# ---- design 1 ----
Figure 1. Zoomed window (design 1).
Region (18, 18) to (58, 58) µm. Cells in gray, sequential cells in the stronger gray; small squares are vias.
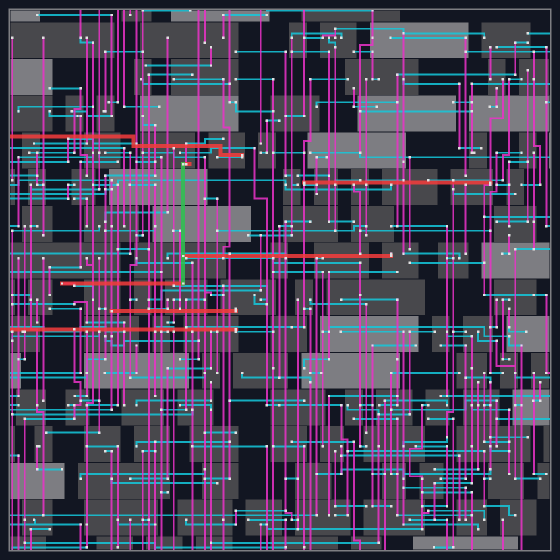

===== src/rtl/arith_pkg.sv =====
// Shared arithmetic definitions for the bit-serial datapath blocks.
package arith_pkg;

    localparam int ARITH_WIDTH = 4;

    typedef enum logic [1:0] {
        SUB_IDLE  = 2'd0,
        SUB_SHIFT = 2'd1,
        SUB_DONE  = 2'd2
    } sub_state_e;

endpackage


===== src/rtl/full_subtractor.sv =====
// One-bit full subtractor: diff = a - b - borrow_in.
module full_subtractor (
    input  logic a,
    input  logic b,
    input  logic borrow_in,
    output logic diff,
    output logic borrow_out
);

    assign diff       = a ^ b ^ borrow_in;
    assign borrow_out = (~a & b) | (~(a ^ b) & borrow_in);

endmodule


===== src/rtl/serial_subtractor.sv =====
// Bit-serial subtractor, LSB first, one full-subtractor cell plus borrow flop.
module serial_subtractor
    import arith_pkg::*;
#(
    parameter  int WIDTH = ARITH_WIDTH,
    localparam int CNT_W = $clog2(WIDTH)
) (
    input  logic             clk,
    input  logic             reset,
    input  logic             in_valid,
    output logic             in_ready,
    input  logic [WIDTH-1:0] a,
    input  logic [WIDTH-1:0] b,
    input  logic             borrow_in,
    output logic             out_valid,
    input  logic             out_ready,
    output logic [WIDTH-1:0] diff,
    output logic             borrow_out,
    output logic             overflow,
    output logic             busy
);

    sub_state_e       state_q;
    logic [WIDTH-1:0] a_sh_q;
    logic [WIDTH-1:0] b_sh_q;
    logic [WIDTH-1:0] diff_sh_q;
    logic [WIDTH-1:0] diff_q;
    logic [CNT_W-1:0] cnt_q;
    logic             bw_q;
    logic             a_msb_q;
    logic             b_msb_q;
    logic             last_q;
    logic             borrow_q;
    logic             ovf_q;
    logic             bit_d;
    logic             bw_d;

    full_subtractor u_fs (
        .a         (a_sh_q[0]),
        .b         (b_sh_q[0]),
        .borrow_in (bw_q),
        .diff      (bit_d),
        .borrow_out(bw_d)
    );

    always_ff @(posedge clk) begin
        if (reset) begin
            state_q   <= SUB_IDLE;
            a_sh_q    <= '0;
            b_sh_q    <= '0;
            diff_sh_q <= '0;
            diff_q    <= '0;
            cnt_q     <= '0;
            bw_q      <= 1'b0;
            a_msb_q   <= 1'b0;
            b_msb_q   <= 1'b0;
            last_q    <= 1'b0;
            borrow_q  <= 1'b0;
            ovf_q     <= 1'b0;
        end else begin
            unique case (state_q)
                SUB_IDLE: begin
                    if (in_valid) begin
                        a_sh_q  <= a;
                        b_sh_q  <= b;
                        bw_q    <= borrow_in;
                        a_msb_q <= a[WIDTH-1];
                        b_msb_q <= b[WIDTH-1];
                        cnt_q   <= '0;
                        last_q  <= 1'b0;
                        state_q <= SUB_SHIFT;
                    end
                end
                SUB_SHIFT: begin
                    if (!last_q) begin
                        a_sh_q    <= {1'b0, a_sh_q[WIDTH-1:1]};
                        b_sh_q    <= {1'b0, b_sh_q[WIDTH-1:1]};
                        diff_sh_q <= {bit_d, diff_sh_q[WIDTH-1:1]};
                        bw_q      <= bw_d;
                        cnt_q     <= cnt_q + CNT_W'(1);
                        if (cnt_q == CNT_W'(WIDTH - 1))
                            last_q <= 1'b1;
                    end else begin
                        // Transition edge: publish the completed result.
                        diff_q   <= diff_sh_q;
                        borrow_q <= bw_q;
                        ovf_q    <= (a_msb_q != b_msb_q) &&
                                    (diff_sh_q[WIDTH-1] != a_msb_q);
                        last_q   <= 1'b0;
                        state_q  <= SUB_DONE;
                    end
                end
                SUB_DONE: begin
                    if (out_ready)
                        state_q <= SUB_IDLE;
                end
                default: state_q <= SUB_IDLE;
            endcase
        end
    end

    assign in_ready   = (state_q == SUB_IDLE) && !reset;
    assign out_valid  = (state_q == SUB_DONE);
    assign busy       = (state_q != SUB_IDLE);
    assign diff       = diff_q;
    assign borrow_out = borrow_q;
    assign overflow   = ovf_q;

endmodule


===== config.mk =====
export PLATFORM = sky130hd
export DESIGN_NAME = serial_subtractor
export DESIGN_NICKNAME = d
export VERILOG_FILES = /design/src/rtl/arith_pkg.sv /design/src/rtl/full_subtractor.sv /design/src/rtl/serial_subtractor.sv
export SDC_FILE = /design/constraint.sdc
export NUM_CORES = 1
export LEC_CHECK = 0
export CAP_MARGIN = 30
export CELL_PAD_IN_SITES_DETAIL_PLACEMENT = 1
export CELL_PAD_IN_SITES_GLOBAL_PLACEMENT = 1
export CORE_MARGIN = 8
export CORE_UTILIZATION = 33
export DETAILED_ROUTE_END_ITERATION = 6
export PLACE_DENSITY = 0.8
export RECOVER_POWER = 100
export SETUP_SLACK_MARGIN = 0.1
export SKIP_LAST_GASP = 1
export SYNTH_ARGS = -nofsm -noshare
export SYNTH_HDL_FRONTEND = slang
export SYNTH_HIERARCHICAL = 1
export SYNTH_SLANG_ARGS = --single-unit

===== constraint.sdc =====
create_clock -name clk -period 1.35 [get_ports clk]
set_input_delay 0.27 -clock clk [delete_from_list [all_inputs] [get_ports clk]]
set_output_delay 0.27 -clock clk [all_outputs]
set_load 0.05 [all_outputs]

# ---- design 2 ----
[src/rtl/lms_train_ctrl.sv]
// Training sequencer for the 8-element DRCpLMS beamformer: clears the weights, waits for the
// pipeline to fill, gates adaptation per snapshot and latches the weights when the run ends.
module lms_train_ctrl #(
   parameter int unsigned PIPE_LAT = 4,
   parameter int unsigned CLR_CYC  = 2,
   parameter int unsigned MAX_ITER = 1024,
   parameter int unsigned CONV_RUN = 16,
   parameter int unsigned EW       = 18
) (
   input  logic                 clk,
   input  logic                 rst_n,
   input  logic                 start,
   input  logic                 abort,
   input  logic                 snap_valid,
   input  logic [EW:0]          err_thr,
   input  logic signed [EW-1:0] econj_i,
   input  logic signed [EW-1:0] econj_q,
   output logic                 clr_w,
   output logic                 adapt_en,
   output logic                 busy,
   output logic                 converged,
   output logic                 done,
   output logic                 w_latch,
   output logic [15:0]          iter_cnt
);

   typedef enum logic [2:0] {StIdle, StInit, StFill, StTrain, StHold} state_e;

   state_e              state_q, state_d;
   logic [7:0]          cnt_q, cnt_d;
   logic [7:0]          run_q, run_d;
   logic [15:0]         iter_q, iter_d;
   logic                conv_q, conv_d;
   logic [PIPE_LAT-1:0] dl_q, dl_d;
   logic                clr_q, busy_q, done_q;
   logic                start_go;
   logic [EW:0]         mag;

   // |x| clamped so the most-negative code cannot wrap to a small magnitude.
   function automatic logic [EW-2:0] sat_abs(input logic [EW-1:0] x);
      logic [EW-1:0] neg;
      neg = -x;
      if (x[EW-1] && (x[EW-2:0] == '0)) return '1;
      else if (x[EW-1]) return neg[EW-2:0];
      else return x[EW-2:0];
   endfunction

   assign mag      = {2'b00, sat_abs(econj_i)} + {2'b00, sat_abs(econj_q)};
   assign adapt_en = dl_q[PIPE_LAT-1] & (state_q == StTrain);

   always_comb begin
      state_d  = state_q;
      cnt_d    = cnt_q;
      run_d    = run_q;
      iter_d   = iter_q;
      conv_d   = conv_q;
      start_go = 1'b0;
      unique case (state_q)
         StIdle: begin
            if (start) begin
               state_d  = StInit;
               start_go = 1'b1;
               cnt_d    = '0;
               run_d    = '0;
               iter_d   = '0;
               conv_d   = 1'b0;
            end
         end
         StInit: begin
            if (abort) begin
               state_d = StHold;
            end else if (cnt_q == 8'(CLR_CYC - 1)) begin
               state_d = StFill;
               cnt_d   = '0;
            end else begin
               cnt_d = cnt_q + 8'd1;
            end
         end
         StFill: begin
            if (abort) begin
               state_d = StHold;
            end else if (cnt_q == 8'(PIPE_LAT - 1)) begin
               state_d = StTrain;
               cnt_d   = '0;
            end else begin
               cnt_d = cnt_q + 8'd1;
            end
         end
         StTrain: begin
            if (adapt_en) begin
               iter_d = iter_q + 16'd1;
               if (mag < err_thr) run_d = (run_q == 8'(CONV_RUN)) ? run_q : run_q + 8'd1;
               else               run_d = '0;
            end
            if (abort) begin
               state_d = StHold;
            end else if (adapt_en && (run_d == 8'(CONV_RUN))) begin
               state_d = StHold;
               conv_d  = 1'b1;
            end else if (adapt_en && (iter_d == 16'(MAX_ITER))) begin
               state_d = StHold;
            end
         end
         StHold:  state_d = StIdle;
         default: state_d = StIdle;
      endcase
   end

   // Snapshot-valid delay line; restarted on every new run so stale snapshots never adapt.
   always_comb begin
      dl_d = '0;
      if (!start_go) begin
         dl_d[0] = snap_valid;
         for (int i = 1; i < int'(PIPE_LAT); i++) dl_d[i] = dl_q[i-1];
      end
   end

   always_ff @(posedge clk or negedge rst_n) begin
      if (!rst_n) begin
         state_q <= StIdle;
         cnt_q   <= '0;
         run_q   <= '0;
         iter_q  <= '0;
         conv_q  <= 1'b0;
         dl_q    <= '0;
         clr_q   <= 1'b0;
         busy_q  <= 1'b0;
         done_q  <= 1'b0;
      end else begin
         state_q <= state_d;
         cnt_q   <= cnt_d;
         run_q   <= run_d;
         iter_q  <= iter_d;
         conv_q  <= conv_d;
         dl_q    <= dl_d;
         clr_q   <= (state_d == StInit);
         busy_q  <= (state_d inside {StInit, StFill, StTrain});
         done_q  <= (state_d == StHold);
      end
   end

   assign clr_w     = clr_q;
   assign busy      = busy_q;
   assign converged = conv_q;
   assign done      = done_q;
   assign w_latch   = done_q;
   assign iter_cnt  = iter_q;

endmodule

[config.mk]
export PLATFORM = sky130hd
export DESIGN_NAME = lms_train_ctrl
export DESIGN_NICKNAME = d
export VERILOG_FILES = /design/src/rtl/lms_train_ctrl.sv
export SDC_FILE = /design/constraint.sdc
export NUM_CORES = 1
export LEC_CHECK = 0
export CAP_MARGIN = 30
export CORE_MARGIN = 3
export CORE_UTILIZATION = 50
export DETAILED_ROUTE_END_ITERATION = 7
export DONT_BUFFER_PORTS = 1
export GPL_TIMING_DRIVEN = 0
export PLACE_DENSITY = 0.75
export SETUP_SLACK_MARGIN = 0.3
export SLEW_MARGIN = 20
export SYNTH_ARGS = -nofsm -noshare
export SYNTH_HDL_FRONTEND = slang
export SYNTH_SLANG_ARGS = --single-unit
[constraint.sdc]
create_clock -name clk -period 3 [get_ports clk]
set_input_delay 0.3 -clock clk [delete_from_list [all_inputs] [get_ports clk]]
set_output_delay 0.3 -clock clk [all_outputs]
set_load 0.02 [all_outputs]
Figure 2. Placed standard cells (design 1).
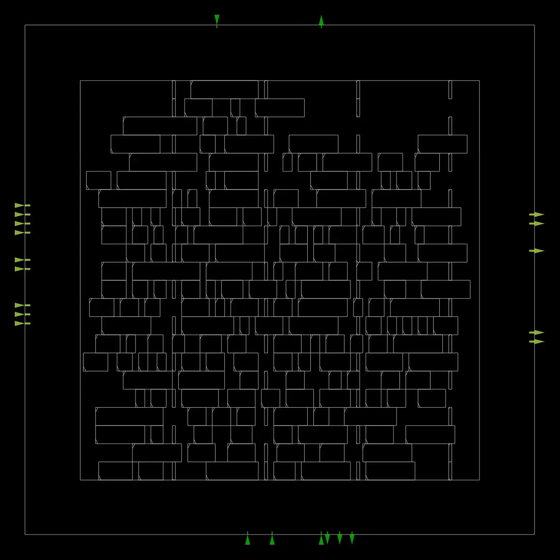
Filler Cell Count: 405
total number of sequential cells: 26
share of cell area taken by flip-flops and latches: 26.5%
number of rows in the core area: 22

About Figure 1:
| color | layer |
|---|---|
| red | met3 |
| green | met4 |
| cyan | met1 |
| magenta | met2 |
most frequent: dfxtp_1 (11), buf_4 (11), nand2_1 (10)
netlist names of flops here include: `diff_sh_q` (3), `b_sh_q` (2)
sequential cells in the window: 12
cells with their middle in the window: 102

==> notes.md, design 1 <==
On the backend side, the flow ran end to end.

The required time at the worst endpoint is listed as ~1.1 ns. The share of cell area taken by muxes after synthesis stands at 4.17%. In this run the critical register-to-register path is launched from state_q[0]$_SDFFE_PP0P_. The largest buffer count on any clock path stands at 2. The detailed placer reported the number of placed instances as 207. The fraction of the mapped netlist area in adder cells stands at under 10%. The final reports fail on setup timing. The post-route clock period utilization stands at 119%. Global routing put the most usage on met2. The critical path is of the flip-flop to output pin type.

The max capacitance violation total stands at 0. For this run, the final setup violation count is recorded as 18. The worst-case setup margin in the final layout stands at -0.260 ns.

The setup check on the worst reg-to-reg path leaves a slack of -0.09 ns. The count of clock tree sinks stands at 26. The iteration tally of the first detailed-router pass stands at 4. Overall power consumption after layout is estimated at approximately 1800 µW. The timing report attributes the biggest portion of critical-path delay to flip-flops. The simple logic cell fraction of the synthesized area stands at 23.3%. The cell type that accounts for the most area after synthesis is dfxtp_1. The flow ran to the end, but the final reports show violations.

In this run the critical register-to-register path is captured at bw_q$_SDFFE_PP0P_. For reference, the clock transition at the flip-flops on the worst setup and hold paths is 0.15 ns. The violation tally recorded at the end of detailed-routing iteration 0 is 44. The share of async-settable or async-resettable flops after synthesis stands at 0%. Clock cells make up 2.66% of the layout cell area. For reference, the top logic cell family by area is simple AND/OR/NAND/NOR gates.

Measured in cells, the most critical reg-to-reg path has a length of 5. For this run, the leading register cell type out of synthesis is dfxtp_1. The minimum hold slack stands at approximately 0.48 ns. The number of vias per cell after detailed routing stands at between 5 and 6. The congestion estimate from routability-driven global placement came to 0.757. Leaving out the clock tree, the finished layout contains a buffer count of roughly 48. According to the timing report, the arrival time at the worst endpoint equals roughly 1.3 ns. In this run, synthesis produced a sequential element count of 26.
Figure 3. Met2 routing (design 2).
Drawn at 4 px/µm. Cells faint in the background.
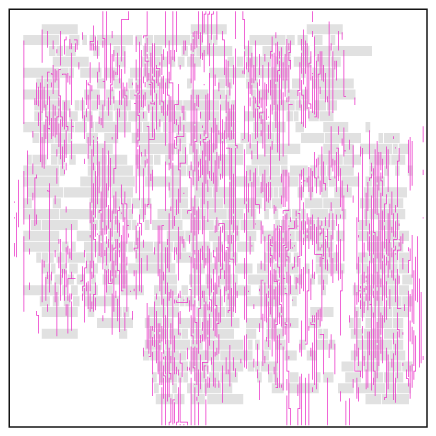
wire length on this layer: 6640 µm
main direction: vertical
share of all routed wire: 47%
longest straight run: 48.6 µm
nets with wire on the layer: 651

==> notes.md, design 2 <==
On the backend side, the flow ran end to end.

The run finished, with violations left. The final setup violation count stands at 14. The cell-mix breakdown from Yosys lists the XOR/XNOR area share as around 4.0%.

The cell count of the worst hold path stands at 1. Of the post-synthesis cell area, the part taken by muxes is under 10%. Total power normalized to cell area comes to 406 mW/mm². The clock buffer count stands at 6. The number of global-route vias before repair stands at ~4800. The worst hold path belongs to the class input port to flip-flop. The placeable core area stands at 0.00928 mm². Setup slack on the critical path of the routed design comes to -2.23 ns.

The sum of overflow across all layers after global routing stands at 0. The number of warning messages in the yosys log stands at 0. The standard-cell row count stands at 35. Per the log, the first TritonRoute iteration ended with a DRC count of 377. The final reports fail on setup timing. Detailed placement ended at an HPWL of 10100 µm.

The synthesized instance count stands at between 600 and 700.

# ---- design 3 ----
Figure 4. I/O pins on the die edge (design 3).
Pins as bars across the die edge, other pins in gray.
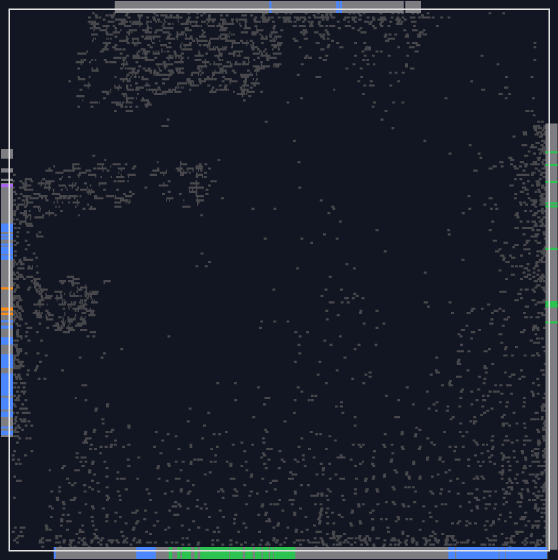

### src/rtl/p_hit_arbiter.sv
// Round-robin share of one p_hit datapath between two requesters.
// A 1-bit tag FIFO routes each in-order p_hit result back to its owner.
module p_hit_arbiter #(
    parameter int TAG_DEPTH = 16
) (
    input  logic                      clock,
    input  logic                      reset,
    input  logic [1:0]                req_empty,
    output logic [1:0]                req_rd_en,
    input  logic signed [1:0][2:0][31:0] req_tri_normal_1,
    input  logic signed [1:0][2:0][31:0] req_tri_normal_2,
    input  logic signed [1:0][2:0][31:0] req_v0,
    input  logic signed [1:0][2:0][31:0] req_origin,
    input  logic signed [1:0][2:0][31:0] req_dir,
    output logic signed [2:0][31:0]   ph_tri_normal_1,
    output logic signed [2:0][31:0]   ph_tri_normal_2,
    output logic signed [2:0][31:0]   ph_v0,
    output logic signed [2:0][31:0]   ph_origin,
    output logic signed [2:0][31:0]   ph_dir,
    input  logic [3:0]                ph_in_full,
    output logic [3:0]                ph_in_wr_en,
    input  logic signed [2:0][31:0]   ph_out,
    input  logic                      ph_out_empty,
    output logic                      ph_out_rd_en,
    output logic signed [1:0][2:0][31:0] res_out,
    output logic [1:0]                res_empty,
    input  logic [1:0]                res_rd_en,
    output logic [$clog2(TAG_DEPTH):0] outstanding,
    output logic                      err
);

    localparam int AW = (TAG_DEPTH > 1) ? $clog2(TAG_DEPTH) : 1;
    localparam int CW = $clog2(TAG_DEPTH) + 1;

    logic                  prio_q, prio_d;
    logic [TAG_DEPTH-1:0]  tag_q, tag_d;
    logic [AW-1:0]         wp_q, wp_d;
    logic [AW-1:0]         rp_q, rp_d;
    logic [CW-1:0]         cnt_q, cnt_d;
    logic signed [1:0][2:0][31:0] res_q, res_d;
    logic [1:0]            remp_q, remp_d;
    logic                  err_q, err_d;

    logic can_issue;
    logic issue;
    logic g;
    logic sel;
    logic t;
    logic pop;

    always_comb begin
        can_issue = (ph_in_full == 4'b0000) &&
                    (cnt_q < CW'(TAG_DEPTH)) && !reset;
        g     = req_empty[prio_q] ? ~prio_q : prio_q;
        issue = can_issue && (req_empty != 2'b11);
        sel   = issue ? g : prio_q;

        req_rd_en = 2'b00;
        if (issue) req_rd_en[g] = 1'b1;
        ph_in_wr_en = {4{issue}};

        ph_tri_normal_1 = req_tri_normal_1[sel];
        ph_tri_normal_2 = req_tri_normal_2[sel];
        ph_v0           = req_v0[sel];
        ph_origin       = req_origin[sel];
        ph_dir          = req_dir[sel];

        t   = tag_q[rp_q];
        pop = !ph_out_empty && (cnt_q != '0) &&
              (remp_q[t] || res_rd_en[t]);
        ph_out_rd_en = pop;
    end

    always_comb begin
        prio_d = issue ? ~g : prio_q;
        tag_d  = tag_q;
        if (issue) tag_d[wp_q] = g;
        wp_d   = wp_q + AW'(issue);
        rp_d   = rp_q + AW'(pop);
        cnt_d  = cnt_q + CW'(issue) - CW'(pop);

        res_d  = res_q;
        remp_d = remp_q;
        for (int r = 0; r < 2; r++) begin
            if (res_rd_en[r]) remp_d[r] = 1'b1;
        end
        // A refill wins over a same-cycle read of the slot.
        if (pop) begin
            res_d[t]  = ph_out;
            remp_d[t] = 1'b0;
        end

        err_d = err_q | (!ph_out_empty && (cnt_q == '0));
    end

    always_ff @(posedge clock or posedge reset) begin
        if (reset) begin
            prio_q <= 1'b0;
            tag_q  <= '0;
            wp_q   <= '0;
            rp_q   <= '0;
            cnt_q  <= '0;
            res_q  <= '0;
            remp_q <= 2'b11;
            err_q  <= 1'b0;
        end else begin
            prio_q <= prio_d;
            tag_q  <= tag_d;
            wp_q   <= wp_d;
            rp_q   <= rp_d;
            cnt_q  <= cnt_d;
            res_q  <= res_d;
            remp_q <= remp_d;
            err_q  <= err_d;
        end
    end

    assign outstanding = cnt_q;
    assign res_out     = res_q;
    assign res_empty   = remp_q;
    assign err         = err_q;

endmodule
### config.mk
export PLATFORM = sky130hd
export DESIGN_NAME = p_hit_arbiter
export DESIGN_NICKNAME = d
export VERILOG_FILES = /design/src/rtl/p_hit_arbiter.sv
export SDC_FILE = /design/constraint.sdc
export NUM_CORES = 1
export LEC_CHECK = 0
export ABC_AREA = 1
export CORE_AREA = 2 2 687 689
export DETAILED_ROUTE_END_ITERATION = 16
export DIE_AREA = 0 0 689 691
export GPL_TIMING_DRIVEN = 1
export HOLD_SLACK_MARGIN = 0.02
export PLACE_DENSITY = 0.3
export SYNTH_ARGS = -nofsm -noshare
export SYNTH_HDL_FRONTEND = slang
export SYNTH_SLANG_ARGS = --single-unit
export TNS_END_PERCENT = 20
### constraint.sdc
create_clock -name clock -period 24.4 [get_ports clock]
set_clock_uncertainty 0.05 [all_clocks]
set_input_delay 7.32 -clock clock [delete_from_list [all_inputs] [get_ports clock]]
set_output_delay 7.32 -clock clock [all_outputs]
set_load 0.005 [all_outputs]
# ---- design 4 ----
`config.mk`:
```
export PLATFORM = sky130hd
export DESIGN_NAME = ethernet_tx_axis_scheduler_flat
export DESIGN_NICKNAME = d
export VERILOG_FILES = /design/src/rtl/ethernet_tx_axis_scheduler_if.sv /design/src/rtl/ethernet_tx_axis_scheduler.sv /design/src/flat_wrapper.sv
export SDC_FILE = /design/constraint.sdc
export NUM_CORES = 1
export LEC_CHECK = 0
export CAP_MARGIN = 10
export CORE_AREA = 2 2 126 128
export DETAILED_ROUTE_END_ITERATION = 12
export DIE_AREA = 0 0 128 130
export PLACE_DENSITY_LB_ADDON = 0.25
export SLEW_MARGIN = 20
export SYNTH_ARGS = -nofsm -noshare
export SYNTH_HDL_FRONTEND = slang
export SYNTH_SLANG_ARGS = --single-unit
export TNS_END_PERCENT = 20
```
`constraint.sdc`:
```
create_clock -name i_clk -period 1.9 [get_ports i_clk]
set_input_delay 0.38 -clock i_clk [delete_from_list [all_inputs] [get_ports i_clk]]
set_output_delay 0.38 -clock i_clk [all_outputs]
set_load 0.1 [all_outputs]
```
`src/rtl/ethernet_tx_axis_scheduler_if.sv`:
```
// AXI-Stream bundle between the frame sources, the TX scheduler and the 64-bit MAC.
// Member names keep the scheduler-side direction prefixes so both ends read the same.
interface ethernet_tx_axis_scheduler_if #(
   parameter int N_REQ = 3
);
   logic [N_REQ-1:0]    i_req_axis_tvalid;
   logic [64*N_REQ-1:0] i_req_axis_tdata;
   logic [N_REQ-1:0]    i_req_axis_tlast;
   logic [8*N_REQ-1:0]  i_req_axis_tkeep;
   logic [N_REQ-1:0]    o_req_axis_tready;

   logic                o_tx_axis_tvalid;
   logic [63:0]         o_tx_axis_tdata;
   logic                o_tx_axis_tlast;
   logic [7:0]          o_tx_axis_tkeep;
   logic                i_tx_axis_tready;

   // Sources plus MAC side.
   modport master (
      output i_req_axis_tvalid, i_req_axis_tdata, i_req_axis_tlast, i_req_axis_tkeep,
      input  o_req_axis_tready,
      input  o_tx_axis_tvalid, o_tx_axis_tdata, o_tx_axis_tlast, o_tx_axis_tkeep,
      output i_tx_axis_tready
   );

   // Scheduler side.
   modport slave (
      input  i_req_axis_tvalid, i_req_axis_tdata, i_req_axis_tlast, i_req_axis_tkeep,
      output o_req_axis_tready,
      output o_tx_axis_tvalid, o_tx_axis_tdata, o_tx_axis_tlast, o_tx_axis_tkeep,
      input  i_tx_axis_tready
   );
endinterface

```
`src/rtl/ethernet_tx_axis_scheduler.sv`:
```
// Packet-level round-robin scheduler sharing one 64-bit TX AXI-Stream MAC input between
// N_REQ frame sources; a grant lasts a whole frame and the datapath is a pure mux.
module ethernet_tx_axis_scheduler #(
   parameter int          N_REQ     = 3,
   parameter int unsigned MAX_BEATS = 190
) (
   input  logic                        i_clk,
   input  logic                        i_reset,
   ethernet_tx_axis_scheduler_if.slave bus,
   output logic [N_REQ-1:0]            o_grant,
   output logic                        o_busy,
   output logic [15:0]                 o_frame_count,
   output logic                        o_overrun
);
   localparam int               IDX_W    = $clog2(N_REQ);
   localparam logic [IDX_W-1:0] LAST_IDX = IDX_W'(N_REQ - 1);

   localparam logic [0:0] S_IDLE = 1'b0;
   localparam logic [0:0] S_PASS = 1'b1;

   logic [0:0]       state_q, state_d;
   logic [IDX_W-1:0] grant_idx_q, grant_idx_d;
   logic [IDX_W-1:0] rr_ptr_q, rr_ptr_d;
   logic [7:0]       beat_cnt_q, beat_cnt_d;
   logic [15:0]      frame_count_q, frame_count_d;
   logic             overrun_q, overrun_d;

   logic [63:0]      req_data [N_REQ];
   logic [7:0]       req_keep [N_REQ];

   logic             in_pass;
   logic             any_req;
   logic [IDX_W-1:0] pick_idx;
   logic [IDX_W-1:0] cand;
   logic             beat_accept;

   logic             tx_valid;
   logic [63:0]      tx_data;
   logic             tx_last;
   logic [7:0]       tx_keep;
   logic [N_REQ-1:0] req_ready;
   logic [N_REQ-1:0] grant;

   for (genvar k = 0; k < N_REQ; k++) begin : g_unpack
      assign req_data[k] = bus.i_req_axis_tdata[64*k +: 64];
      assign req_keep[k] = bus.i_req_axis_tkeep[8*k +: 8];
   end

   // Search upward from rr_ptr; walking offsets high-to-low lets the nearest request win.
   always_comb begin
      pick_idx = rr_ptr_q;
      any_req  = 1'b0;
      cand     = '0;
      for (int i = N_REQ - 1; i >= 0; i--) begin
         if (int'(rr_ptr_q) + i >= N_REQ) cand = IDX_W'(int'(rr_ptr_q) + i - N_REQ);
         else                              cand = IDX_W'(int'(rr_ptr_q) + i);
         if (bus.i_req_axis_tvalid[cand]) begin
            pick_idx = cand;
            any_req  = 1'b1;
         end
      end
   end

   always_comb begin
      // NOTE: every signal driven here gets a default first, so no latch can be inferred.
      in_pass   = (state_q == S_PASS);
      tx_valid  = 1'b0;
      tx_data   = '0;
      tx_last   = 1'b0;
      tx_keep   = '0;
      req_ready = '0;
      grant     = '0;
      if (in_pass) begin
         tx_valid             = bus.i_req_axis_tvalid[grant_idx_q];
         tx_data              = req_data[grant_idx_q];
         tx_last              = bus.i_req_axis_tlast[grant_idx_q];
         tx_keep              = req_keep[grant_idx_q];
         req_ready[grant_idx_q] = bus.i_tx_axis_tready;
         grant[grant_idx_q]   = 1'b1;
      end
      beat_accept = in_pass && tx_valid && bus.i_tx_axis_tready;
   end

   always_comb begin
      state_d       = state_q;
      grant_idx_d   = grant_idx_q;
      rr_ptr_d      = rr_ptr_q;
      beat_cnt_d    = beat_cnt_q;
      frame_count_d = frame_count_q;
      overrun_d     = overrun_q;
      case (state_q)
         S_IDLE: begin
            if (any_req) begin
               state_d     = S_PASS;
               grant_idx_d = pick_idx;
               beat_cnt_d  = '0;
            end
         end
         S_PASS: begin
            // Watchdog only flags a runaway frame; the grant is never cut short.
            if (32'(beat_cnt_q) >= MAX_BEATS) overrun_d = 1'b1;
            if (beat_accept) begin
               if (beat_cnt_q != 8'hFF) beat_cnt_d = beat_cnt_q + 8'd1;
               if (tx_last) begin
                  state_d       = S_IDLE;
                  rr_ptr_d      = (grant_idx_q == LAST_IDX) ? '0 : grant_idx_q + IDX_W'(1);
                  frame_count_d = frame_count_q + 16'd1;
               end
            end
         end
         default: state_d = S_IDLE;
      endcase
   end

   always_ff @(posedge i_clk) begin
      // NOTE: sequential state is updated with non-blocking assignments only.
      if (i_reset) begin
         state_q       <= S_IDLE;
         grant_idx_q   <= '0;
         rr_ptr_q      <= '0;
         beat_cnt_q    <= '0;
         frame_count_q <= '0;
         overrun_q     <= 1'b0;
      end else begin
         state_q       <= state_d;
         grant_idx_q   <= grant_idx_d;
         rr_ptr_q      <= rr_ptr_d;
         beat_cnt_q    <= beat_cnt_d;
         frame_count_q <= frame_count_d;
         overrun_q     <= overrun_d;
      end
   end

   assign bus.o_tx_axis_tvalid  = tx_valid;
   assign bus.o_tx_axis_tdata   = tx_data;
   assign bus.o_tx_axis_tlast   = tx_last;
   assign bus.o_tx_axis_tkeep   = tx_keep;
   assign bus.o_req_axis_tready = req_ready;
   assign o_grant               = grant;
   assign o_busy                = in_pass;
   assign o_frame_count         = frame_count_q;
   assign o_overrun             = overrun_q;
endmodule

```
`src/flat_wrapper.sv`:
```
// flat-port wrapper written by rule: the top's interface ports become plain ports
module ethernet_tx_axis_scheduler_flat 
#(
   parameter int          N_REQ     = 3,
   parameter int unsigned MAX_BEATS = 190
)
  (i_clk, i_reset, o_grant, o_busy, o_frame_count, o_overrun, bus_i_req_axis_tvalid, bus_i_req_axis_tdata, bus_i_req_axis_tlast, bus_i_req_axis_tkeep, bus_o_req_axis_tready, bus_o_tx_axis_tvalid, bus_o_tx_axis_tdata, bus_o_tx_axis_tlast, bus_o_tx_axis_tkeep, bus_i_tx_axis_tready);
  ethernet_tx_axis_scheduler_if #(.N_REQ(N_REQ)) bus_i ();
  input  logic i_clk;
  input  logic i_reset;
  output logic [N_REQ-1:0] o_grant;
  output logic o_busy;
  output logic [15:0] o_frame_count;
  output logic o_overrun;
  input wire logic [$bits(bus_i.i_req_axis_tvalid)-1:0] bus_i_req_axis_tvalid;
  input wire logic [$bits(bus_i.i_req_axis_tdata)-1:0] bus_i_req_axis_tdata;
  input wire logic [$bits(bus_i.i_req_axis_tlast)-1:0] bus_i_req_axis_tlast;
  input wire logic [$bits(bus_i.i_req_axis_tkeep)-1:0] bus_i_req_axis_tkeep;
  output wire logic [$bits(bus_i.o_req_axis_tready)-1:0] bus_o_req_axis_tready;
  output wire logic [$bits(bus_i.o_tx_axis_tvalid)-1:0] bus_o_tx_axis_tvalid;
  output wire logic [$bits(bus_i.o_tx_axis_tdata)-1:0] bus_o_tx_axis_tdata;
  output wire logic [$bits(bus_i.o_tx_axis_tlast)-1:0] bus_o_tx_axis_tlast;
  output wire logic [$bits(bus_i.o_tx_axis_tkeep)-1:0] bus_o_tx_axis_tkeep;
  input wire logic [$bits(bus_i.i_tx_axis_tready)-1:0] bus_i_tx_axis_tready;
  assign bus_i.i_req_axis_tvalid = bus_i_req_axis_tvalid;
  assign bus_i.i_req_axis_tdata = bus_i_req_axis_tdata;
  assign bus_i.i_req_axis_tlast = bus_i_req_axis_tlast;
  assign bus_i.i_req_axis_tkeep = bus_i_req_axis_tkeep;
  assign bus_o_req_axis_tready = bus_i.o_req_axis_tready;
  assign bus_o_tx_axis_tvalid = bus_i.o_tx_axis_tvalid;
  assign bus_o_tx_axis_tdata = bus_i.o_tx_axis_tdata;
  assign bus_o_tx_axis_tlast = bus_i.o_tx_axis_tlast;
  assign bus_o_tx_axis_tkeep = bus_i.o_tx_axis_tkeep;
  assign bus_i.i_tx_axis_tready = bus_i_tx_axis_tready;
  ethernet_tx_axis_scheduler #(.N_REQ(N_REQ), .MAX_BEATS(MAX_BEATS)) u_core (.i_clk(i_clk), .i_reset(i_reset), .bus(bus_i), .o_grant(o_grant), .o_busy(o_busy), .o_frame_count(o_frame_count), .o_overrun(o_overrun));
endmodule
```

==> layout pictures side by side <==
Placed standard cells.
picture 1
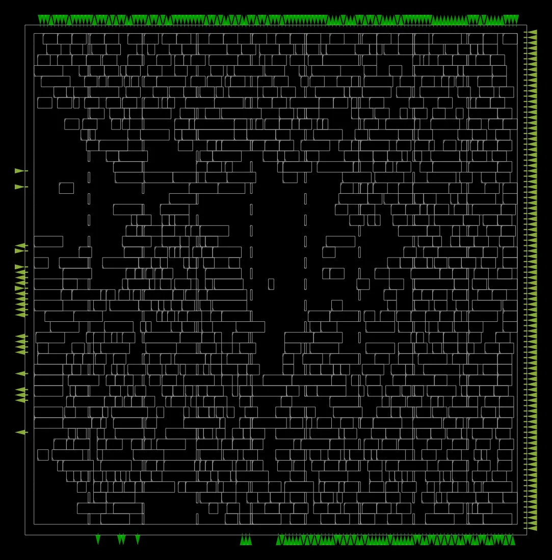
picture 2
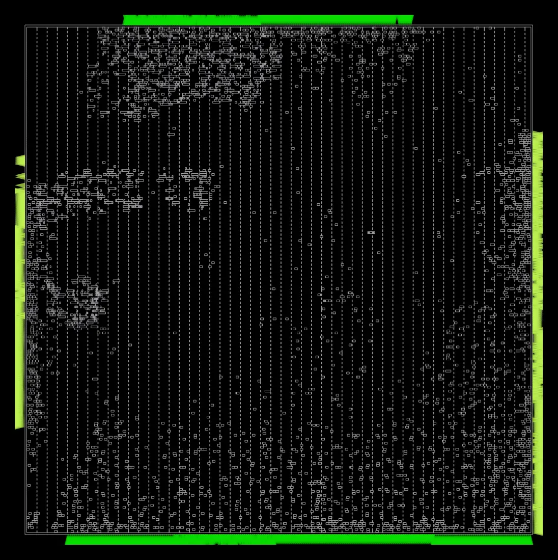
For design 4, see picture 1.
For design 3, see picture 2.
- most cells: picture 2

Figure 5. Floorplan with the power grid (design 3).
Pins as bars on the die edge. Tap cells in gray.
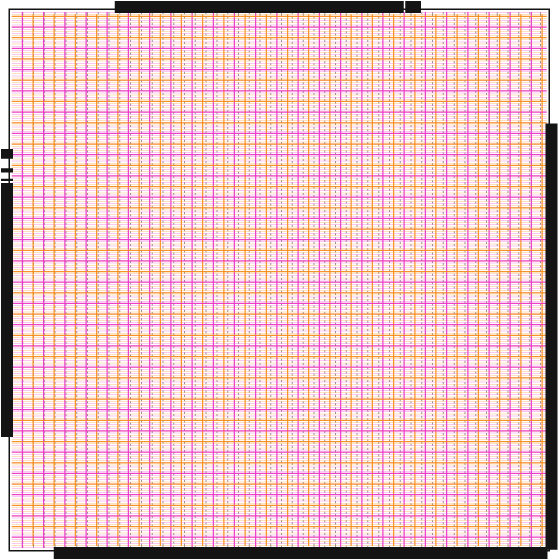
| color | net |
|---|---|
| orange | VDD |
| magenta | VSS |
tap cells: 6223
met4 straps: 50

Figure 6. Met2 routing (design 3).
Drawn at 1 px/µm. Cells faint in the background.
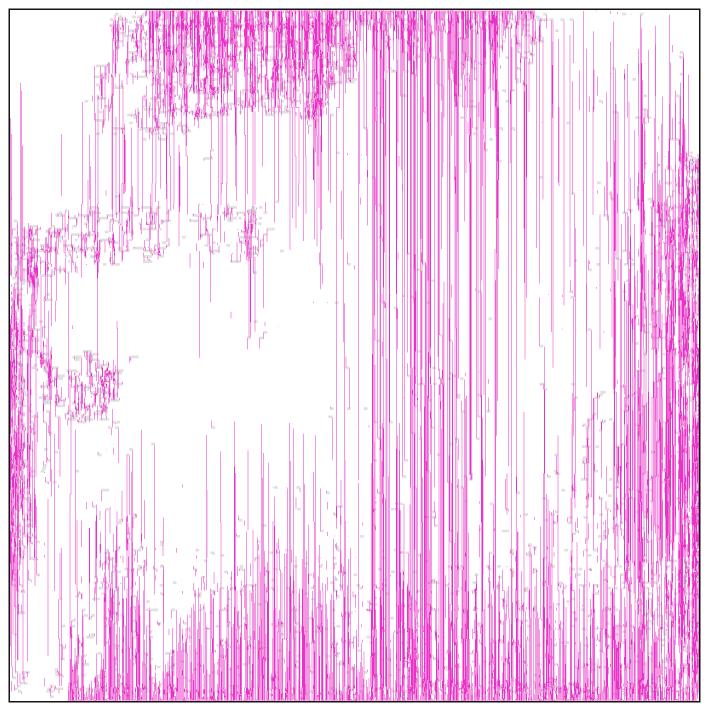
wire length on this layer: 197 mm
share of all routed wire: 50%
longest straight run: 663 µm

## Picture notes: Figure 4
| color | port | pins | direction | edge |
|---|---|---|---|---|
| orange | `ph_in_full` | 4 | input | left |
| green | `ph_v0` | 96 | output | 85 bottom, 11 right |
| blue | `req_tri_normal_2` | 192 | input | 118 bottom, 70 left, 4 top |
| purple | `res_rd_en` | 2 | input | left |

==> notes.md, design 3 <==
On the backend side, the flow ran end to end.

The worst setup path is captured at an output pin. The initial antenna violation count is 320. TritonCTS built the clock tree. The power report lists the sequential group at 659 µW. The synthesized netlist net count stands at 2668. The number of warnings in the stage logs stands at 38. The layout has 49 clock buffers. The hold violation total from the final report stands at 0. The clock share of power stands at 11.1%.

The met2 track utilization from global routing stands at approximately 29%. Global routing consumed, on the met3 layer, under 10% of the routing resources. The routed design uses 197000 µm of met2 wire. In the final report, the number of endpoints failing setup comes to 0. The number of global-route vias before repair came to ~22000.

The flip-flop and latch count after synthesis stands at 225. For the clock group, total power comes out at 465 µW. Summed over all combinational cells, the power is 3070 µW.

The number of hold buffers added after cts stands at 0. The global-route usage over all layers stands at about 16%. Detailed placement ended at an HPWL of about 370000 µm. Across the whole layout, storage elements account for 0.00563 mm². In this run the power density over the cells is 99.7 mW/mm². The count of library flops with an enable pin stands at 0. The number of placed instances, taps included stands at approximately 9500. The area growth from synthesis to layout stands at 161%.

Per the log, the first TritonRoute iteration ended with a DRC count of 1495. The max-slew headroom at the worst pin stands at approximately a quarter. The fraction of cell area in sequential cells is reported as 13.4%. Per the timing report, the achievable frequency comes out to between 0.04 and 0.05 GHz. The largest individual stage delay along the critical path comes from the cell clkdlybuf4s50_1. The layout sequential cell count stands at between 200 and 250. The delay of the slowest cell on the worst path stands at 0.97 ns. The worst-case setup margin in the final layout stands at 4.34 ns.

The number of signal-net buffers in the layout stands at between 1500 and 2000. The signal arrival time at the worst endpoint stands at approximately 13 ns. The largest net degree at the start of global routing stands at about 140. Setup total negative slack on the finished layout was measured at 0 ns. Registers are responsible for around 16% of the overall power. Signal routing reaches up to met5. The portion of the layout cell area used by clock cells stands at 2.39%. The first-pass GRT wire length stands at around 450000 µm. Before any placement, the netlist area is recorded as about 0.016 mm². Data on the critical path is required at its endpoint by 17.03 ns.

In this run the post-CTS setup repair buffer count came out at 0. The chip occupies 0.476 mm². The maximum ir drop on the vdd rail stands at 0.0765 mV. The inverter count stands at 39. The number of vias per cell after detailed routing stands at 2.30.

The floorplan report lists the tap cell count as 6223. After synthesis, the largest area contributor takes up 34.6% of total cell area. For this run, the number of Yosys warnings is 0. The static leakage stands at 0.0150 µW. The fraction of final layout cells with drive strength greater than 1 stands at approximately 17%. Per report_power, the top consumer among the power groups is combinational logic.

The flow ran to the end, and the final reports show no timing, DRC or antenna violations. The number of nets in the final layout stands at approximately 4300. The number of antenna cells inserted stands at 81. By instance count, the leading cell after synthesis is nand2_1. The core utilization before placement stands at ~3.4%. The sum of routed wire segments on met1 stands at 157000 µm. The worst setup path is launched from an input port. The final weighted congestion in routability-driven placement stands at 1.15. The area fraction in compound gates after synthesis stands at about 1%.

The post-cts repair resize count stands at 0. According to the floorplan log, the row count is between 200 and 300. After layout, the minimum clock period comes to 20.06 ns.
Figure 7. Met2 routing (design 4).
Drawn at 3 px/µm. Cells faint in the background.
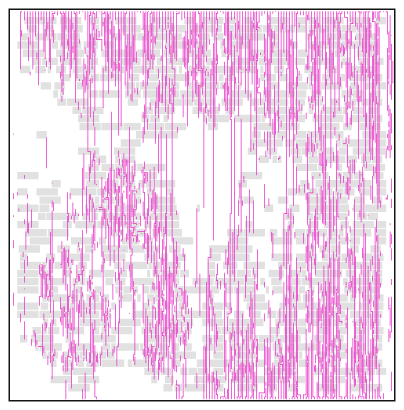
nets with wire on the layer: 952
share of all routed wire: 51%
main direction: vertical
longest straight run: 65.6 µm
wire length on this layer: 10800 µm

==> notes.md, design 4 <==
On the backend side, the flow ran end to end.

The maximum ir drop on the vdd rail stands at 0.362 mV. The final reports fail on setup timing. The warning tally printed by Yosys for this design is 0.

Signal routing reaches up to met4. The cell count of the worst reg-to-reg path stands at 8. Among all cell types in the netlist, the one instantiated most often is nand2_1. In this design, the stage delay of the slowest critical-path cell is 0.37 ns.

The non-filler instance count after layout stands at 1100. The fraction of power consumed by sequential logic stands at 11.7%. The proportion of cell area occupied by multi-input gates stands at 35.4%. Per the cell usage report, the commonest logic cells after layout are clkdlybuf4s50_1, buf_12, mux2i_1. Per the timing report, the most critical flop-to-flop path originates at u_core.grant_idx_q[1]$_SDFFE_PP0P_. In the finished layout, the clock tree contains a buffer count of 6. The post-synthesis sequential area ratio stands at ~16%. The flow ran to the end, but the final reports show violations. The commonest register cell is dfxtp_1. Summing the areas of all compound-gate instances in the mapped netlist gives between 20% and 30% of the synthesized area. Detailed-route iteration 0 reported a violation count of 270. For this run, asynchronously set or reset flops after synthesis account for 0%. After layout, the worst setup slack is -0.264 ns. Counting only logic cells after layout, the most numerous master is clkdlybuf4s50_1. The cell-internal power stands at 3030 µW. Summed over all nets, wire length on met2 after detailed routing comes to roughly 11000 µm. The initial antenna violation count came to 1. STA classifies the critical path startpoint as a flip-flop.

At the later pin of the worst-skew pair, clock insertion delay measures 0.28 ns. The register with the most flip-flops in the layout has 16 of them. The largest net degree at the start of global routing stands at 63. The fraction of final layout cells with drive strength greater than 1 stands at 36.6%. The slew check shows that the tightest pin keeps a relative margin of 72.8%. The final weighted congestion in routability-driven placement stands at 0.890.

The sequential cell area stands at 627 µm². Of the total synthesized cell area, the portion taken by full adders, half adders and majority gates is 2.34%. Once detailed placement completed, the half-perimeter wirelength came to 15900 µm. Setup violations remaining at the end of the flow were counted as roughly 92.

The floorplan step set the die width to around 130 µm. According to the report, the first pass of detailed routing completed in 4 iterations. After Yosys synthesis, XOR and XNOR cells account for 0.701% of the synthesized area. Counting flops with a built-in enable in the synthesized netlist gives 0. In this run the most critical hold path is launched from u_core.rr_ptr_q[0]$_SDFFE_PP0P_.

# ---- design 5 ----
Figure 8. Metal layers overlaid (design 5).
Drawn at 8 px/µm. Only two layers are drawn.
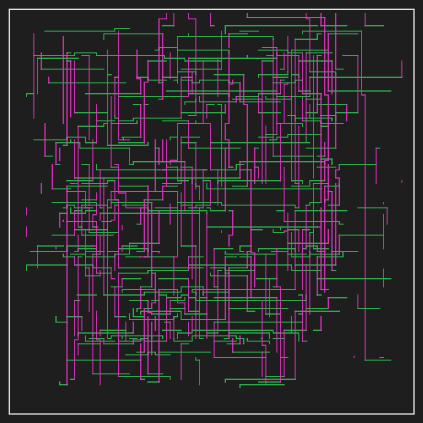

==> src/rtl/core_reset_sequencer.sv <==
// core_reset_sequencer
// Owns the core and peripheral reset lines. Merges software, watchdog and
// debug reset requests into one sequence: a minimum assertion window,
// a staggered release (peripherals first, then core) and a cooldown window
// in which new requests are only remembered. Reports the cause of the last
// sequence and a saturating count of requested (non-POR) sequences.
module core_reset_sequencer #(
    parameter int MIN_ASSERT_CYCLES = 16,
    parameter int RELEASE_DELAY     = 4,
    parameter int COOLDOWN_CYCLES   = 8,
    parameter int CNT_W             = 8
) (
    input  logic             clock,
    input  logic             reset_n,
    input  logic             sw_req,
    input  logic             wdt_req,
    input  logic             dbg_req,
    output logic             core_reset,
    output logic             periph_reset,
    output logic             busy,
    output logic             done,
    output logic [3:0]       reset_cause,
    output logic [CNT_W-1:0] reset_count
);

    // The shared phase counter must reach the largest terminal value.
    localparam int MAXC_AS = (MIN_ASSERT_CYCLES > RELEASE_DELAY) ? MIN_ASSERT_CYCLES : RELEASE_DELAY;
    localparam int MAXC    = (MAXC_AS > COOLDOWN_CYCLES) ? MAXC_AS : COOLDOWN_CYCLES;
    localparam int CW      = (MAXC > 1) ? $clog2(MAXC) : 1;

    localparam logic [CW-1:0] ASSERT_LAST  = CW'(MIN_ASSERT_CYCLES - 1);
    localparam logic [CW-1:0] STAGGER_LAST = CW'(RELEASE_DELAY - 1);
    localparam logic [CW-1:0] COOL_LAST    = CW'(COOLDOWN_CYCLES - 1);

    typedef enum logic [1:0] {
        ASSERT  = 2'd0,
        STAGGER = 2'd1,
        COOL    = 2'd2,
        RUN     = 2'd3
    } state_t;

    state_t        state_reg;
    logic [CW-1:0] cnt_reg;
    logic [2:0]    pending_reg;   // {dbg, wdt, sw} seen while releasing
    logic [2:0]    req_now;

    assign req_now = {dbg_req, wdt_req, sw_req};

    // Sequencer FSM; every output is a register updated alongside the state.
    always_ff @(posedge clock or negedge reset_n) begin
        if (!reset_n) begin
            state_reg    <= ASSERT;
            cnt_reg      <= '0;
            pending_reg  <= '0;
            core_reset   <= 1'b1;
            periph_reset <= 1'b1;
            busy         <= 1'b1;
            done         <= 1'b0;
            reset_cause  <= 4'b0001;
            reset_count  <= '0;
        end else begin
            done <= 1'b0;
            case (state_reg)
                ASSERT: begin
                    // Requests during assertion are absorbed into this sequence.
                    reset_cause <= reset_cause | {dbg_req, wdt_req, sw_req, 1'b0};
                    if (cnt_reg == ASSERT_LAST && !dbg_req) begin
                        state_reg    <= STAGGER;
                        cnt_reg      <= '0;
                        periph_reset <= 1'b0;
                    end else if (cnt_reg != ASSERT_LAST) begin
                        cnt_reg <= cnt_reg + 1'b1;
                    end
                end
                STAGGER: begin
                    pending_reg <= pending_reg | req_now;
                    if (cnt_reg == STAGGER_LAST) begin
                        state_reg  <= COOL;
                        cnt_reg    <= '0;
                        core_reset <= 1'b0;
                        done       <= 1'b1;
                    end else begin
                        cnt_reg <= cnt_reg + 1'b1;
                    end
                end
                COOL: begin
                    pending_reg <= pending_reg | req_now;
                    if (cnt_reg == COOL_LAST) begin
                        state_reg <= RUN;
                        cnt_reg   <= '0;
                        busy      <= 1'b0;
                    end else begin
                        cnt_reg <= cnt_reg + 1'b1;
                    end
                end
                RUN: begin
                    // Live and remembered requests start a single new sequence.
                    if (|(req_now | pending_reg)) begin
                        state_reg    <= ASSERT;
                        cnt_reg      <= '0;
                        core_reset   <= 1'b1;
                        periph_reset <= 1'b1;
                        busy         <= 1'b1;
                        reset_cause  <= {req_now | pending_reg, 1'b0};
                        pending_reg  <= '0;
                        if (reset_count != {CNT_W{1'b1}}) begin
                            reset_count <= reset_count + 1'b1;
                        end
                    end
                end
                default: begin
                    state_reg    <= ASSERT;
                    cnt_reg      <= '0;
                    core_reset   <= 1'b1;
                    periph_reset <= 1'b1;
                    busy         <= 1'b1;
                end
            endcase
        end
    end

endmodule

==> config.mk <==
export PLATFORM = sky130hd
export DESIGN_NAME = core_reset_sequencer
export DESIGN_NICKNAME = d
export VERILOG_FILES = /design/src/rtl/core_reset_sequencer.sv
export SDC_FILE = /design/constraint.sdc
export NUM_CORES = 1
export LEC_CHECK = 0
export CORE_MARGIN = 1
export CORE_UTILIZATION = 56
export CTS_BUF_LIST = sky130_fd_sc_hd__clkbuf_16
export DETAILED_ROUTE_END_ITERATION = 10
export PLACE_DENSITY = 0.86
export SLEW_MARGIN = 0
export SYNTH_ARGS = -nofsm -noshare
export SYNTH_HDL_FRONTEND = slang
export SYNTH_SLANG_ARGS = --single-unit
export TNS_END_PERCENT = 100
==> constraint.sdc <==
create_clock -name clock -period 2.7 [get_ports clock]
set_clock_uncertainty 0.1 [all_clocks]
set_input_delay 0.675 -clock clock [delete_from_list [all_inputs] [get_ports clock]]
set_output_delay 0.675 -clock clock [all_outputs]
set_load 0.05 [all_outputs]
# ---- design 6 ----
==> config.mk <==
export PLATFORM = sky130hd
export DESIGN_NAME = z_to_z_calculator
export DESIGN_NICKNAME = d
export VERILOG_FILES = /design/src/rtl/backprop_pkg.sv /design/src/rtl/fxp_mul_sat.sv /design/src/rtl/z_to_z_calculator.sv
export SDC_FILE = /design/constraint.sdc
export NUM_CORES = 2
export LEC_CHECK = 0
export CAP_MARGIN = 20
export CORE_MARGIN = 5
export CORE_UTILIZATION = 53
export CTS_BUF_LIST = sky130_fd_sc_hd__clkbuf_4
export CTS_CLUSTER_DIAMETER = 200
export DETAILED_ROUTE_END_ITERATION = 12
export PLACE_DENSITY = 0.78
export REMOVE_ABC_BUFFERS = 1
export SYNTH_ARGS = -nofsm -noshare
export SYNTH_HDL_FRONTEND = slang
export SYNTH_SLANG_ARGS = --single-unit
==> constraint.sdc <==
create_clock -name clk -period 7 [get_ports clk]
set_clock_uncertainty 0.15 [all_clocks]
set_input_delay 1.05 -clock clk [delete_from_list [all_inputs] [get_ports clk]]
set_output_delay 1.05 -clock clk [all_outputs]
set_load 0.005 [all_outputs]
==> src/rtl/backprop_pkg.sv <==
// Shared fixed-point definitions for the backprop stages.
// The product is truncated toward -inf and then saturated to the lane range.
package backprop_pkg;

  localparam int DATA_SIZE = 16;
  localparam int FRAC_BITS = DATA_SIZE / 2;
  localparam int MAX_W     = 32;

  localparam logic [DATA_SIZE-1:0] SAT_MAX = {1'b0, {(DATA_SIZE-1){1'b1}}};
  localparam logic [DATA_SIZE-1:0] SAT_MIN = {1'b1, {(DATA_SIZE-1){1'b0}}};

  // Operands arrive sign-extended to MAX_W; w is the real lane width (<= MAX_W).
  // The result is saturated to the w-bit signed range and returned sign-extended.
  function automatic logic signed [MAX_W-1:0] fxmul(
    input logic signed [MAX_W-1:0] a,
    input logic signed [MAX_W-1:0] b,
    input int                      w
  );
    logic signed [2*MAX_W-1:0] a_w;
    logic signed [2*MAX_W-1:0] b_w;
    logic signed [2*MAX_W-1:0] prod;
    logic signed [2*MAX_W-1:0] shifted;
    logic signed [2*MAX_W-1:0] hi;
    logic signed [2*MAX_W-1:0] lo;
    a_w     = {{MAX_W{a[MAX_W-1]}}, a};
    b_w     = {{MAX_W{b[MAX_W-1]}}, b};
    prod    = a_w * b_w;
    shifted = prod >>> (w / 2);
    hi      = (64'sd1 <<< (w - 1)) - 64'sd1;
    lo      = -(64'sd1 <<< (w - 1));
    if (shifted > hi) begin
      fxmul = hi[MAX_W-1:0];
    end else if (shifted < lo) begin
      fxmul = lo[MAX_W-1:0];
    end else begin
      fxmul = shifted[MAX_W-1:0];
    end
  endfunction

endpackage

==> src/rtl/fxp_mul_sat.sv <==
// One lane of signed fixed-point multiply: full product, arithmetic shift
// by data_size/2, saturate. Purely combinational.
module fxp_mul_sat
  import backprop_pkg::*;
#(
  parameter int data_size = DATA_SIZE
) (
  input  logic [data_size-1:0] a,
  input  logic [data_size-1:0] b,
  output logic [data_size-1:0] y
);

  assign y = data_size'(fxmul(MAX_W'($signed(a)), MAX_W'($signed(b)), data_size));

endmodule

==> src/rtl/z_to_z_calculator.sv <==
// Per-lane error term: delta = f'(z) * upstream gradient, registered.
// No valid/ready handshake: the output is valid one edge after its inputs and consumers sample by schedule.
module z_to_z_calculator
  import backprop_pkg::*;
#(
  parameter int data_size = DATA_SIZE,
  parameter int size      = 3
) (
  input  logic                      clk,
  input  logic                      reset,
  input  logic                      set_diff_act,
  input  logic                      start_new_layer,
  input  logic [data_size*size-1:0] diff_act,
  input  logic [data_size*size-1:0] diff_cost,
  input  logic [data_size*size-1:0] diff_dense,
  output logic [data_size*size-1:0] diff_z_to_z
);

  localparam int W = data_size * size;

  logic [W-1:0] act_q;
  logic [W-1:0] up;
  logic [W-1:0] lane_prod;

  // Source select follows the current level of start_new_layer; nothing is latched.
  assign up = start_new_layer ? diff_cost : diff_dense;

  for (genvar i = 0; i < size; i++) begin : g_lane
    fxp_mul_sat #(
      .data_size(data_size)
    ) u_mul (
      .a(act_q[data_size*i +: data_size]),
      .b(up[data_size*i +: data_size]),
      .y(lane_prod[data_size*i +: data_size])
    );
  end

  // The product uses act_q from before the edge, so a load shows up one edge later.
  always_ff @(posedge clk or posedge reset) begin
    if (reset) begin
      act_q       <= '0;
      diff_z_to_z <= '0;
    end else begin
      if (set_diff_act) begin
        act_q <= diff_act;
      end
      diff_z_to_z <= lane_prod;
    end
  end

endmodule

Figure 9. Met2 routing (design 5).
Drawn at 8 px/µm. Cells faint in the background.
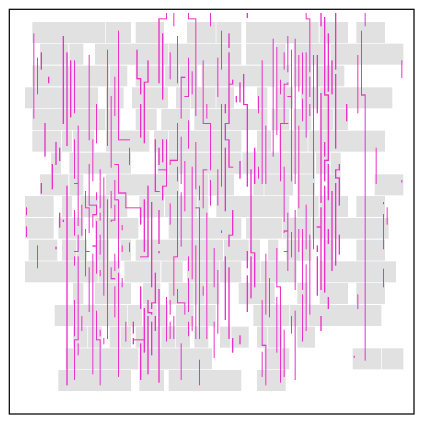
main direction: vertical
longest straight run: 33.1 µm
share of all routed wire: 49%
wire length on this layer: 1370 µm

Notes on Figure 8 above:
| color | layer | wire length |
|---|---|---|
| magenta | met2 | 1370 µm |
| green | met1 | 1280 µm |

==> notes.md, design 5 <==
On the backend side, the flow ran end to end.

The flow ran to the end, and the final reports show no timing, DRC or antenna violations. The first detailed-routing pass ran for 4 iterations. CTS built an H-tree with a depth of 1. The path with the worst hold slack has its endpoint at reset_cause[0]$_DFFE_PN1P_.

Across all checked pins, the minimum headroom to the slew limit is 58.4%. The finished layout holds around 180 standard cells, fillers aside. The cell count listed in synth_stat.txt stands at 130. The die height stands at 50.4 µm.

The top-level I/O count stands at 21. The number of vias per cell after detailed routing stands at 5.90. The first global-routing pass estimated 4710 µm of wire. Summed over all layers, the global routing overflow is 0. The detail route stage leaves a number of antenna-violating nets equal to 0. The initial antenna violation count stands at 0. Setup slack on the critical path of the routed design comes to 0.320 ns. The simple logic cell fraction of the synthesized area stands at between 10% and 20%.
Figure 10. I/O pins on the die edge (design 6).
Drawn at 2 px/µm. Pins as bars across the die edge, other pins in gray.
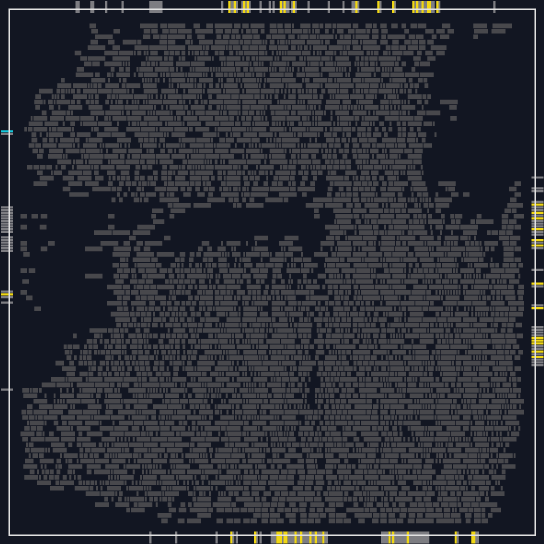
| color | port | pins | direction | edge |
|---|---|---|---|---|
| yellow | `diff_dense` | 48 | input | 18 bottom, 16 top, 13 right, 1 left |
| cyan | `clk` | 1 | input | left |
all pins by edge: 72 bottom, 61 top, 40 right, 23 left

Figure 11. Placed standard cells (design 6).
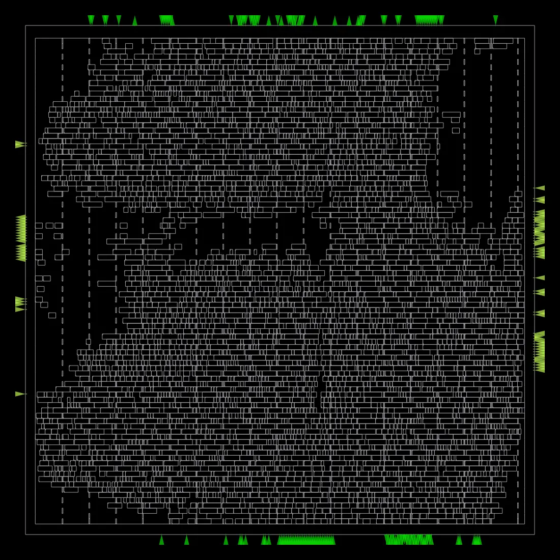
Filler Cell Count: 4452
Tap Cells: 846
number of rows in the core area: 92
total number of sequential cells: 96
share of cell area taken by flip-flops and latches: 5.58%

==> notes.md, design 6 <==
On the backend side, the flow ran end to end.

The signal arrival time at the worst endpoint stands at 7.96 ns. The final reports fail on setup timing.

Entering global routing, the biggest net connects 54 pins. The synthesis run identifies the leading combinational cell family as adder cells. Counting along the longest clock path gives a buffer depth of 2. The plain and repair buffers instantiated in the layout total 775. After routing the design area is between 0.04 and 0.05 mm². The root buffer cell chosen for the clock tree is clkbuf_4. The tightest min-delay check is of the flip-flop to flip-flop type. According to the floorplan report, the total die area is roughly 0.069 mm². The buffer_ports step reported a buffer count of 195.

The count of buffers added by post-CTS timing repair for setup stands at 71. In this run, the number of DRC markers left after iteration 0 of detailed routing was 1729. The cell-mix breakdown from Yosys lists the simple-gate area share as between 10% and 20%. TritonCTS built the clock tree. Setup slack on the critical path of the routed design comes to -0.594 ns. The run finished, with violations left. The final setup violation count stands at 48. On the critical path the largest part of the delay comes from adder cells.

Per STA, the startpoint of the critical path is start_new_layer. After layout, the inverter instance count without clock inverters stands at 894. For this configuration, the core starts out at a cell density of 53.5%. Global routing finished with a remaining overflow of 0.

# ---- design 7 ----
Figure 12. Zoomed window (design 7).
Region (20, 20) to (60, 60) µm. Cells in gray, sequential cells in the stronger gray; small squares are vias.
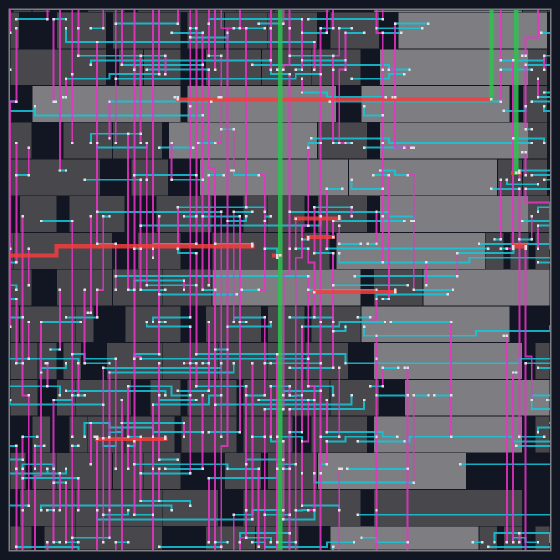

**src/rtl/init_regfile_pkg.sv**
```systemverilog
// Shared types and helpers for the init_regfile register bank.
package init_regfile_pkg;

    typedef enum logic [1:0] {
        IDLE  = 2'd0,
        SWEEP = 2'd1,
        DONE  = 2'd2
    } state_t;

    // Address width for a bank of the given depth; one bit minimum keeps ports legal.
    function automatic int addr_width(input int depth);
        return (depth <= 2) ? 1 : $clog2(depth);
    endfunction

endpackage

```
**src/rtl/init_sweep_ctrl.sv**
```systemverilog
// Sweep sequencer: walks ptr over every entry once per init_start and emits a write strobe.
module init_sweep_ctrl
    import init_regfile_pkg::*;
#(
    parameter int WIDTH = 4,
    parameter int DEPTH = 8,
    parameter int AW    = addr_width(DEPTH)
) (
    input  logic             clk,
    input  logic             rst,
    input  logic             init_start,
    input  logic [WIDTH-1:0] init_val,
    output logic             sweep_we,
    output logic [AW-1:0]    sweep_addr,
    output logic [WIDTH-1:0] sweep_data,
    output logic             busy,
    output logic             done
);

    localparam logic [AW-1:0] LAST = AW'(DEPTH - 1);

    state_t           state, state_nxt;
    logic [AW-1:0]    ptr, ptr_nxt;
    logic [WIDTH-1:0] sweep_val, sweep_val_nxt;

    always_ff @(posedge clk) begin
        if (rst) begin
            state     <= IDLE;
            ptr       <= '0;
            sweep_val <= '0;
        end else begin
            state     <= state_nxt;
            ptr       <= ptr_nxt;
            sweep_val <= sweep_val_nxt;
        end
    end

    always_comb begin
        state_nxt     = state;
        ptr_nxt       = ptr;
        sweep_val_nxt = sweep_val;
        case (state)
            IDLE: begin
                if (init_start) begin
                    state_nxt     = SWEEP;
                    ptr_nxt       = '0;
                    sweep_val_nxt = init_val;
                end
            end
            SWEEP: begin
                // Stop on the last entry so ptr never steps past DEPTH-1.
                if (ptr == LAST) begin
                    state_nxt = DONE;
                    ptr_nxt   = '0;
                end else begin
                    ptr_nxt = ptr + 1'b1;
                end
            end
            DONE: begin
                state_nxt = IDLE;
            end
            default: begin
                state_nxt = IDLE;
                ptr_nxt   = '0;
            end
        endcase
    end

    assign sweep_we   = (state == SWEEP);
    assign sweep_addr = ptr;
    assign sweep_data = sweep_val;
    assign busy       = (state == SWEEP);
    assign done       = (state == DONE);

endmodule

```
**src/rtl/init_regfile.sv**
```systemverilog
// Register bank with one write port, one registered read port and a broadcast init sweep.
module init_regfile
    import init_regfile_pkg::*;
#(
    parameter int WIDTH = 4,
    parameter int DEPTH = 8,
    parameter int AW    = addr_width(DEPTH)
) (
    input  logic             clk,
    input  logic             rst,
    input  logic             init_start,
    input  logic [WIDTH-1:0] init_val,
    input  logic             wen,
    input  logic [AW-1:0]    waddr,
    input  logic [WIDTH-1:0] wdata,
    input  logic [AW-1:0]    raddr,
    output logic [WIDTH-1:0] rdata,
    output logic             busy,
    output logic             done,
    output logic             wr_err
);

    localparam logic [AW:0] DEPTH_EXT = (AW + 1)'(DEPTH);

    logic [WIDTH-1:0] mem [DEPTH];
    logic             sweep_we;
    logic [AW-1:0]    sweep_addr;
    logic [WIDTH-1:0] sweep_data;
    logic             waddr_ok;
    logic             raddr_ok;

    init_sweep_ctrl #(
        .WIDTH (WIDTH),
        .DEPTH (DEPTH),
        .AW    (AW)
    ) u_ctrl (
        .clk        (clk),
        .rst        (rst),
        .init_start (init_start),
        .init_val   (init_val),
        .sweep_we   (sweep_we),
        .sweep_addr (sweep_addr),
        .sweep_data (sweep_data),
        .busy       (busy),
        .done       (done)
    );

    // Addresses at or above DEPTH are only reachable when DEPTH is not a power of two.
    assign waddr_ok = ({1'b0, waddr} < DEPTH_EXT);
    assign raddr_ok = ({1'b0, raddr} < DEPTH_EXT);

    always_ff @(posedge clk) begin
        if (rst) begin
            for (int i = 0; i < DEPTH; i++) begin
                mem[i] <= '0;
            end
            rdata  <= '0;
            wr_err <= 1'b0;
        end else begin
            // Sweep owns the array while busy; external writes then get reported, not applied.
            if (sweep_we) begin
                mem[sweep_addr] <= sweep_data;
            end else if (wen && waddr_ok) begin
                mem[waddr] <= wdata;
            end
            wr_err <= busy && wen && waddr_ok;
            rdata  <= raddr_ok ? mem[raddr] : '0;
        end
    end

endmodule

```
**config.mk**
```make
export PLATFORM = sky130hd
export DESIGN_NAME = init_regfile
export DESIGN_NICKNAME = d
export VERILOG_FILES = /design/src/rtl/init_regfile_pkg.sv /design/src/rtl/init_sweep_ctrl.sv /design/src/rtl/init_regfile.sv
export SDC_FILE = /design/constraint.sdc
export NUM_CORES = 1
export LEC_CHECK = 0
export ABC_AREA = 1
export CORE_MARGIN = 5
export CORE_UTILIZATION = 51
export DETAILED_ROUTE_END_ITERATION = 6
export PLACE_DENSITY_LB_ADDON = 0.2
export SLEW_MARGIN = 15
export SYNTH_ARGS = -nofsm -noshare
export SYNTH_HDL_FRONTEND = slang
export SYNTH_SLANG_ARGS = --single-unit
```
**constraint.sdc**
```tcl
create_clock -name clk -period 1.5 [get_ports clk]
set_clock_uncertainty 0.05 [all_clocks]
set_input_delay 0.3 -clock clk [delete_from_list [all_inputs] [get_ports clk]]
set_output_delay 0.3 -clock clk [all_outputs]
set_load 0.005 [all_outputs]
```
# ---- design 8 ----
[src/rtl/bus_pkg.sv]
// Shared bus ownership types for the arbiter and the master control paths.
// State and owner codes share one encoding, so a grant state maps directly to an owner code.
package bus_pkg;

  typedef enum logic [1:0] {
    IDLE = 2'b00,
    GNT1 = 2'b01,
    GNT2 = 2'b10
  } arb_state_e;

  typedef enum logic [1:0] {
    OWN_NONE = 2'b00,
    OWN_M1   = 2'b01,
    OWN_M2   = 2'b10
  } owner_e;

  localparam int PRIO_FIXED = 0;
  localparam int PRIO_RR    = 1;

  function automatic owner_e other_master(input owner_e o);
    return (o == OWN_M1) ? OWN_M2 : OWN_M1;
  endfunction

  function automatic owner_e state_owner(input arb_state_e s);
    case (s)
      GNT1:    return OWN_M1;
      GNT2:    return OWN_M2;
      default: return OWN_NONE;
    endcase
  endfunction

endpackage

[src/rtl/tenure_counter.sv]
// Saturating count of consecutive granted cycles; hit flags the last cycle
// the current owner may keep the bus while the other master waits.
module tenure_counter #(
  parameter int MAX_TENURE = 16,
  parameter int CNT_W      = 8
) (
  input  logic clk,
  input  logic rst,
  input  logic clr,
  input  logic inc,
  output logic hit
);

  localparam logic [CNT_W-1:0] LIMIT = CNT_W'((MAX_TENURE == 0) ? 0 : MAX_TENURE - 1);

  logic [CNT_W-1:0] cnt;

  always_ff @(posedge clk or posedge rst) begin
    if (rst)                     cnt <= '0;
    else if (clr)                cnt <= '0;
    else if (inc && cnt != '1)   cnt <= cnt + 1'b1;
  end

  assign hit = (MAX_TENURE != 0) && (cnt == LIMIT);

endmodule

[src/rtl/bus_arbiter.sv]
// Two-master bus arbiter: IDLE dead cycle between owners, fixed or round-robin
// tie-break, and tenure-limit preemption when the other master is waiting.
module bus_arbiter
  import bus_pkg::*;
#(
  parameter int PRIORITY_MODE = PRIO_RR,
  parameter int MAX_TENURE    = 16,
  parameter int CNT_W         = 8
) (
  input  logic       clk,
  input  logic       rst,
  input  logic       busreq_1,
  input  logic       busreq_2,
  output logic       grant_1,
  output logic       grant_2,
  output logic       bus_busy,
  output logic [1:0] owner,
  output logic       preempt
);

  arb_state_e state_q, state_d;
  owner_e     last_q, last_d, tie_winner;
  logic       force_q, force_d;
  logic       preempt_d;
  logic       hit;

  // The counter is held clear through IDLE, which makes it zero on every grant entry.
  tenure_counter #(
    .MAX_TENURE (MAX_TENURE),
    .CNT_W      (CNT_W)
  ) u_tenure (
    .clk (clk),
    .rst (rst),
    .clr (state_q == IDLE),
    .inc (state_q != IDLE),
    .hit (hit)
  );

  // After a preempt the waiting master wins even in fixed-priority mode.
  assign tie_winner = (force_q || PRIORITY_MODE == PRIO_RR) ? other_master(last_q) : OWN_M1;

  always_comb begin
    state_d   = state_q;
    last_d    = last_q;
    force_d   = force_q;
    preempt_d = 1'b0;
    case (state_q)
      IDLE: begin
        if (busreq_1 && busreq_2) state_d = (tie_winner == OWN_M1) ? GNT1 : GNT2;
        else if (busreq_1)        state_d = GNT1;
        else if (busreq_2)        state_d = GNT2;
        if (state_d != IDLE)      force_d = 1'b0;
      end
      GNT1: begin
        if (!busreq_1) begin
          state_d = IDLE;
          last_d  = OWN_M1;
        end else if (hit && busreq_2) begin
          state_d   = IDLE;
          last_d    = OWN_M1;
          force_d   = 1'b1;
          preempt_d = 1'b1;
        end
      end
      GNT2: begin
        if (!busreq_2) begin
          state_d = IDLE;
          last_d  = OWN_M2;
        end else if (hit && busreq_1) begin
          state_d   = IDLE;
          last_d    = OWN_M2;
          force_d   = 1'b1;
          preempt_d = 1'b1;
        end
      end
      default: state_d = IDLE;
    endcase
  end

  always_ff @(posedge clk or posedge rst) begin
    if (rst) begin
      state_q <= IDLE;
      last_q  <= OWN_M2;
      force_q <= 1'b0;
    end else begin
      state_q <= state_d;
      last_q  <= last_d;
      force_q <= force_d;
    end
  end

  // Outputs come from the next state so grants, owner and busy flip on the same edge.
  always_ff @(posedge clk or posedge rst) begin
    if (rst) begin
      grant_1  <= 1'b0;
      grant_2  <= 1'b0;
      bus_busy <= 1'b0;
      owner    <= OWN_NONE;
      preempt  <= 1'b0;
    end else begin
      grant_1  <= (state_d == GNT1);
      grant_2  <= (state_d == GNT2);
      bus_busy <= (state_d != IDLE);
      owner    <= state_owner(state_d);
      preempt  <= preempt_d;
    end
  end

endmodule

[config.mk]
export PLATFORM = sky130hd
export DESIGN_NAME = bus_arbiter
export DESIGN_NICKNAME = d
export VERILOG_FILES = /design/src/rtl/bus_pkg.sv /design/src/rtl/tenure_counter.sv /design/src/rtl/bus_arbiter.sv
export SDC_FILE = /design/constraint.sdc
export NUM_CORES = 1
export LEC_CHECK = 0
export CAP_MARGIN = 30
export CORE_ASPECT_RATIO = 1.5
export CORE_MARGIN = 4
export CORE_UTILIZATION = 30
export CTS_CLUSTER_SIZE = 24
export DETAILED_ROUTE_END_ITERATION = 8
export GPL_ROUTABILITY_DRIVEN = 0
export GPL_TIMING_DRIVEN = 0
export PLACE_DENSITY = 0.5
export SETUP_SLACK_MARGIN = 0.4
export SLEW_MARGIN = 25
export SYNTH_ARGS = -nofsm -noshare
export SYNTH_HDL_FRONTEND = slang
export SYNTH_SLANG_ARGS = --single-unit
[constraint.sdc]
create_clock -name clk -period 4.85 [get_ports clk]
set_input_delay 0.7275 -clock clk [delete_from_list [all_inputs] [get_ports clk]]
set_output_delay 0.7275 -clock clk [all_outputs]
set_load 0.005 [all_outputs]

## Gallery

Met2 routing.
Drawn at 4 px/µm. Cells faint in the background.
image #1
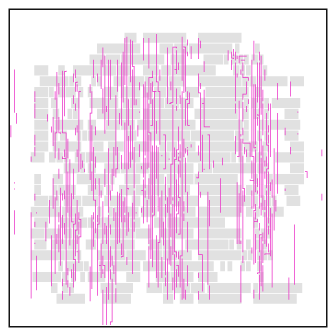
image #2
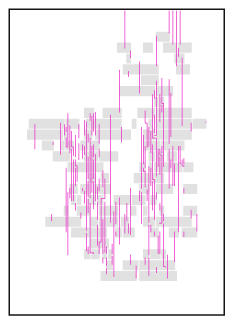
| from | picture |
|---|---|
| design 8 | image #2 |
| design 7 | image #1 |

Figure 13. Floorplan with the power grid (design 8).
Drawn at 6 px/µm. Pins as bars on the die edge. Tap cells in gray.
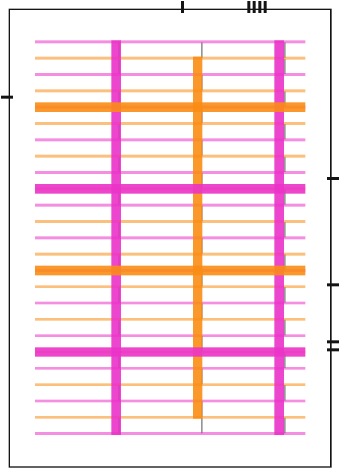
| color | net |
|---|---|
| orange | VDD |
| magenta | VSS |
rows: 24
met1 rails: 25
signal pins: 10
tap cells: 39
met4 straps: 3

==> notes.md, design 8 <==
On the backend side, the flow ran end to end.

The flow ran to the end, and the final reports show no timing, DRC or antenna violations. The clock skew stands at 0.00454 ns. Combinational cells consume a total of around 190 µW.

The share of total power dissipated in combinational logic is approximately 38%. The area growth from synthesis to layout stands at 19.9%. The initial antenna violation count came to 0. After synthesis, the most frequently instantiated cells are dfrtp_1, nor2_1, ha_1, inv_1. The number of antenna cells inserted stands at 0. The non-filler instance count after layout stands at roughly 140. The number of vias per cell after detailed routing stands at 5.04. The report lists the cells along the critical path as clkdlybuf4s50_1, and4bb_1, o211ai_1, a31oi_2, nor3b_2.

In the synthesized netlist, the dominant kind of combinational cell is simple AND/OR/NAND/NOR gates. Per the OpenROAD timing report, the critical path contains 5 cells. The report lists the number of standard-cell rows as 24. The number of buffers inserted during clock tree synthesis stands at 3.

For this run, global-route usage on met3 was measured as 1.76%. The iteration count recorded for the first detailed-route pass is 4. The portion of synthesized area spent on multiplexers is 2.16%. The startpoint identified for the worst hold timing path is last_q[0]$_DFFE_PP0P_.

In the final layout, flip-flops and latches occupy 402 µm². The combinational cell area excluding buffers and inverters stands at 464 µm². Looking at the worst setup and hold paths, the clock pins of their registers show a slew of around 0.060 ns. Nets still carrying antenna violations after routing amount to 0. The largest buffer count on any clock path stands at 2. The count of input and output buffers stands at 8. Counting the clock-network buffers in the layout gives 4. The count of clock tree sinks stands at 16. Signal nets in the final route climb as high as met4. The pre-CTS setup check shows a worst slack of 2.58 ns. STA reports a reg2reg setup slack of 3.16 ns.

The min-delay analysis places its worst path in the category flip-flop to flip-flop. Hold analysis shows the worst path with a depth of 2. Global routing used ~9.9% of the available tracks across all layers. The cell count listed in synth_stat.txt stands at 88. The worst setup path is captured at a flip-flop. The iteration-0 DRC count of the detailed router stands at 11.

The met1 usage in global routing stands at a little under an eighth. The placeable core area stands at around 0.003 mm². The count of library flops with an enable pin stands at 0.

The number of global-route vias before repair was 693. The final routed wire length divided by cell count stands at around 12 µm. The post-route DRC violation count stands at 0.

The number of nets in the final layout stands at 110. Per the synthesis report, the single largest cell type by area occupies 40.5% of cell area. For this run, the share of the core covered by cells in the final layout is 37.7%. The flip-flop and latch count after synthesis stands at 16. The simple logic cell fraction of the synthesized area stands at 21.5%. The count of H-tree levels built during CTS stands at 1. The area fraction in compound gates after synthesis stands at 18.8%. The power density of the placed cells stands at 451 mW/mm². The number of signal-net buffers in the layout stands at 13. Counting flops per register, the top entry is u_tenure.cnt. The top-level I/O count stands at 10.
Figure 14. Metal layers overlaid (design 7).
Drawn at 4 px/µm. Only two layers are drawn.
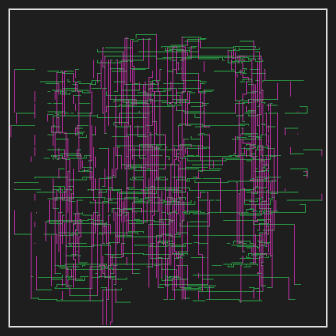
| color | layer | wire length |
|---|---|---|
| magenta | met2 | 2720 µm |
| green | met1 | 2170 µm |

Figure 15. I/O pins on the die edge (design 7).
Drawn at 6 px/µm. Pins as bars across the die edge, other pins in gray.
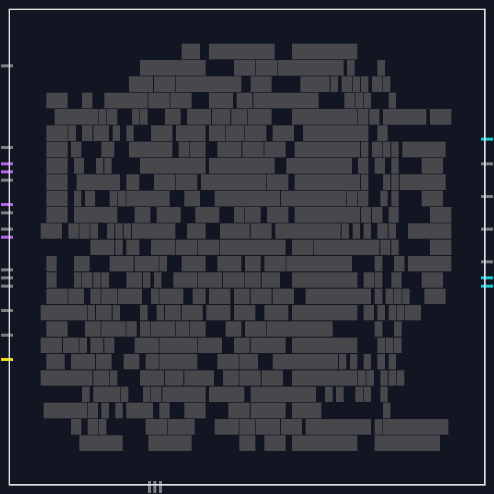
| color | port | pins | direction | edge |
|---|---|---|---|---|
| yellow | `wen` | 1 | input | left |
| purple | `init_val` | 4 | input | left |
| cyan | `raddr` | 3 | input | right |

Notes on Figure 12 above:
| color | layer |
|---|---|
| magenta | met2 |
| cyan | met1 |
| red | met3 |
| green | met4 |
netlist names of flops here include: `mem` (19)
sequential cells in the window: 19
most frequent: nor3_2 (19), edfxtp_1 (19), buf_4 (12)
cells with their middle in the window: 114

==> notes.md, design 7 <==
On the backend side, the flow ran end to end.

The flow ran to the end, and the final reports show no timing, DRC or antenna violations. The floorplan step set the die width to 79.0 µm. The first detailed-routing pass took 4 iterations. The tally of filler cells in the layout stands at 353. Across all layers, the routed design uses 1911 vias.

The clock tree synthesis step divided the H-tree into 2 levels. Along the worst path, the maximum fanout reaches 5. In the routed layout, each cell is associated on average with a via count of 5.11. In this run the most critical hold path is launched from u_ctrl.sweep_data[1]$_SDFFE_PP0P_. The startpoint identified for the worst register-to-register timing path is u_ctrl.state[1]$_SDFFE_PP0P_. The report lists the number of standard-cell rows as 25. The cell sequence reported for the critical path is inv_2, nand2_4, buf_6, nand3b_1, nand2_4, nand2_4, o21ai_2, buf_6. The wire length reported by the detailed router stands at between 5000 and 6000 µm.

The area growth from synthesis to layout stands at 37.2%. The number of global-route vias before repair was 1914. The post-cts repair resize count stands at 25. Counting every sink on the clock net gives 46. The number of cells on the critical path stands at 8.

The reported net switching power stands at 816 µW. The setup check on the worst reg-to-reg path leaves a slack of between 0.004 and 0.005 ns. The post-route clock period utilization stands at 99.7%.

The overall power consumption stands at 3030 µW. The final routed wire length divided by cell count stands at approximately 14 µm. Yosys reports the multiplexer fraction of the synthesized area as 0%. Of all flip-flops after synthesis, the portion carrying an async set or reset was 0%.

The worst hold path was traced through 2 stages. Setup repair after global routing could not meet its margin everywhere. The worst path required time stands at 1.49 ns.

The top cell type's share of synthesized area stands at 39.6%. The power dissipated in combinational cells stands at 643 µW. The flow reports power dissipated in sequential cells as approximately 1500 µW. Broken down by cell family, the worst path's largest delay share belongs to simple AND/OR/NAND/NOR gates. The source-to-sink clock delay at the later pin of the worst-skew pair stands at 0.31 ns. The placeable core area stands at 0.00466 mm².

The average cell area after synthesis stands at roughly 9.6 µm². The first global-routing pass estimated 8650 µm of wire. The most critical setup path has its endpoint at mem[0][3]$_SDFFCE_PN0P_. The number of buffers inserted during clock tree synthesis stands at 5. Entering global routing, the biggest net connects 21 pins. Among all cell types in the netlist, the one instantiated most often is nor2_1. The longest clock path from root to sink contains 2 buffers. For this design, the slowest cell found on the critical path is dfxtp_2.

# ---- design 9 ----
Figure 16. I/O pins on the die edge (design 9).
Drawn at 3 px/µm. Pins as bars across the die edge, other pins in gray.
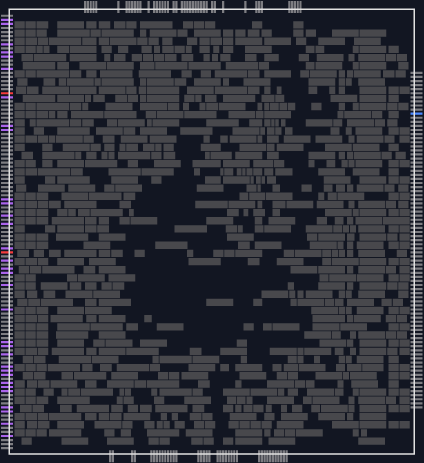

===== src/rtl/mem_arb_pkg.sv =====
// Shared encodings for the memory port arbiter: FSM states, access sizes,
// read/write codes, grant identifiers and the alignment check.
package mem_arb_pkg;

  typedef enum logic [2:0] {
    IDLE    = 3'd0,
    CHECK   = 3'd1,
    ACCESS  = 3'd2,
    RESP    = 3'd3,
    RECOVER = 3'd4
  } state_t;

  localparam logic [1:0] SZ_BYTE = 2'b00;
  localparam logic [1:0] SZ_HALF = 2'b01;
  localparam logic [1:0] SZ_WORD = 2'b10;
  localparam logic [1:0] SZ_RSVD = 2'b11;

  localparam logic RW_READ  = 1'b1;
  localparam logic RW_WRITE = 1'b0;

  localparam logic GNT_FETCH = 1'b0;
  localparam logic GNT_DATA  = 1'b1;

  // An access is rejected when its address is not naturally aligned for its
  // size, or when the size code is the reserved one.
  function automatic logic size_misaligned(input logic [1:0] size,
                                           input logic [1:0] addr_lo);
    logic bad;
    bad = 1'b0;
    case (size)
      SZ_HALF: bad = addr_lo[0];
      SZ_WORD: bad = (addr_lo != 2'b00);
      SZ_RSVD: bad = 1'b1;
      default: bad = 1'b0;
    endcase
    return bad;
  endfunction

endpackage


===== src/rtl/mem_port_arbiter_rr_arb2.sv =====
// Two-requester round-robin picker. Purely combinational: a lone requester
// always wins, and on a tie the requester that was not granted last wins.
module rr_arb2
  import mem_arb_pkg::*;
(
  input  logic i_f_req,
  input  logic i_d_req,
  input  logic i_last,
  output logic o_valid,
  output logic o_gnt
);

  // Pick the winner from the request pair and the previous grant.
  always_comb begin
    o_valid = i_f_req | i_d_req;
    o_gnt   = GNT_FETCH;
    if (i_f_req && i_d_req) begin
      o_gnt = (i_last == GNT_FETCH) ? GNT_DATA : GNT_FETCH;
    end else if (i_d_req) begin
      o_gnt = GNT_DATA;
    end
  end

endmodule


===== src/rtl/mem_port_arbiter.sv =====
// Shares one memory port between instruction fetch and load/store. One
// requester is granted at a time; its request is latched, checked for
// alignment, then driven to memory until mfc or a timeout, and a one-cycle
// ack with an error qualifier is returned. All outputs are registered.
// mem_addr/rw/size/wdata are launched one cycle ahead of mem_en so the memory
// sees a full cycle of address setup before the strobe.
module mem_port_arbiter
  import mem_arb_pkg::*;
#(
  parameter int ADDR_W  = 32,
  parameter int DATA_W  = 32,
  parameter int TIMEOUT = 15,
  parameter int TO_W    = 4
) (
  input  logic              clk,
  input  logic              clr,
  input  logic              f_req,
  input  logic [ADDR_W-1:0] f_addr,
  output logic              f_ack,
  output logic [DATA_W-1:0] f_rdata,
  input  logic              d_req,
  input  logic              d_rw,
  input  logic [1:0]        d_size,
  input  logic [ADDR_W-1:0] d_addr,
  input  logic [DATA_W-1:0] d_wdata,
  output logic              d_ack,
  output logic [DATA_W-1:0] d_rdata,
  output logic              err,
  output logic              mem_en,
  output logic              mem_rw,
  output logic [1:0]        mem_size,
  output logic [ADDR_W-1:0] mem_addr,
  output logic [DATA_W-1:0] mem_wdata,
  input  logic [DATA_W-1:0] mem_rdata,
  input  logic              mfc
);

  localparam logic [TO_W-1:0] LP_TO_LAST = TO_W'(TIMEOUT - 1);

  state_t r_state;
  state_t w_next;

  logic              w_arb_valid;
  logic              w_arb_gnt;
  logic              r_last;
  logic              r_gnt;

  logic              r_rw;
  logic [1:0]        r_size;
  logic [ADDR_W-1:0] r_addr;
  logic [DATA_W-1:0] r_wdata;

  logic              r_mem_en;
  logic              r_mem_rw;
  logic [1:0]        r_mem_size;
  logic [ADDR_W-1:0] r_mem_addr;
  logic [DATA_W-1:0] r_mem_wdata;

  logic [TO_W-1:0]   r_cnt;
  logic [DATA_W-1:0] r_rdata;
  logic              r_err_lat;

  logic              r_f_ack;
  logic              r_d_ack;
  logic [DATA_W-1:0] r_f_rdata;
  logic [DATA_W-1:0] r_d_rdata;
  logic              r_err;

  logic              w_take;
  logic              w_bad;
  logic              w_mfc_hit;
  logic              w_to_hit;
  logic              w_done;
  logic              w_resp_f;
  logic              w_resp_d;

  rr_arb2 u_arb (
    .i_f_req (f_req),
    .i_d_req (d_req),
    .i_last  (r_last),
    .o_valid (w_arb_valid),
    .o_gnt   (w_arb_gnt)
  );

  // mfc only counts once the strobe is actually visible to memory; the
  // timeout fires on the TIMEOUT-th strobe cycle unless mfc arrives with it.
  assign w_take    = (r_state == IDLE) && w_arb_valid;
  assign w_bad     = size_misaligned(r_size, r_addr[1:0]);
  assign w_mfc_hit = (r_state == ACCESS) && r_mem_en && mfc;
  assign w_to_hit  = (r_state == ACCESS) && r_mem_en && !mfc && (r_cnt == LP_TO_LAST);
  assign w_done    = w_mfc_hit || w_to_hit;
  assign w_resp_f  = (r_state == RESP) && (r_gnt == GNT_FETCH);
  assign w_resp_d  = (r_state == RESP) && (r_gnt == GNT_DATA);

  // Next-state decode for the access sequence.
  always_comb begin
    w_next = r_state;
    case (r_state)
      IDLE:    if (w_arb_valid) w_next = CHECK;
      CHECK:   w_next = w_bad ? RESP : ACCESS;
      ACCESS:  if (w_done) w_next = RESP;
      RESP:    w_next = RECOVER;
      RECOVER: w_next = IDLE;
      default: w_next = IDLE;
    endcase
  end

  // State register; reset kills any access in flight without an ack.
  always_ff @(posedge clk or negedge clr) begin
    if (!clr) begin
      r_state <= IDLE;
    end else begin
      r_state <= w_next;
    end
  end

  // Grant bookkeeping; last grant starts at DATA so fetch wins the first tie.
  always_ff @(posedge clk or negedge clr) begin
    if (!clr) begin
      r_gnt  <= GNT_FETCH;
      r_last <= GNT_DATA;
    end else if (w_take) begin
      r_gnt  <= w_arb_gnt;
      r_last <= w_arb_gnt;
    end
  end

  // Capture the winning request; fetch is always a word read.
  always_ff @(posedge clk) begin
    if (w_take) begin
      if (w_arb_gnt == GNT_FETCH) begin
        r_rw    <= RW_READ;
        r_size  <= SZ_WORD;
        r_addr  <= f_addr;
        r_wdata <= '0;
      end else begin
        r_rw    <= d_rw;
        r_size  <= d_size;
        r_addr  <= d_addr;
        r_wdata <= d_wdata;
      end
    end
  end

  // Memory-side registers: address/control launched from CHECK, strobe
  // raised the following cycle and dropped on the completing edge.
  always_ff @(posedge clk or negedge clr) begin
    if (!clr) begin
      r_mem_en    <= 1'b0;
      r_mem_rw    <= 1'b0;
      r_mem_size  <= 2'b00;
      r_mem_addr  <= '0;
      r_mem_wdata <= '0;
      r_cnt       <= '0;
    end else begin
      r_mem_en <= (r_state == ACCESS) && !w_done;
      if ((r_state == CHECK) && !w_bad) begin
        r_mem_rw    <= r_rw;
        r_mem_size  <= r_size;
        r_mem_addr  <= r_addr;
        r_mem_wdata <= r_wdata;
        r_cnt       <= '0;
      end else if ((r_state == ACCESS) && r_mem_en && !w_done) begin
        r_cnt <= r_cnt + TO_W'(1);
      end
    end
  end

  // Completion result: read data only for successful reads, error on
  // rejection or timeout.
  always_ff @(posedge clk or negedge clr) begin
    if (!clr) begin
      r_rdata   <= '0;
      r_err_lat <= 1'b0;
    end else if (r_state == CHECK) begin
      r_rdata   <= '0;
      r_err_lat <= w_bad;
    end else if (w_mfc_hit) begin
      r_rdata   <= (r_rw == RW_READ) ? mem_rdata : '0;
      r_err_lat <= 1'b0;
    end else if (w_to_hit) begin
      r_rdata   <= '0;
      r_err_lat <= 1'b1;
    end
  end

  // Requester-side outputs: one-cycle ack to the granted side, data and err
  // valid only alongside that ack.
  always_ff @(posedge clk or negedge clr) begin
    if (!clr) begin
      r_f_ack   <= 1'b0;
      r_d_ack   <= 1'b0;
      r_f_rdata <= '0;
      r_d_rdata <= '0;
      r_err     <= 1'b0;
    end else begin
      r_f_ack   <= w_resp_f;
      r_d_ack   <= w_resp_d;
      r_f_rdata <= w_resp_f ? r_rdata : '0;
      r_d_rdata <= w_resp_d ? r_rdata : '0;
      r_err     <= (r_state == RESP) ? r_err_lat : 1'b0;
    end
  end

  assign f_ack     = r_f_ack;
  assign f_rdata   = r_f_rdata;
  assign d_ack     = r_d_ack;
  assign d_rdata   = r_d_rdata;
  assign err       = r_err;
  assign mem_en    = r_mem_en;
  assign mem_rw    = r_mem_rw;
  assign mem_size  = r_mem_size;
  assign mem_addr  = r_mem_addr;
  assign mem_wdata = r_mem_wdata;

endmodule


===== config.mk =====
export PLATFORM = sky130hd
export DESIGN_NAME = mem_port_arbiter
export DESIGN_NICKNAME = d
export VERILOG_FILES = /design/src/rtl/mem_arb_pkg.sv /design/src/rtl/mem_port_arbiter_rr_arb2.sv /design/src/rtl/mem_port_arbiter.sv
export SDC_FILE = /design/constraint.sdc
export NUM_CORES = 1
export LEC_CHECK = 0
export CORE_ASPECT_RATIO = 1.1
export CORE_MARGIN = 1
export CORE_UTILIZATION = 47
export CTS_BUF_LIST = sky130_fd_sc_hd__clkbuf_4 sky130_fd_sc_hd__clkbuf_8 sky130_fd_sc_hd__clkbuf_16
export DETAILED_ROUTE_END_ITERATION = 10
export MAX_ROUTING_LAYER = met4
export PLACE_DENSITY = 0.82
export SLEW_MARGIN = 10
export SYNTH_ARGS = -nofsm -noshare
export SYNTH_HDL_FRONTEND = slang
export SYNTH_SLANG_ARGS = --single-unit

===== constraint.sdc =====
create_clock -name clk -period 3.5 [get_ports clk]
set_clock_uncertainty 0.1 [all_clocks]
set_input_delay 0.35 -clock clk [delete_from_list [all_inputs] [get_ports clk]]
set_output_delay 0.35 -clock clk [all_outputs]
set_load 0.05 [all_outputs]

# ---- design 10 ----
--- config.mk ---
export PLATFORM = sky130hd
export DESIGN_NAME = plic_gateway_array_flat
export DESIGN_NICKNAME = d
export VERILOG_FILES = /design/src/rtl/plic_gateway_array_if.sv /design/src/rtl/plic_gateway_array.sv /design/src/flat_wrapper.sv
export SDC_FILE = /design/constraint.sdc
export NUM_CORES = 1
export LEC_CHECK = 0
export CAP_MARGIN = 0
export CORE_MARGIN = 1.5
export CORE_UTILIZATION = 35
export CTS_BUF_LIST = sky130_fd_sc_hd__clkbuf_4
export CTS_CLUSTER_DIAMETER = 60
export DETAILED_ROUTE_END_ITERATION = 7
export SETUP_SLACK_MARGIN = 0.15
export SYNTH_ARGS = -nofsm -noshare
export SYNTH_HDL_FRONTEND = slang
export SYNTH_SLANG_ARGS = --single-unit
export TNS_END_PERCENT = 20
--- constraint.sdc ---
create_clock -name clk -period 3.7 [get_ports clk]
set_input_delay 0.555 -clock clk [delete_from_list [all_inputs] [get_ports clk]]
set_output_delay 0.555 -clock clk [all_outputs]
set_load 0.05 [all_outputs]
--- src/rtl/plic_gateway_array_if.sv ---
// -----------------------------------------------------------------------------
// plic_gateway_array_if
//
// Bundle of per-source interrupt lines and PLIC handshake signals for the
// gateway array. Every signal is N bits wide, one bit per interrupt source.
//
//   io_interrupt      raw interrupt lines (from peripherals)
//   io_mode           per-source trigger mode: 0 = level, 1 = rising edge
//   io_enable         per-source enable; 0 masks io_plic_valid
//   io_plic_valid     source requests a claim (to PLIC core)
//   io_plic_ready     PLIC core accepts the request
//   io_plic_complete  PLIC core signals completion of a claimed source
//   io_in_flight      source claimed and not yet completed
//   io_overflow       one-cycle pulse: an edge was lost to a saturated counter
//
// Modports:
//   master - drives lines, mode, enable, ready, complete (PLIC/environment side)
//   slave  - the gateway array itself
// -----------------------------------------------------------------------------
interface plic_gateway_array_if #(
    parameter int N = 8
);
    logic [N-1:0] io_interrupt;
    logic [N-1:0] io_mode;
    logic [N-1:0] io_enable;
    logic [N-1:0] io_plic_valid;
    logic [N-1:0] io_plic_ready;
    logic [N-1:0] io_plic_complete;
    logic [N-1:0] io_in_flight;
    logic [N-1:0] io_overflow;

    modport master (
        output io_interrupt,
        output io_mode,
        output io_enable,
        output io_plic_ready,
        output io_plic_complete,
        input  io_plic_valid,
        input  io_in_flight,
        input  io_overflow
    );

    modport slave (
        input  io_interrupt,
        input  io_mode,
        input  io_enable,
        input  io_plic_ready,
        input  io_plic_complete,
        output io_plic_valid,
        output io_in_flight,
        output io_overflow
    );
endinterface

--- src/rtl/plic_gateway_array.sv ---
// -----------------------------------------------------------------------------
// plic_gateway_array
//
// Bank of N independent interrupt gateways between raw interrupt lines and the
// PLIC core. Each source is level- or rising-edge-triggered. Edge sources keep
// a saturating pending counter so bursts of edges arriving while a claim is in
// flight (or while masked) are not lost.
//
// Parameters:
//   N            number of sources (1..64)
//   SYNC_STAGES  synchroniser depth on the raw lines (0 = combinational bypass)
//   CNT_W        width of each edge pending counter (saturates at 2^CNT_W-1)
//
// Ports:
//   clk     clock
//   reset   synchronous, active-high reset
//   io_bus  plic_gateway_array_if slave modport (lines, mode, enable,
//           valid/ready/complete handshake, in-flight and overflow status)
// -----------------------------------------------------------------------------
module plic_gateway_array #(
    parameter int N           = 8,
    parameter int SYNC_STAGES = 2,
    parameter int CNT_W       = 3
) (
    input  logic                  clk,
    input  logic                  reset,
    plic_gateway_array_if.slave   io_bus
);

    localparam logic [CNT_W-1:0] PEND_MAX = '1;
    localparam logic [CNT_W-1:0] PEND_ONE = CNT_W'(1);

    logic [N-1:0]     w_irqS;
    logic [N-1:0]     w_rise;
    logic [N-1:0]     w_valid;
    logic [N-1:0]     w_fire;
    logic [N-1:0]     w_ovfNext;
    logic [CNT_W-1:0] w_pendNext [N];

    logic [N-1:0]     r_prev;
    logic [N-1:0]     r_inFlight;
    logic [N-1:0]     r_overflow;
    logic [N-1:0]     r_modeReg;
    logic [CNT_W-1:0] r_pend [N];

    // Synchroniser chain for the raw lines. With zero stages the lines feed the
    // gateway logic directly, so level-mode valid becomes combinational from
    // the pins.
    generate
        if (SYNC_STAGES == 0) begin : g_noSync
            assign w_irqS = io_bus.io_interrupt;
        end else begin : g_sync
            logic [N-1:0] r_sync [SYNC_STAGES];

            always_ff @(posedge clk) begin
                if (reset) begin
                    for (int s = 0; s < SYNC_STAGES; s++) begin
                        r_sync[s] <= '0;
                    end
                end else begin
                    r_sync[0] <= io_bus.io_interrupt;
                    for (int s = 1; s < SYNC_STAGES; s++) begin
                        r_sync[s] <= r_sync[s-1];
                    end
                end
            end

            assign w_irqS = r_sync[SYNC_STAGES-1];
        end
    endgenerate

    assign w_rise = w_irqS & ~r_prev;

    // Request generation. Level sources present the synchronised line itself;
    // edge sources present "something is pending". Both are suppressed while a
    // claim is outstanding or the source is masked.
    always_comb begin
        w_valid = '0;
        for (int i = 0; i < N; i++) begin
            w_valid[i] = io_bus.io_enable[i] & ~r_inFlight[i] &
                         (io_bus.io_mode[i] ? (r_pend[i] != '0) : w_irqS[i]);
        end
    end

    assign w_fire = w_valid & io_bus.io_plic_ready;

    // Pending-counter update. A mode change (or level mode) discards any count.
    // A rise and a fire in the same cycle cancel. A rise into a full counter is
    // dropped and flagged. A fire can only happen with a non-zero count, so the
    // decrement never wraps.
    always_comb begin
        w_ovfNext = '0;
        for (int i = 0; i < N; i++) begin
            w_pendNext[i] = r_pend[i];
            if ((io_bus.io_mode[i] != r_modeReg[i]) || !io_bus.io_mode[i]) begin
                w_pendNext[i] = '0;
            end else if (w_rise[i] && !w_fire[i]) begin
                if (r_pend[i] == PEND_MAX) begin
                    w_ovfNext[i] = 1'b1;
                end else begin
                    w_pendNext[i] = r_pend[i] + PEND_ONE;
                end
            end else if (!w_rise[i] && w_fire[i]) begin
                w_pendNext[i] = r_pend[i] - PEND_ONE;
            end
        end
    end

    // Per-source state. In-flight is set by a fire and cleared by complete;
    // since fire requires in-flight to be low, a complete arriving together
    // with a fire is necessarily spurious and the fire wins.
    always_ff @(posedge clk) begin
        if (reset) begin
            r_prev     <= '0;
            r_inFlight <= '0;
            r_overflow <= '0;
            r_modeReg  <= '0;
            for (int i = 0; i < N; i++) begin
                r_pend[i] <= '0;
            end
        end else begin
            r_prev     <= w_irqS;
            r_inFlight <= w_fire | (r_inFlight & ~io_bus.io_plic_complete);
            r_overflow <= w_ovfNext;
            r_modeReg  <= io_bus.io_mode;
            for (int i = 0; i < N; i++) begin
                r_pend[i] <= w_pendNext[i];
            end
        end
    end

    assign io_bus.io_plic_valid = w_valid;
    assign io_bus.io_in_flight  = r_inFlight;
    assign io_bus.io_overflow   = r_overflow;

endmodule

--- src/flat_wrapper.sv ---
// flat-port wrapper written by rule: the top's interface ports become plain ports
module plic_gateway_array_flat 
#(
    parameter int N           = 8,
    parameter int SYNC_STAGES = 2,
    parameter int CNT_W       = 3
)
  (clk, reset, io_bus_io_interrupt, io_bus_io_mode, io_bus_io_enable, io_bus_io_plic_ready, io_bus_io_plic_complete, io_bus_io_plic_valid, io_bus_io_in_flight, io_bus_io_overflow);
  plic_gateway_array_if #(.N(N)) io_bus_i ();
  input  logic clk;
  input  logic reset;
  input wire logic [$bits(io_bus_i.io_interrupt)-1:0] io_bus_io_interrupt;
  input wire logic [$bits(io_bus_i.io_mode)-1:0] io_bus_io_mode;
  input wire logic [$bits(io_bus_i.io_enable)-1:0] io_bus_io_enable;
  input wire logic [$bits(io_bus_i.io_plic_ready)-1:0] io_bus_io_plic_ready;
  input wire logic [$bits(io_bus_i.io_plic_complete)-1:0] io_bus_io_plic_complete;
  output wire logic [$bits(io_bus_i.io_plic_valid)-1:0] io_bus_io_plic_valid;
  output wire logic [$bits(io_bus_i.io_in_flight)-1:0] io_bus_io_in_flight;
  output wire logic [$bits(io_bus_i.io_overflow)-1:0] io_bus_io_overflow;
  assign io_bus_i.io_interrupt = io_bus_io_interrupt;
  assign io_bus_i.io_mode = io_bus_io_mode;
  assign io_bus_i.io_enable = io_bus_io_enable;
  assign io_bus_i.io_plic_ready = io_bus_io_plic_ready;
  assign io_bus_i.io_plic_complete = io_bus_io_plic_complete;
  assign io_bus_io_plic_valid = io_bus_i.io_plic_valid;
  assign io_bus_io_in_flight = io_bus_i.io_in_flight;
  assign io_bus_io_overflow = io_bus_i.io_overflow;
  plic_gateway_array #(.N(N), .SYNC_STAGES(SYNC_STAGES), .CNT_W(CNT_W)) u_core (.clk(clk), .reset(reset), .io_bus(io_bus_i));
endmodule
# ---- design 11 ----
==> src/rtl/multicycle_ctrl_if.sv <==
// Shared instruction/data memory handshake between the multicycle sequencer
// (master) and the memory port (slave).
interface multicycle_ctrl_if;
   logic mem_req;
   logic mem_we;
   logic iord;
   logic mem_ready;

   modport master (
      output mem_req,
      output mem_we,
      output iord,
      input  mem_ready
   );

   modport slave (
      input  mem_req,
      input  mem_we,
      input  iord,
      output mem_ready
   );
endinterface

==> src/rtl/multicycle_ctrl.sv <==
// Multicycle FETCH/DECODE/EXEC/MEM/WB sequencer for the single-ALU MIPS subset.
// Optional macro ILLEGAL_TRAP_EN: illegal opcodes trap instead of retiring as NOPs.
module multicycle_ctrl #(
   parameter int MEM_TIMEOUT = 16,
   parameter int CNT_W       = 16
) (
   input  logic                clk,
   input  logic                rst,
   input  logic [5:0]          op,
   input  logic [5:0]          func,
   multicycle_ctrl_if.master   mem,
   output logic                ir_write,
   output logic                pc_write,
   output logic                wreg,
   output logic                m2reg,
   output logic                wmem,
   output logic                aluimm,
   output logic                regrt,
   output logic [3:0]          aluc,
   output logic [2:0]          state,
   output logic                err,
   output logic                trap,
   output logic [CNT_W-1:0]    retired
);

   typedef enum logic [2:0] {
      S_FETCH  = 3'd0,
      S_DECODE = 3'd1,
      S_EXEC   = 3'd2,
      S_MEM    = 3'd3,
      S_WB     = 3'd4,
      S_ERROR  = 3'd5,
      S_TRAP   = 3'd6
   } state_t;

   typedef enum logic [2:0] {
      C_NOP = 3'd0,
      C_ADD = 3'd1,
      C_SUB = 3'd2,
      C_LW  = 3'd3,
      C_SW  = 3'd4,
      C_ILL = 3'd5
   } class_t;

   localparam logic [3:0] ALU_ADD = 4'b0010;
   localparam logic [3:0] ALU_SUB = 4'b0110;

   // Wide enough to hold MEM_TIMEOUT itself; one bit when the timeout is disabled.
   localparam int              TW     = $clog2(MEM_TIMEOUT + 2);
   localparam logic [TW-1:0]   TLIMIT = TW'(MEM_TIMEOUT);

   state_t            state_reg, state_next;
   class_t            class_reg, class_next;
   class_t            decoded;
   logic [TW-1:0]     tcnt_reg, tcnt_next;
   logic [CNT_W-1:0]  retired_reg, retired_next;
   logic              mreq, mwe, miord;

   always_comb begin
      decoded = C_ILL;
      case (op)
         6'b000000: begin
            if (func == 6'b100000)
               decoded = C_ADD;
            else if (func == 6'b100010)
               decoded = C_SUB;
            else
               decoded = C_ILL;
         end
         6'b100011: decoded = C_LW;
         6'b101011: decoded = C_SW;
         default:   decoded = C_ILL;
      endcase
   end

   always_comb begin
      state_next   = state_reg;
      class_next   = class_reg;
      retired_next = retired_reg;
      tcnt_next    = '0;
      mreq         = 1'b0;
      mwe          = 1'b0;
      miord        = 1'b0;
      ir_write     = 1'b0;
      pc_write     = 1'b0;
      wreg         = 1'b0;
      m2reg        = 1'b0;
      wmem         = 1'b0;
      aluimm       = 1'b0;
      regrt        = 1'b0;
      aluc         = ALU_ADD;

      case (state_reg)
         S_FETCH: begin
            mreq = 1'b1;
            if (mem.mem_ready) begin
               ir_write   = 1'b1;
               pc_write   = 1'b1;
               state_next = S_DECODE;
            end
         end
         S_DECODE: begin
            class_next = decoded;
            if (decoded == C_ILL) begin
`ifdef ILLEGAL_TRAP_EN
               state_next = S_TRAP;
`else
               state_next   = S_FETCH;
               retired_next = retired_reg + 1'b1;
`endif
            end else begin
               state_next = S_EXEC;
            end
         end
         S_EXEC: begin
            case (class_reg)
               C_ADD: state_next = S_WB;
               C_SUB: begin
                  aluc       = ALU_SUB;
                  state_next = S_WB;
               end
               C_LW, C_SW: begin
                  aluimm     = 1'b1;
                  state_next = S_MEM;
               end
               default: state_next = S_FETCH;
            endcase
         end
         S_MEM: begin
            mreq   = 1'b1;
            miord  = 1'b1;
            aluimm = 1'b1;
            if (class_reg == C_SW) begin
               mwe  = 1'b1;
               wmem = 1'b1;
            end
            if (mem.mem_ready) begin
               if (class_reg == C_SW) begin
                  state_next   = S_FETCH;
                  retired_next = retired_reg + 1'b1;
               end else begin
                  state_next = S_WB;
               end
            end
         end
         S_WB: begin
            wreg = 1'b1;
            if (class_reg == C_LW) begin
               m2reg = 1'b1;
               regrt = 1'b1;
            end
            state_next   = S_FETCH;
            retired_next = retired_reg + 1'b1;
         end
         default: ;
      endcase

      // A stalled request never changes state, so the counter only runs while parked.
      if (mreq && !mem.mem_ready) begin
         tcnt_next = tcnt_reg + 1'b1;
         if (MEM_TIMEOUT != 0 && tcnt_next == TLIMIT) begin
            state_next = S_ERROR;
            tcnt_next  = '0;
         end
      end
   end

   always_ff @(posedge clk) begin
      if (rst) begin
         state_reg   <= S_FETCH;
         class_reg   <= C_NOP;
         tcnt_reg    <= '0;
         retired_reg <= '0;
      end else begin
         state_reg   <= state_next;
         class_reg   <= class_next;
         tcnt_reg    <= tcnt_next;
         retired_reg <= retired_next;
      end
   end

   assign mem.mem_req = mreq;
   assign mem.mem_we  = mwe;
   assign mem.iord    = miord;
   assign state       = state_reg;
   assign retired     = retired_reg;
   assign err         = (state_reg == S_ERROR);
`ifdef ILLEGAL_TRAP_EN
   assign trap        = (state_reg == S_TRAP);
`else
   assign trap        = 1'b0;
`endif

endmodule
==> src/flat_wrapper.sv <==
// flat-port wrapper written by rule: the top's interface ports become plain ports
module multicycle_ctrl_flat 
#(
   parameter int MEM_TIMEOUT = 16,
   parameter int CNT_W       = 16
)
  (clk, rst, op, func, ir_write, pc_write, wreg, m2reg, wmem, aluimm, regrt, aluc, state, err, trap, retired, mem_mem_req, mem_mem_we, mem_iord, mem_mem_ready);
  multicycle_ctrl_if mem_i ();
  input  logic clk;
  input  logic rst;
  input  logic [5:0] op;
  input  logic [5:0] func;
  output logic ir_write;
  output logic pc_write;
  output logic wreg;
  output logic m2reg;
  output logic wmem;
  output logic aluimm;
  output logic regrt;
  output logic [3:0] aluc;
  output logic [2:0] state;
  output logic err;
  output logic trap;
  output logic [CNT_W-1:0] retired;
  output wire logic [$bits(mem_i.mem_req)-1:0] mem_mem_req;
  output wire logic [$bits(mem_i.mem_we)-1:0] mem_mem_we;
  output wire logic [$bits(mem_i.iord)-1:0] mem_iord;
  input wire logic [$bits(mem_i.mem_ready)-1:0] mem_mem_ready;
  assign mem_mem_req = mem_i.mem_req;
  assign mem_mem_we = mem_i.mem_we;
  assign mem_iord = mem_i.iord;
  assign mem_i.mem_ready = mem_mem_ready;
  multicycle_ctrl #(.MEM_TIMEOUT(MEM_TIMEOUT), .CNT_W(CNT_W)) u_core (.clk(clk), .rst(rst), .op(op), .func(func), .mem(mem_i), .ir_write(ir_write), .pc_write(pc_write), .wreg(wreg), .m2reg(m2reg), .wmem(wmem), .aluimm(aluimm), .regrt(regrt), .aluc(aluc), .state(state), .err(err), .trap(trap), .retired(retired));
endmodule
==> config.mk <==
export PLATFORM = sky130hd
export DESIGN_NAME = multicycle_ctrl_flat
export DESIGN_NICKNAME = d
export VERILOG_FILES = /design/src/rtl/multicycle_ctrl_if.sv /design/src/rtl/multicycle_ctrl.sv /design/src/flat_wrapper.sv
export SDC_FILE = /design/constraint.sdc
export NUM_CORES = 1
export LEC_CHECK = 0
export CAP_MARGIN = 20
export CELL_PAD_IN_SITES_DETAIL_PLACEMENT = 1
export CELL_PAD_IN_SITES_GLOBAL_PLACEMENT = 1
export CORE_MARGIN = 4
export CORE_UTILIZATION = 25
export DETAILED_ROUTE_END_ITERATION = 7
export PLACE_DENSITY_LB_ADDON = 0.05
export SETUP_SLACK_MARGIN = 0.05
export SLEW_MARGIN = 20
export SYNTH_ARGS = -nofsm -noshare
export SYNTH_HDL_FRONTEND = slang
export SYNTH_SLANG_ARGS = --single-unit
==> constraint.sdc <==
create_clock -name clk -period 1.8 [get_ports clk]
set_input_delay 0.36 -clock clk [delete_from_list [all_inputs] [get_ports clk]]
set_output_delay 0.36 -clock clk [all_outputs]
set_load 0.02 [all_outputs]
Figure 17. Zoomed window (design 9).
Region (47, 54) to (87, 94) µm. Cells in gray, sequential cells in the stronger gray; small squares are vias.
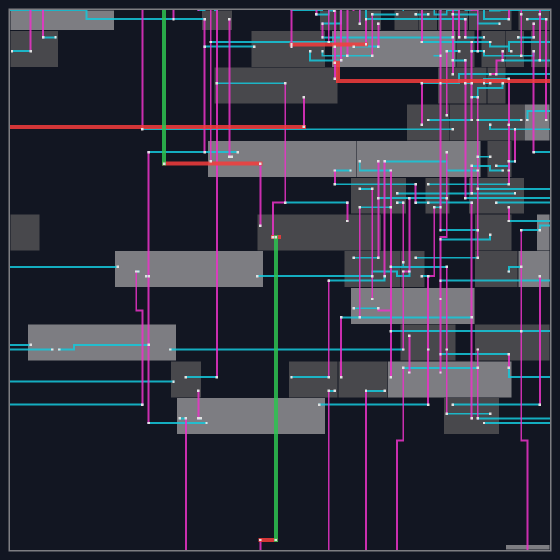
| color | layer |
|---|---|
| cyan | met1 |
| green | met4 |
| magenta | met2 |
| red | met3 |
sequential cells in the window: 9
cells with their middle in the window: 42
most frequent: mux2_2 (5), edfxtp_1 (5), dfrtp_1 (4)
netlist names of flops here include: `mem_addr` (2), `r_addr` (2), `r_size` (2)

Figure 18. Placed standard cells (design 9).
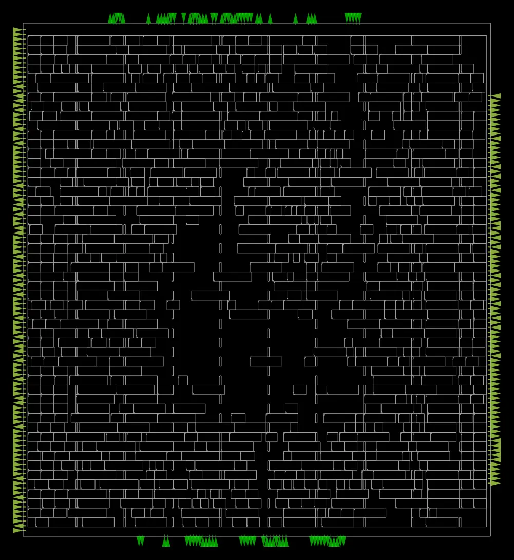
Filler Cell Count: 1202
area of the core region: 0.0187 mm²

About Figure 16:
| color | port | pins | direction | edge |
|---|---|---|---|---|
| red | `d_size` | 2 | input | left |
| blue | `d_ack` | 1 | output | right |
| purple | `d_addr` | 32 | input | left |
all pins by edge: 107 left, 83 right, 43 top, 38 bottom

==> notes.md, design 9 <==
On the backend side, the flow ran end to end.

Net switching is 36.9% of the power. Setup repair after global routing left no endpoint under its margin. The average cell area after synthesis stands at 16.2 µm². The post-synthesis chip area from yosys stands at 0.00908 mm². Cells with a size suffix above 1 make up 14.9% of the layout.

The distinct cell type count after synthesis stands at 44. The number of multi-input combinational cells in the layout is 277. The flow ran to the end, and the final reports show no timing, DRC or antenna violations. STA classifies the critical path startpoint as a flip-flop. The max-slew headroom at the worst pin stands at 37.6%. Looking at the group totals, the largest power group turns out to be sequential cells. The routed layout has 5536 vias. The highest supply drop recorded on VDD is around 0.65 mV.

For the worst min-delay path, the startpoint reported by OpenROAD is mem_rdata[10]. The width of the chip stands at around 130 µm. For this design, the slowest cell found on the critical path is nor3_1.

The routed design shows a wire length per standard cell of 17.8 µm. After global routing, the most crowded layer is met2. In this run the remaining antenna-violating nets after routing total 0. The final report lists the setup-violating endpoint count as 0. The total half-perimeter wirelength after legalization and detailed placement stands at roughly 13000 µm. Sequential cells placed in the final layout were counted as roughly 240. Sorting the synthesized cells by how often they occur yields dfrtp_1, and2_1, edfxtp_1, mux2_2, mux2_1.

According to the report, the first pass of detailed routing completed in 5 iterations. The synthesis report lists the Yosys warning total as 0. The cell count after synthesis came out at 559. The count of buffers added by post-CTS timing repair for setup stands at 0. Following the worst setup path forward leads to its endpoint at r_addr[16]$_DFFE_PP_. The power dissipated in combinational cells stands at 3920 µW. In this run the maximum-capacitance check reported violations numbering 0. The worst hold path belongs to the class input port to flip-flop.

The worst register-to-register path ends at r_addr[16]$_DFFE_PP_. The overall power consumption stands at 10900 µW. The largest fanout on the critical path stands at 36.

The count of input and output buffers stands at 270. Per the detail_route log, met3 wirelength is 1440 µm. The post-cts repair resize count stands at 0. The clock-pin slew of the registers on the worst-case setup and hold paths stands at 0.06 ns. Counting every sink on the clock net gives 244. Per the layout report, the design carries 3 non-clock inverters. The number of vias per cell after detailed routing stands at 5.08. The number of buffers inserted during clock tree synthesis stands at 25. The top cell type's share of synthesized area stands at 48.5%. Routed signal wires occupy layers up through met4.

The number of buffers and inverters on the critical path is 1. The cell-internal power stands at 6900 µW. Cells fill 68.5% of the core in the end. The top-level I/O count stands at 271. The launch point of the worst register-to-register path is recorded as r_state[1]$_DFFE_PN0P_.

The number of placed instances, taps included stands at 1045. Yosys attributes the largest share of cell area to dfrtp_1, edfxtp_1, mux2_2. The worst setup path is captured at a flip-flop.
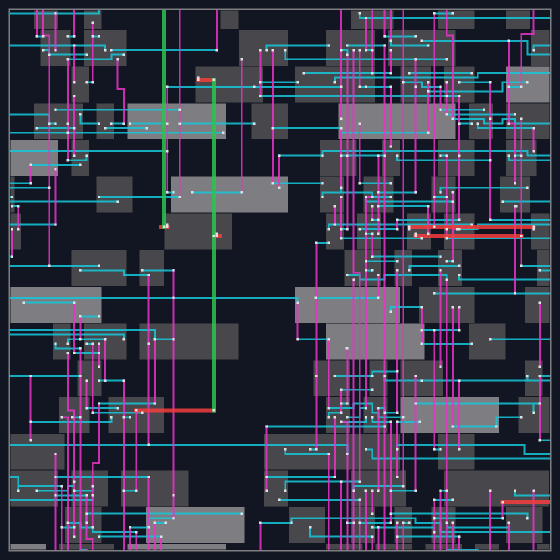
Figure 19: design 11, zoomed window.
Region (24, 24) to (64, 64) µm. Cells in gray, sequential cells in the stronger gray; small squares are vias.
| color | layer |
|---|---|
| green | met4 |
| red | met3 |
| magenta | met2 |
| cyan | met1 |
cells with their middle in the window: 80
sequential cells in the window: 8
netlist names of flops here include: `u_core.class_reg` (3), `u_core.retired` (3), `u_core.state` (2)
most frequent: buf_4 (13), o21ai_0 (8), nand2_1 (6)

==> notes.md, design 11 <==
On the backend side, the flow ran end to end.

The clock share of power stands at 29.5%. In the final routing, the length of wire on met1 measures 2400 µm. The post-route clock period utilization stands at 110%. The share of async-settable or async-resettable flops after synthesis stands at 0%. The final timing report lists a hold violation count of 0.

Post-synth the commonest register cell is dfxtp_1. Looking at the clock tree report, the H-tree level count equals 1. The simple logic cell fraction of the synthesized area stands at 30.0%. In the final layout, multi-input gates take up 43.3% of the cell area.

The top cell type's share of synthesized area stands at 33.9%. The core utilization before placement stands at a little over a quarter. The count of clock tree sinks stands at 27. For the completed layout, the total cell area is recorded as 0.00255 mm². The power report lists the clock group at 356 µW. Per the cell usage report, the commonest logic cell in the layout is buf_4. According to the floorplan report, the placeable core area is 0.00606 mm². The cell count of the worst reg-to-reg path stands at 6.

After clock tree synthesis, the repair step resized 60 gates. Detailed routing placed a total of 2630 µm of wire on met2. The final setup violation count stands at 14. The synthesized instance count stands at ~200. The fraction of the mapped netlist area in adder cells stands at between 2 and 2.5%. At the later pin of the worst-skew pair, clock insertion delay measures 0.28 ns. The endpoint of the worst hold path is reported as u_core.tcnt_reg[0]$_SDFF_PP0_. In the post-synthesis netlist, the cell with the most instances is dfxtp_1.

After synthesis, the netlist uses between 40 and 50 different library cells. The standard-cell row count stands at 28. The initial antenna violation count stands at 0. The flow ran to the end, but the final reports show violations. Across all setup checks in the final design, the least slack found is -0.175 ns.

The overall die size recorded for this design is just under 0.008 mm². In this run the most used layer during global routing was met2. Per the final layout report, the fraction of cells sized above drive strength 1 comes to around a third.

The cell count of the worst hold path stands at 1. The global-route track usage on met3 stands at 2.07%. The final layout report lists a filler cell count of about 730. The setup check on the worst reg-to-reg path leaves a slack of -0.18 ns. The sequential logic power stands at 615 µW.

Counting the clock-network buffers in the layout gives 3. The clock skew stands at 0.00692 ns. Looking at the critical path, the highest net fanout was 8. Per the run summary, max-cap violations total 0. The biggest area contributor in the post-synthesis netlist is dfxtp_1. TritonCTS built the clock tree. Once layout is complete, the utilization of the core stands at 42.1%. Per the power-grid run, VDD falls by no more than 0.274 mV.

The checks that failed: setup timing. Sequential cells were found to cover roughly 34% of the synthesized design area. The library cells used most frequently in the layout, excluding fill and tap cells, are buf_4, dfxtp_1, clkdlybuf4s50_1. The largest buffer count on any clock path stands at 2.
Figure 20. I/O pins on the die edge (design 10).
Drawn at 4 px/µm. Pins as bars across the die edge, other pins in gray.
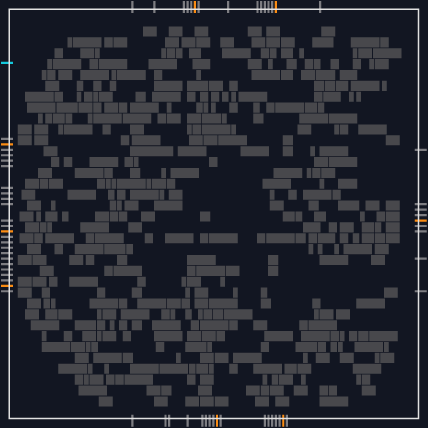
| color | port | pins | direction | edge |
|---|---|---|---|---|
| cyan | `clk` | 1 | input | left |
| orange | `io_bus_io_enable` | 8 | input | 3 left, 2 bottom, 2 top, 1 right |

==> notes.md, design 10 <==
On the backend side, the flow ran end to end.

The number of flip-flops under the largest register name stands at 24. The flow inserted 129 tap cells. The logs give a warning total of 26. Per the timing report, the most critical flop-to-flop path finishes at u_core.r_pend[1][2]$_SDFFE_PP0P_.

The run finished with clean final reports. The worst setup path is launched from an input port. According to the timing report, the critical path is launched from io_bus_io_mode[7]. The overall power consumption stands at approximately 1500 µW. The timing report shows that the slowest cell on the worst path is clkdlybuf4s50_1. The number of global-route vias before repair was 2487. The sequential cell area stands at 0.00144 mm². Counting both buffers and inverters, the worst setup path holds a total of 2.

met3 track demand over resource after global routing is about 3.2%. At the end of the flow the core is filled with cells to a little under half. For reference, XOR and XNOR gates occupy 0% of the area reported after synthesis. The count of input and output buffers stands at 65. The largest fanout on the critical path stands at 4. The simple logic cell fraction of the synthesized area stands at 36.4%. In this build the clock could be raised as far as between 0.3 and 0.4 GHz. The post-route cell area stands at between 0.004 and 0.005 mm². The cell count listed in synth_stat.txt stands at 353. Per the synth stats, the flop cell with the highest instance count is dfxtp_1. Per the hold report, the tightest min-delay path originates at u_core.r_modeReg[7]$_SDFF_PP0_.

Once iteration 0 of detailed routing completed, the report listed roughly 70 DRC markers. Per the repair_timing log after CTS, setup buffers inserted total 0. The final setup violation count stands at 0. Per STA, the worst path is made up of clkdlybuf4s50_1, nor4b_2, nor4b_1, clkdlybuf4s50_1. For this run the aggregate overflow at the end of global routing stands at 0.

The pre-CTS setup slack stands at around 0.64 ns. The number of hold buffers added after cts stands at 0. The count of H-tree levels built during CTS stands at 3. For the pin with the worst max-slew slack, the measured transition is approximately 0.51 ns. The top cell type's share of synthesized area stands at 42.1%. The post-route clock period utilization stands at between 80% and 90%. The synthesized netlist occupies a cell area of 0.00343 mm². The chip area line in the Yosys stat output reads 0.00343 mm².


## Gallery

Met2 routing.
Plate I
Drawn at 4 px/µm. Cells faint in the background.
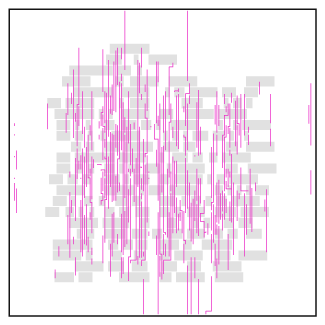
Plate II
Drawn at 2 px/µm. Cells faint in the background.
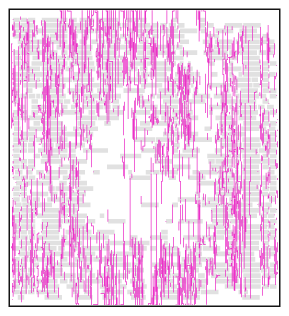
Plate III
Drawn at 4 px/µm. Cells faint in the background.
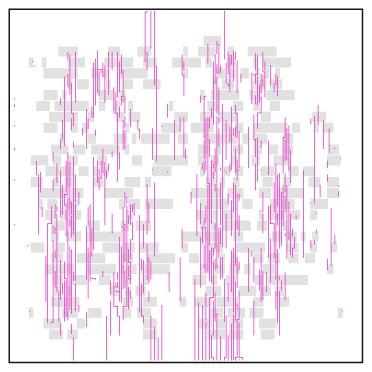
Plate IV
Drawn at 1.5 px/µm. Cells faint in the background.
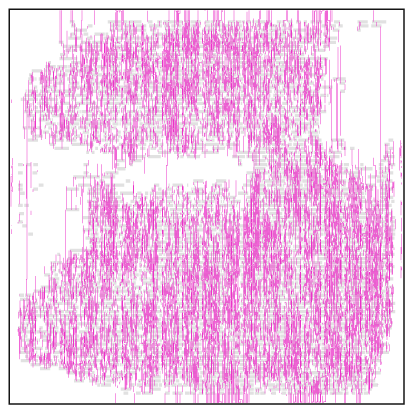
Plate V
Drawn at 4 px/µm. Cells faint in the background.
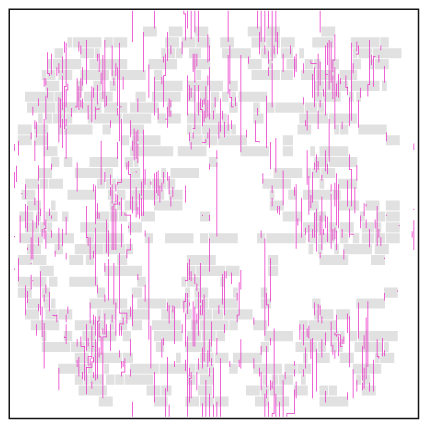
Of these, smallest die: Plate I
Of these, largest die: Plate IV
design 9 -> Plate II
design 10 -> Plate V
design 1 -> Plate I
design 11 -> Plate III
design 6 -> Plate IV

Key to Plate I:
share of all routed wire: 57%
wire length on this layer: 2150 µm
nets with wire on the layer: 179


## Gallery

Zoomed window.
(a)
Region (44, 45) to (84, 85) µm. Cells in gray, sequential cells in the stronger gray; small squares are vias.
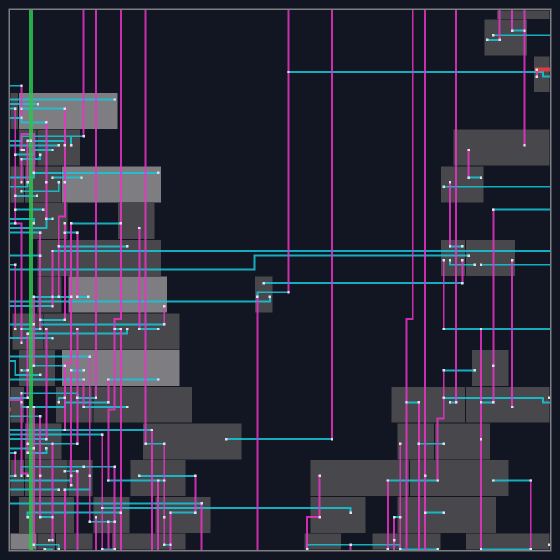
(b)
Region (111, 111) to (151, 151) µm. Cells in gray, sequential cells in the stronger gray; small squares are vias.
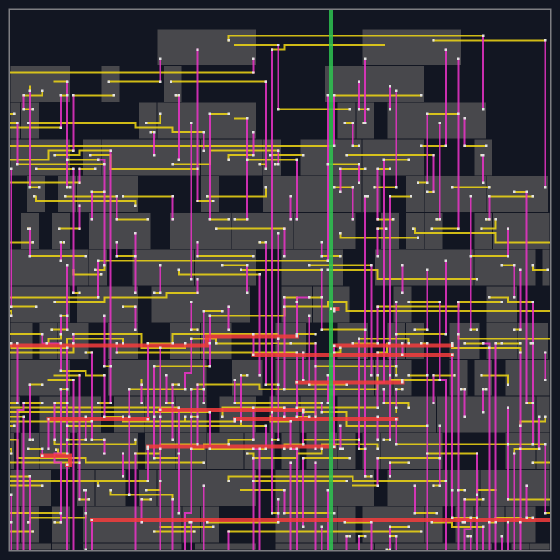
(c)
Region (31, 31) to (71, 71) µm. Cells in gray, sequential cells in the stronger gray; small squares are vias.
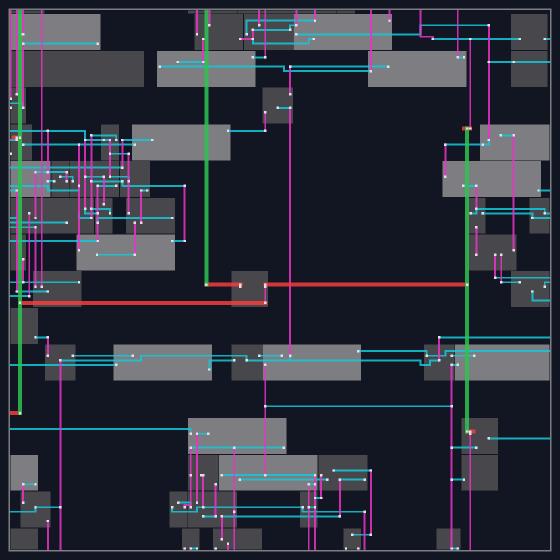
(d)
Region (32, 32) to (72, 72) µm. Cells in gray, sequential cells in the stronger gray; small squares are vias.
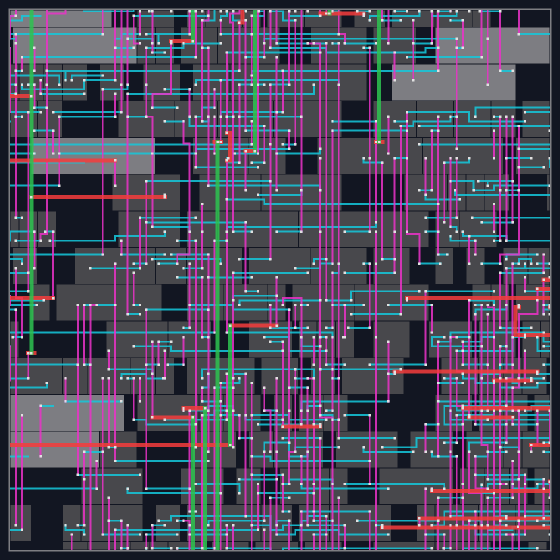
(d): design 2
(b): design 6
(a): design 4
(c): design 10

Key to (d):
| color | layer |
|---|---|
| magenta | met2 |
| cyan | met1 |
| red | met3 |
| green | met4 |
most frequent: ha_1 (11), buf_4 (10), nor2_1 (10)
cells with their middle in the window: 134
netlist names of flops here include: `run_q` (2)
sequential cells in the window: 6

Power is estimated from default activity; no workload was simulated.
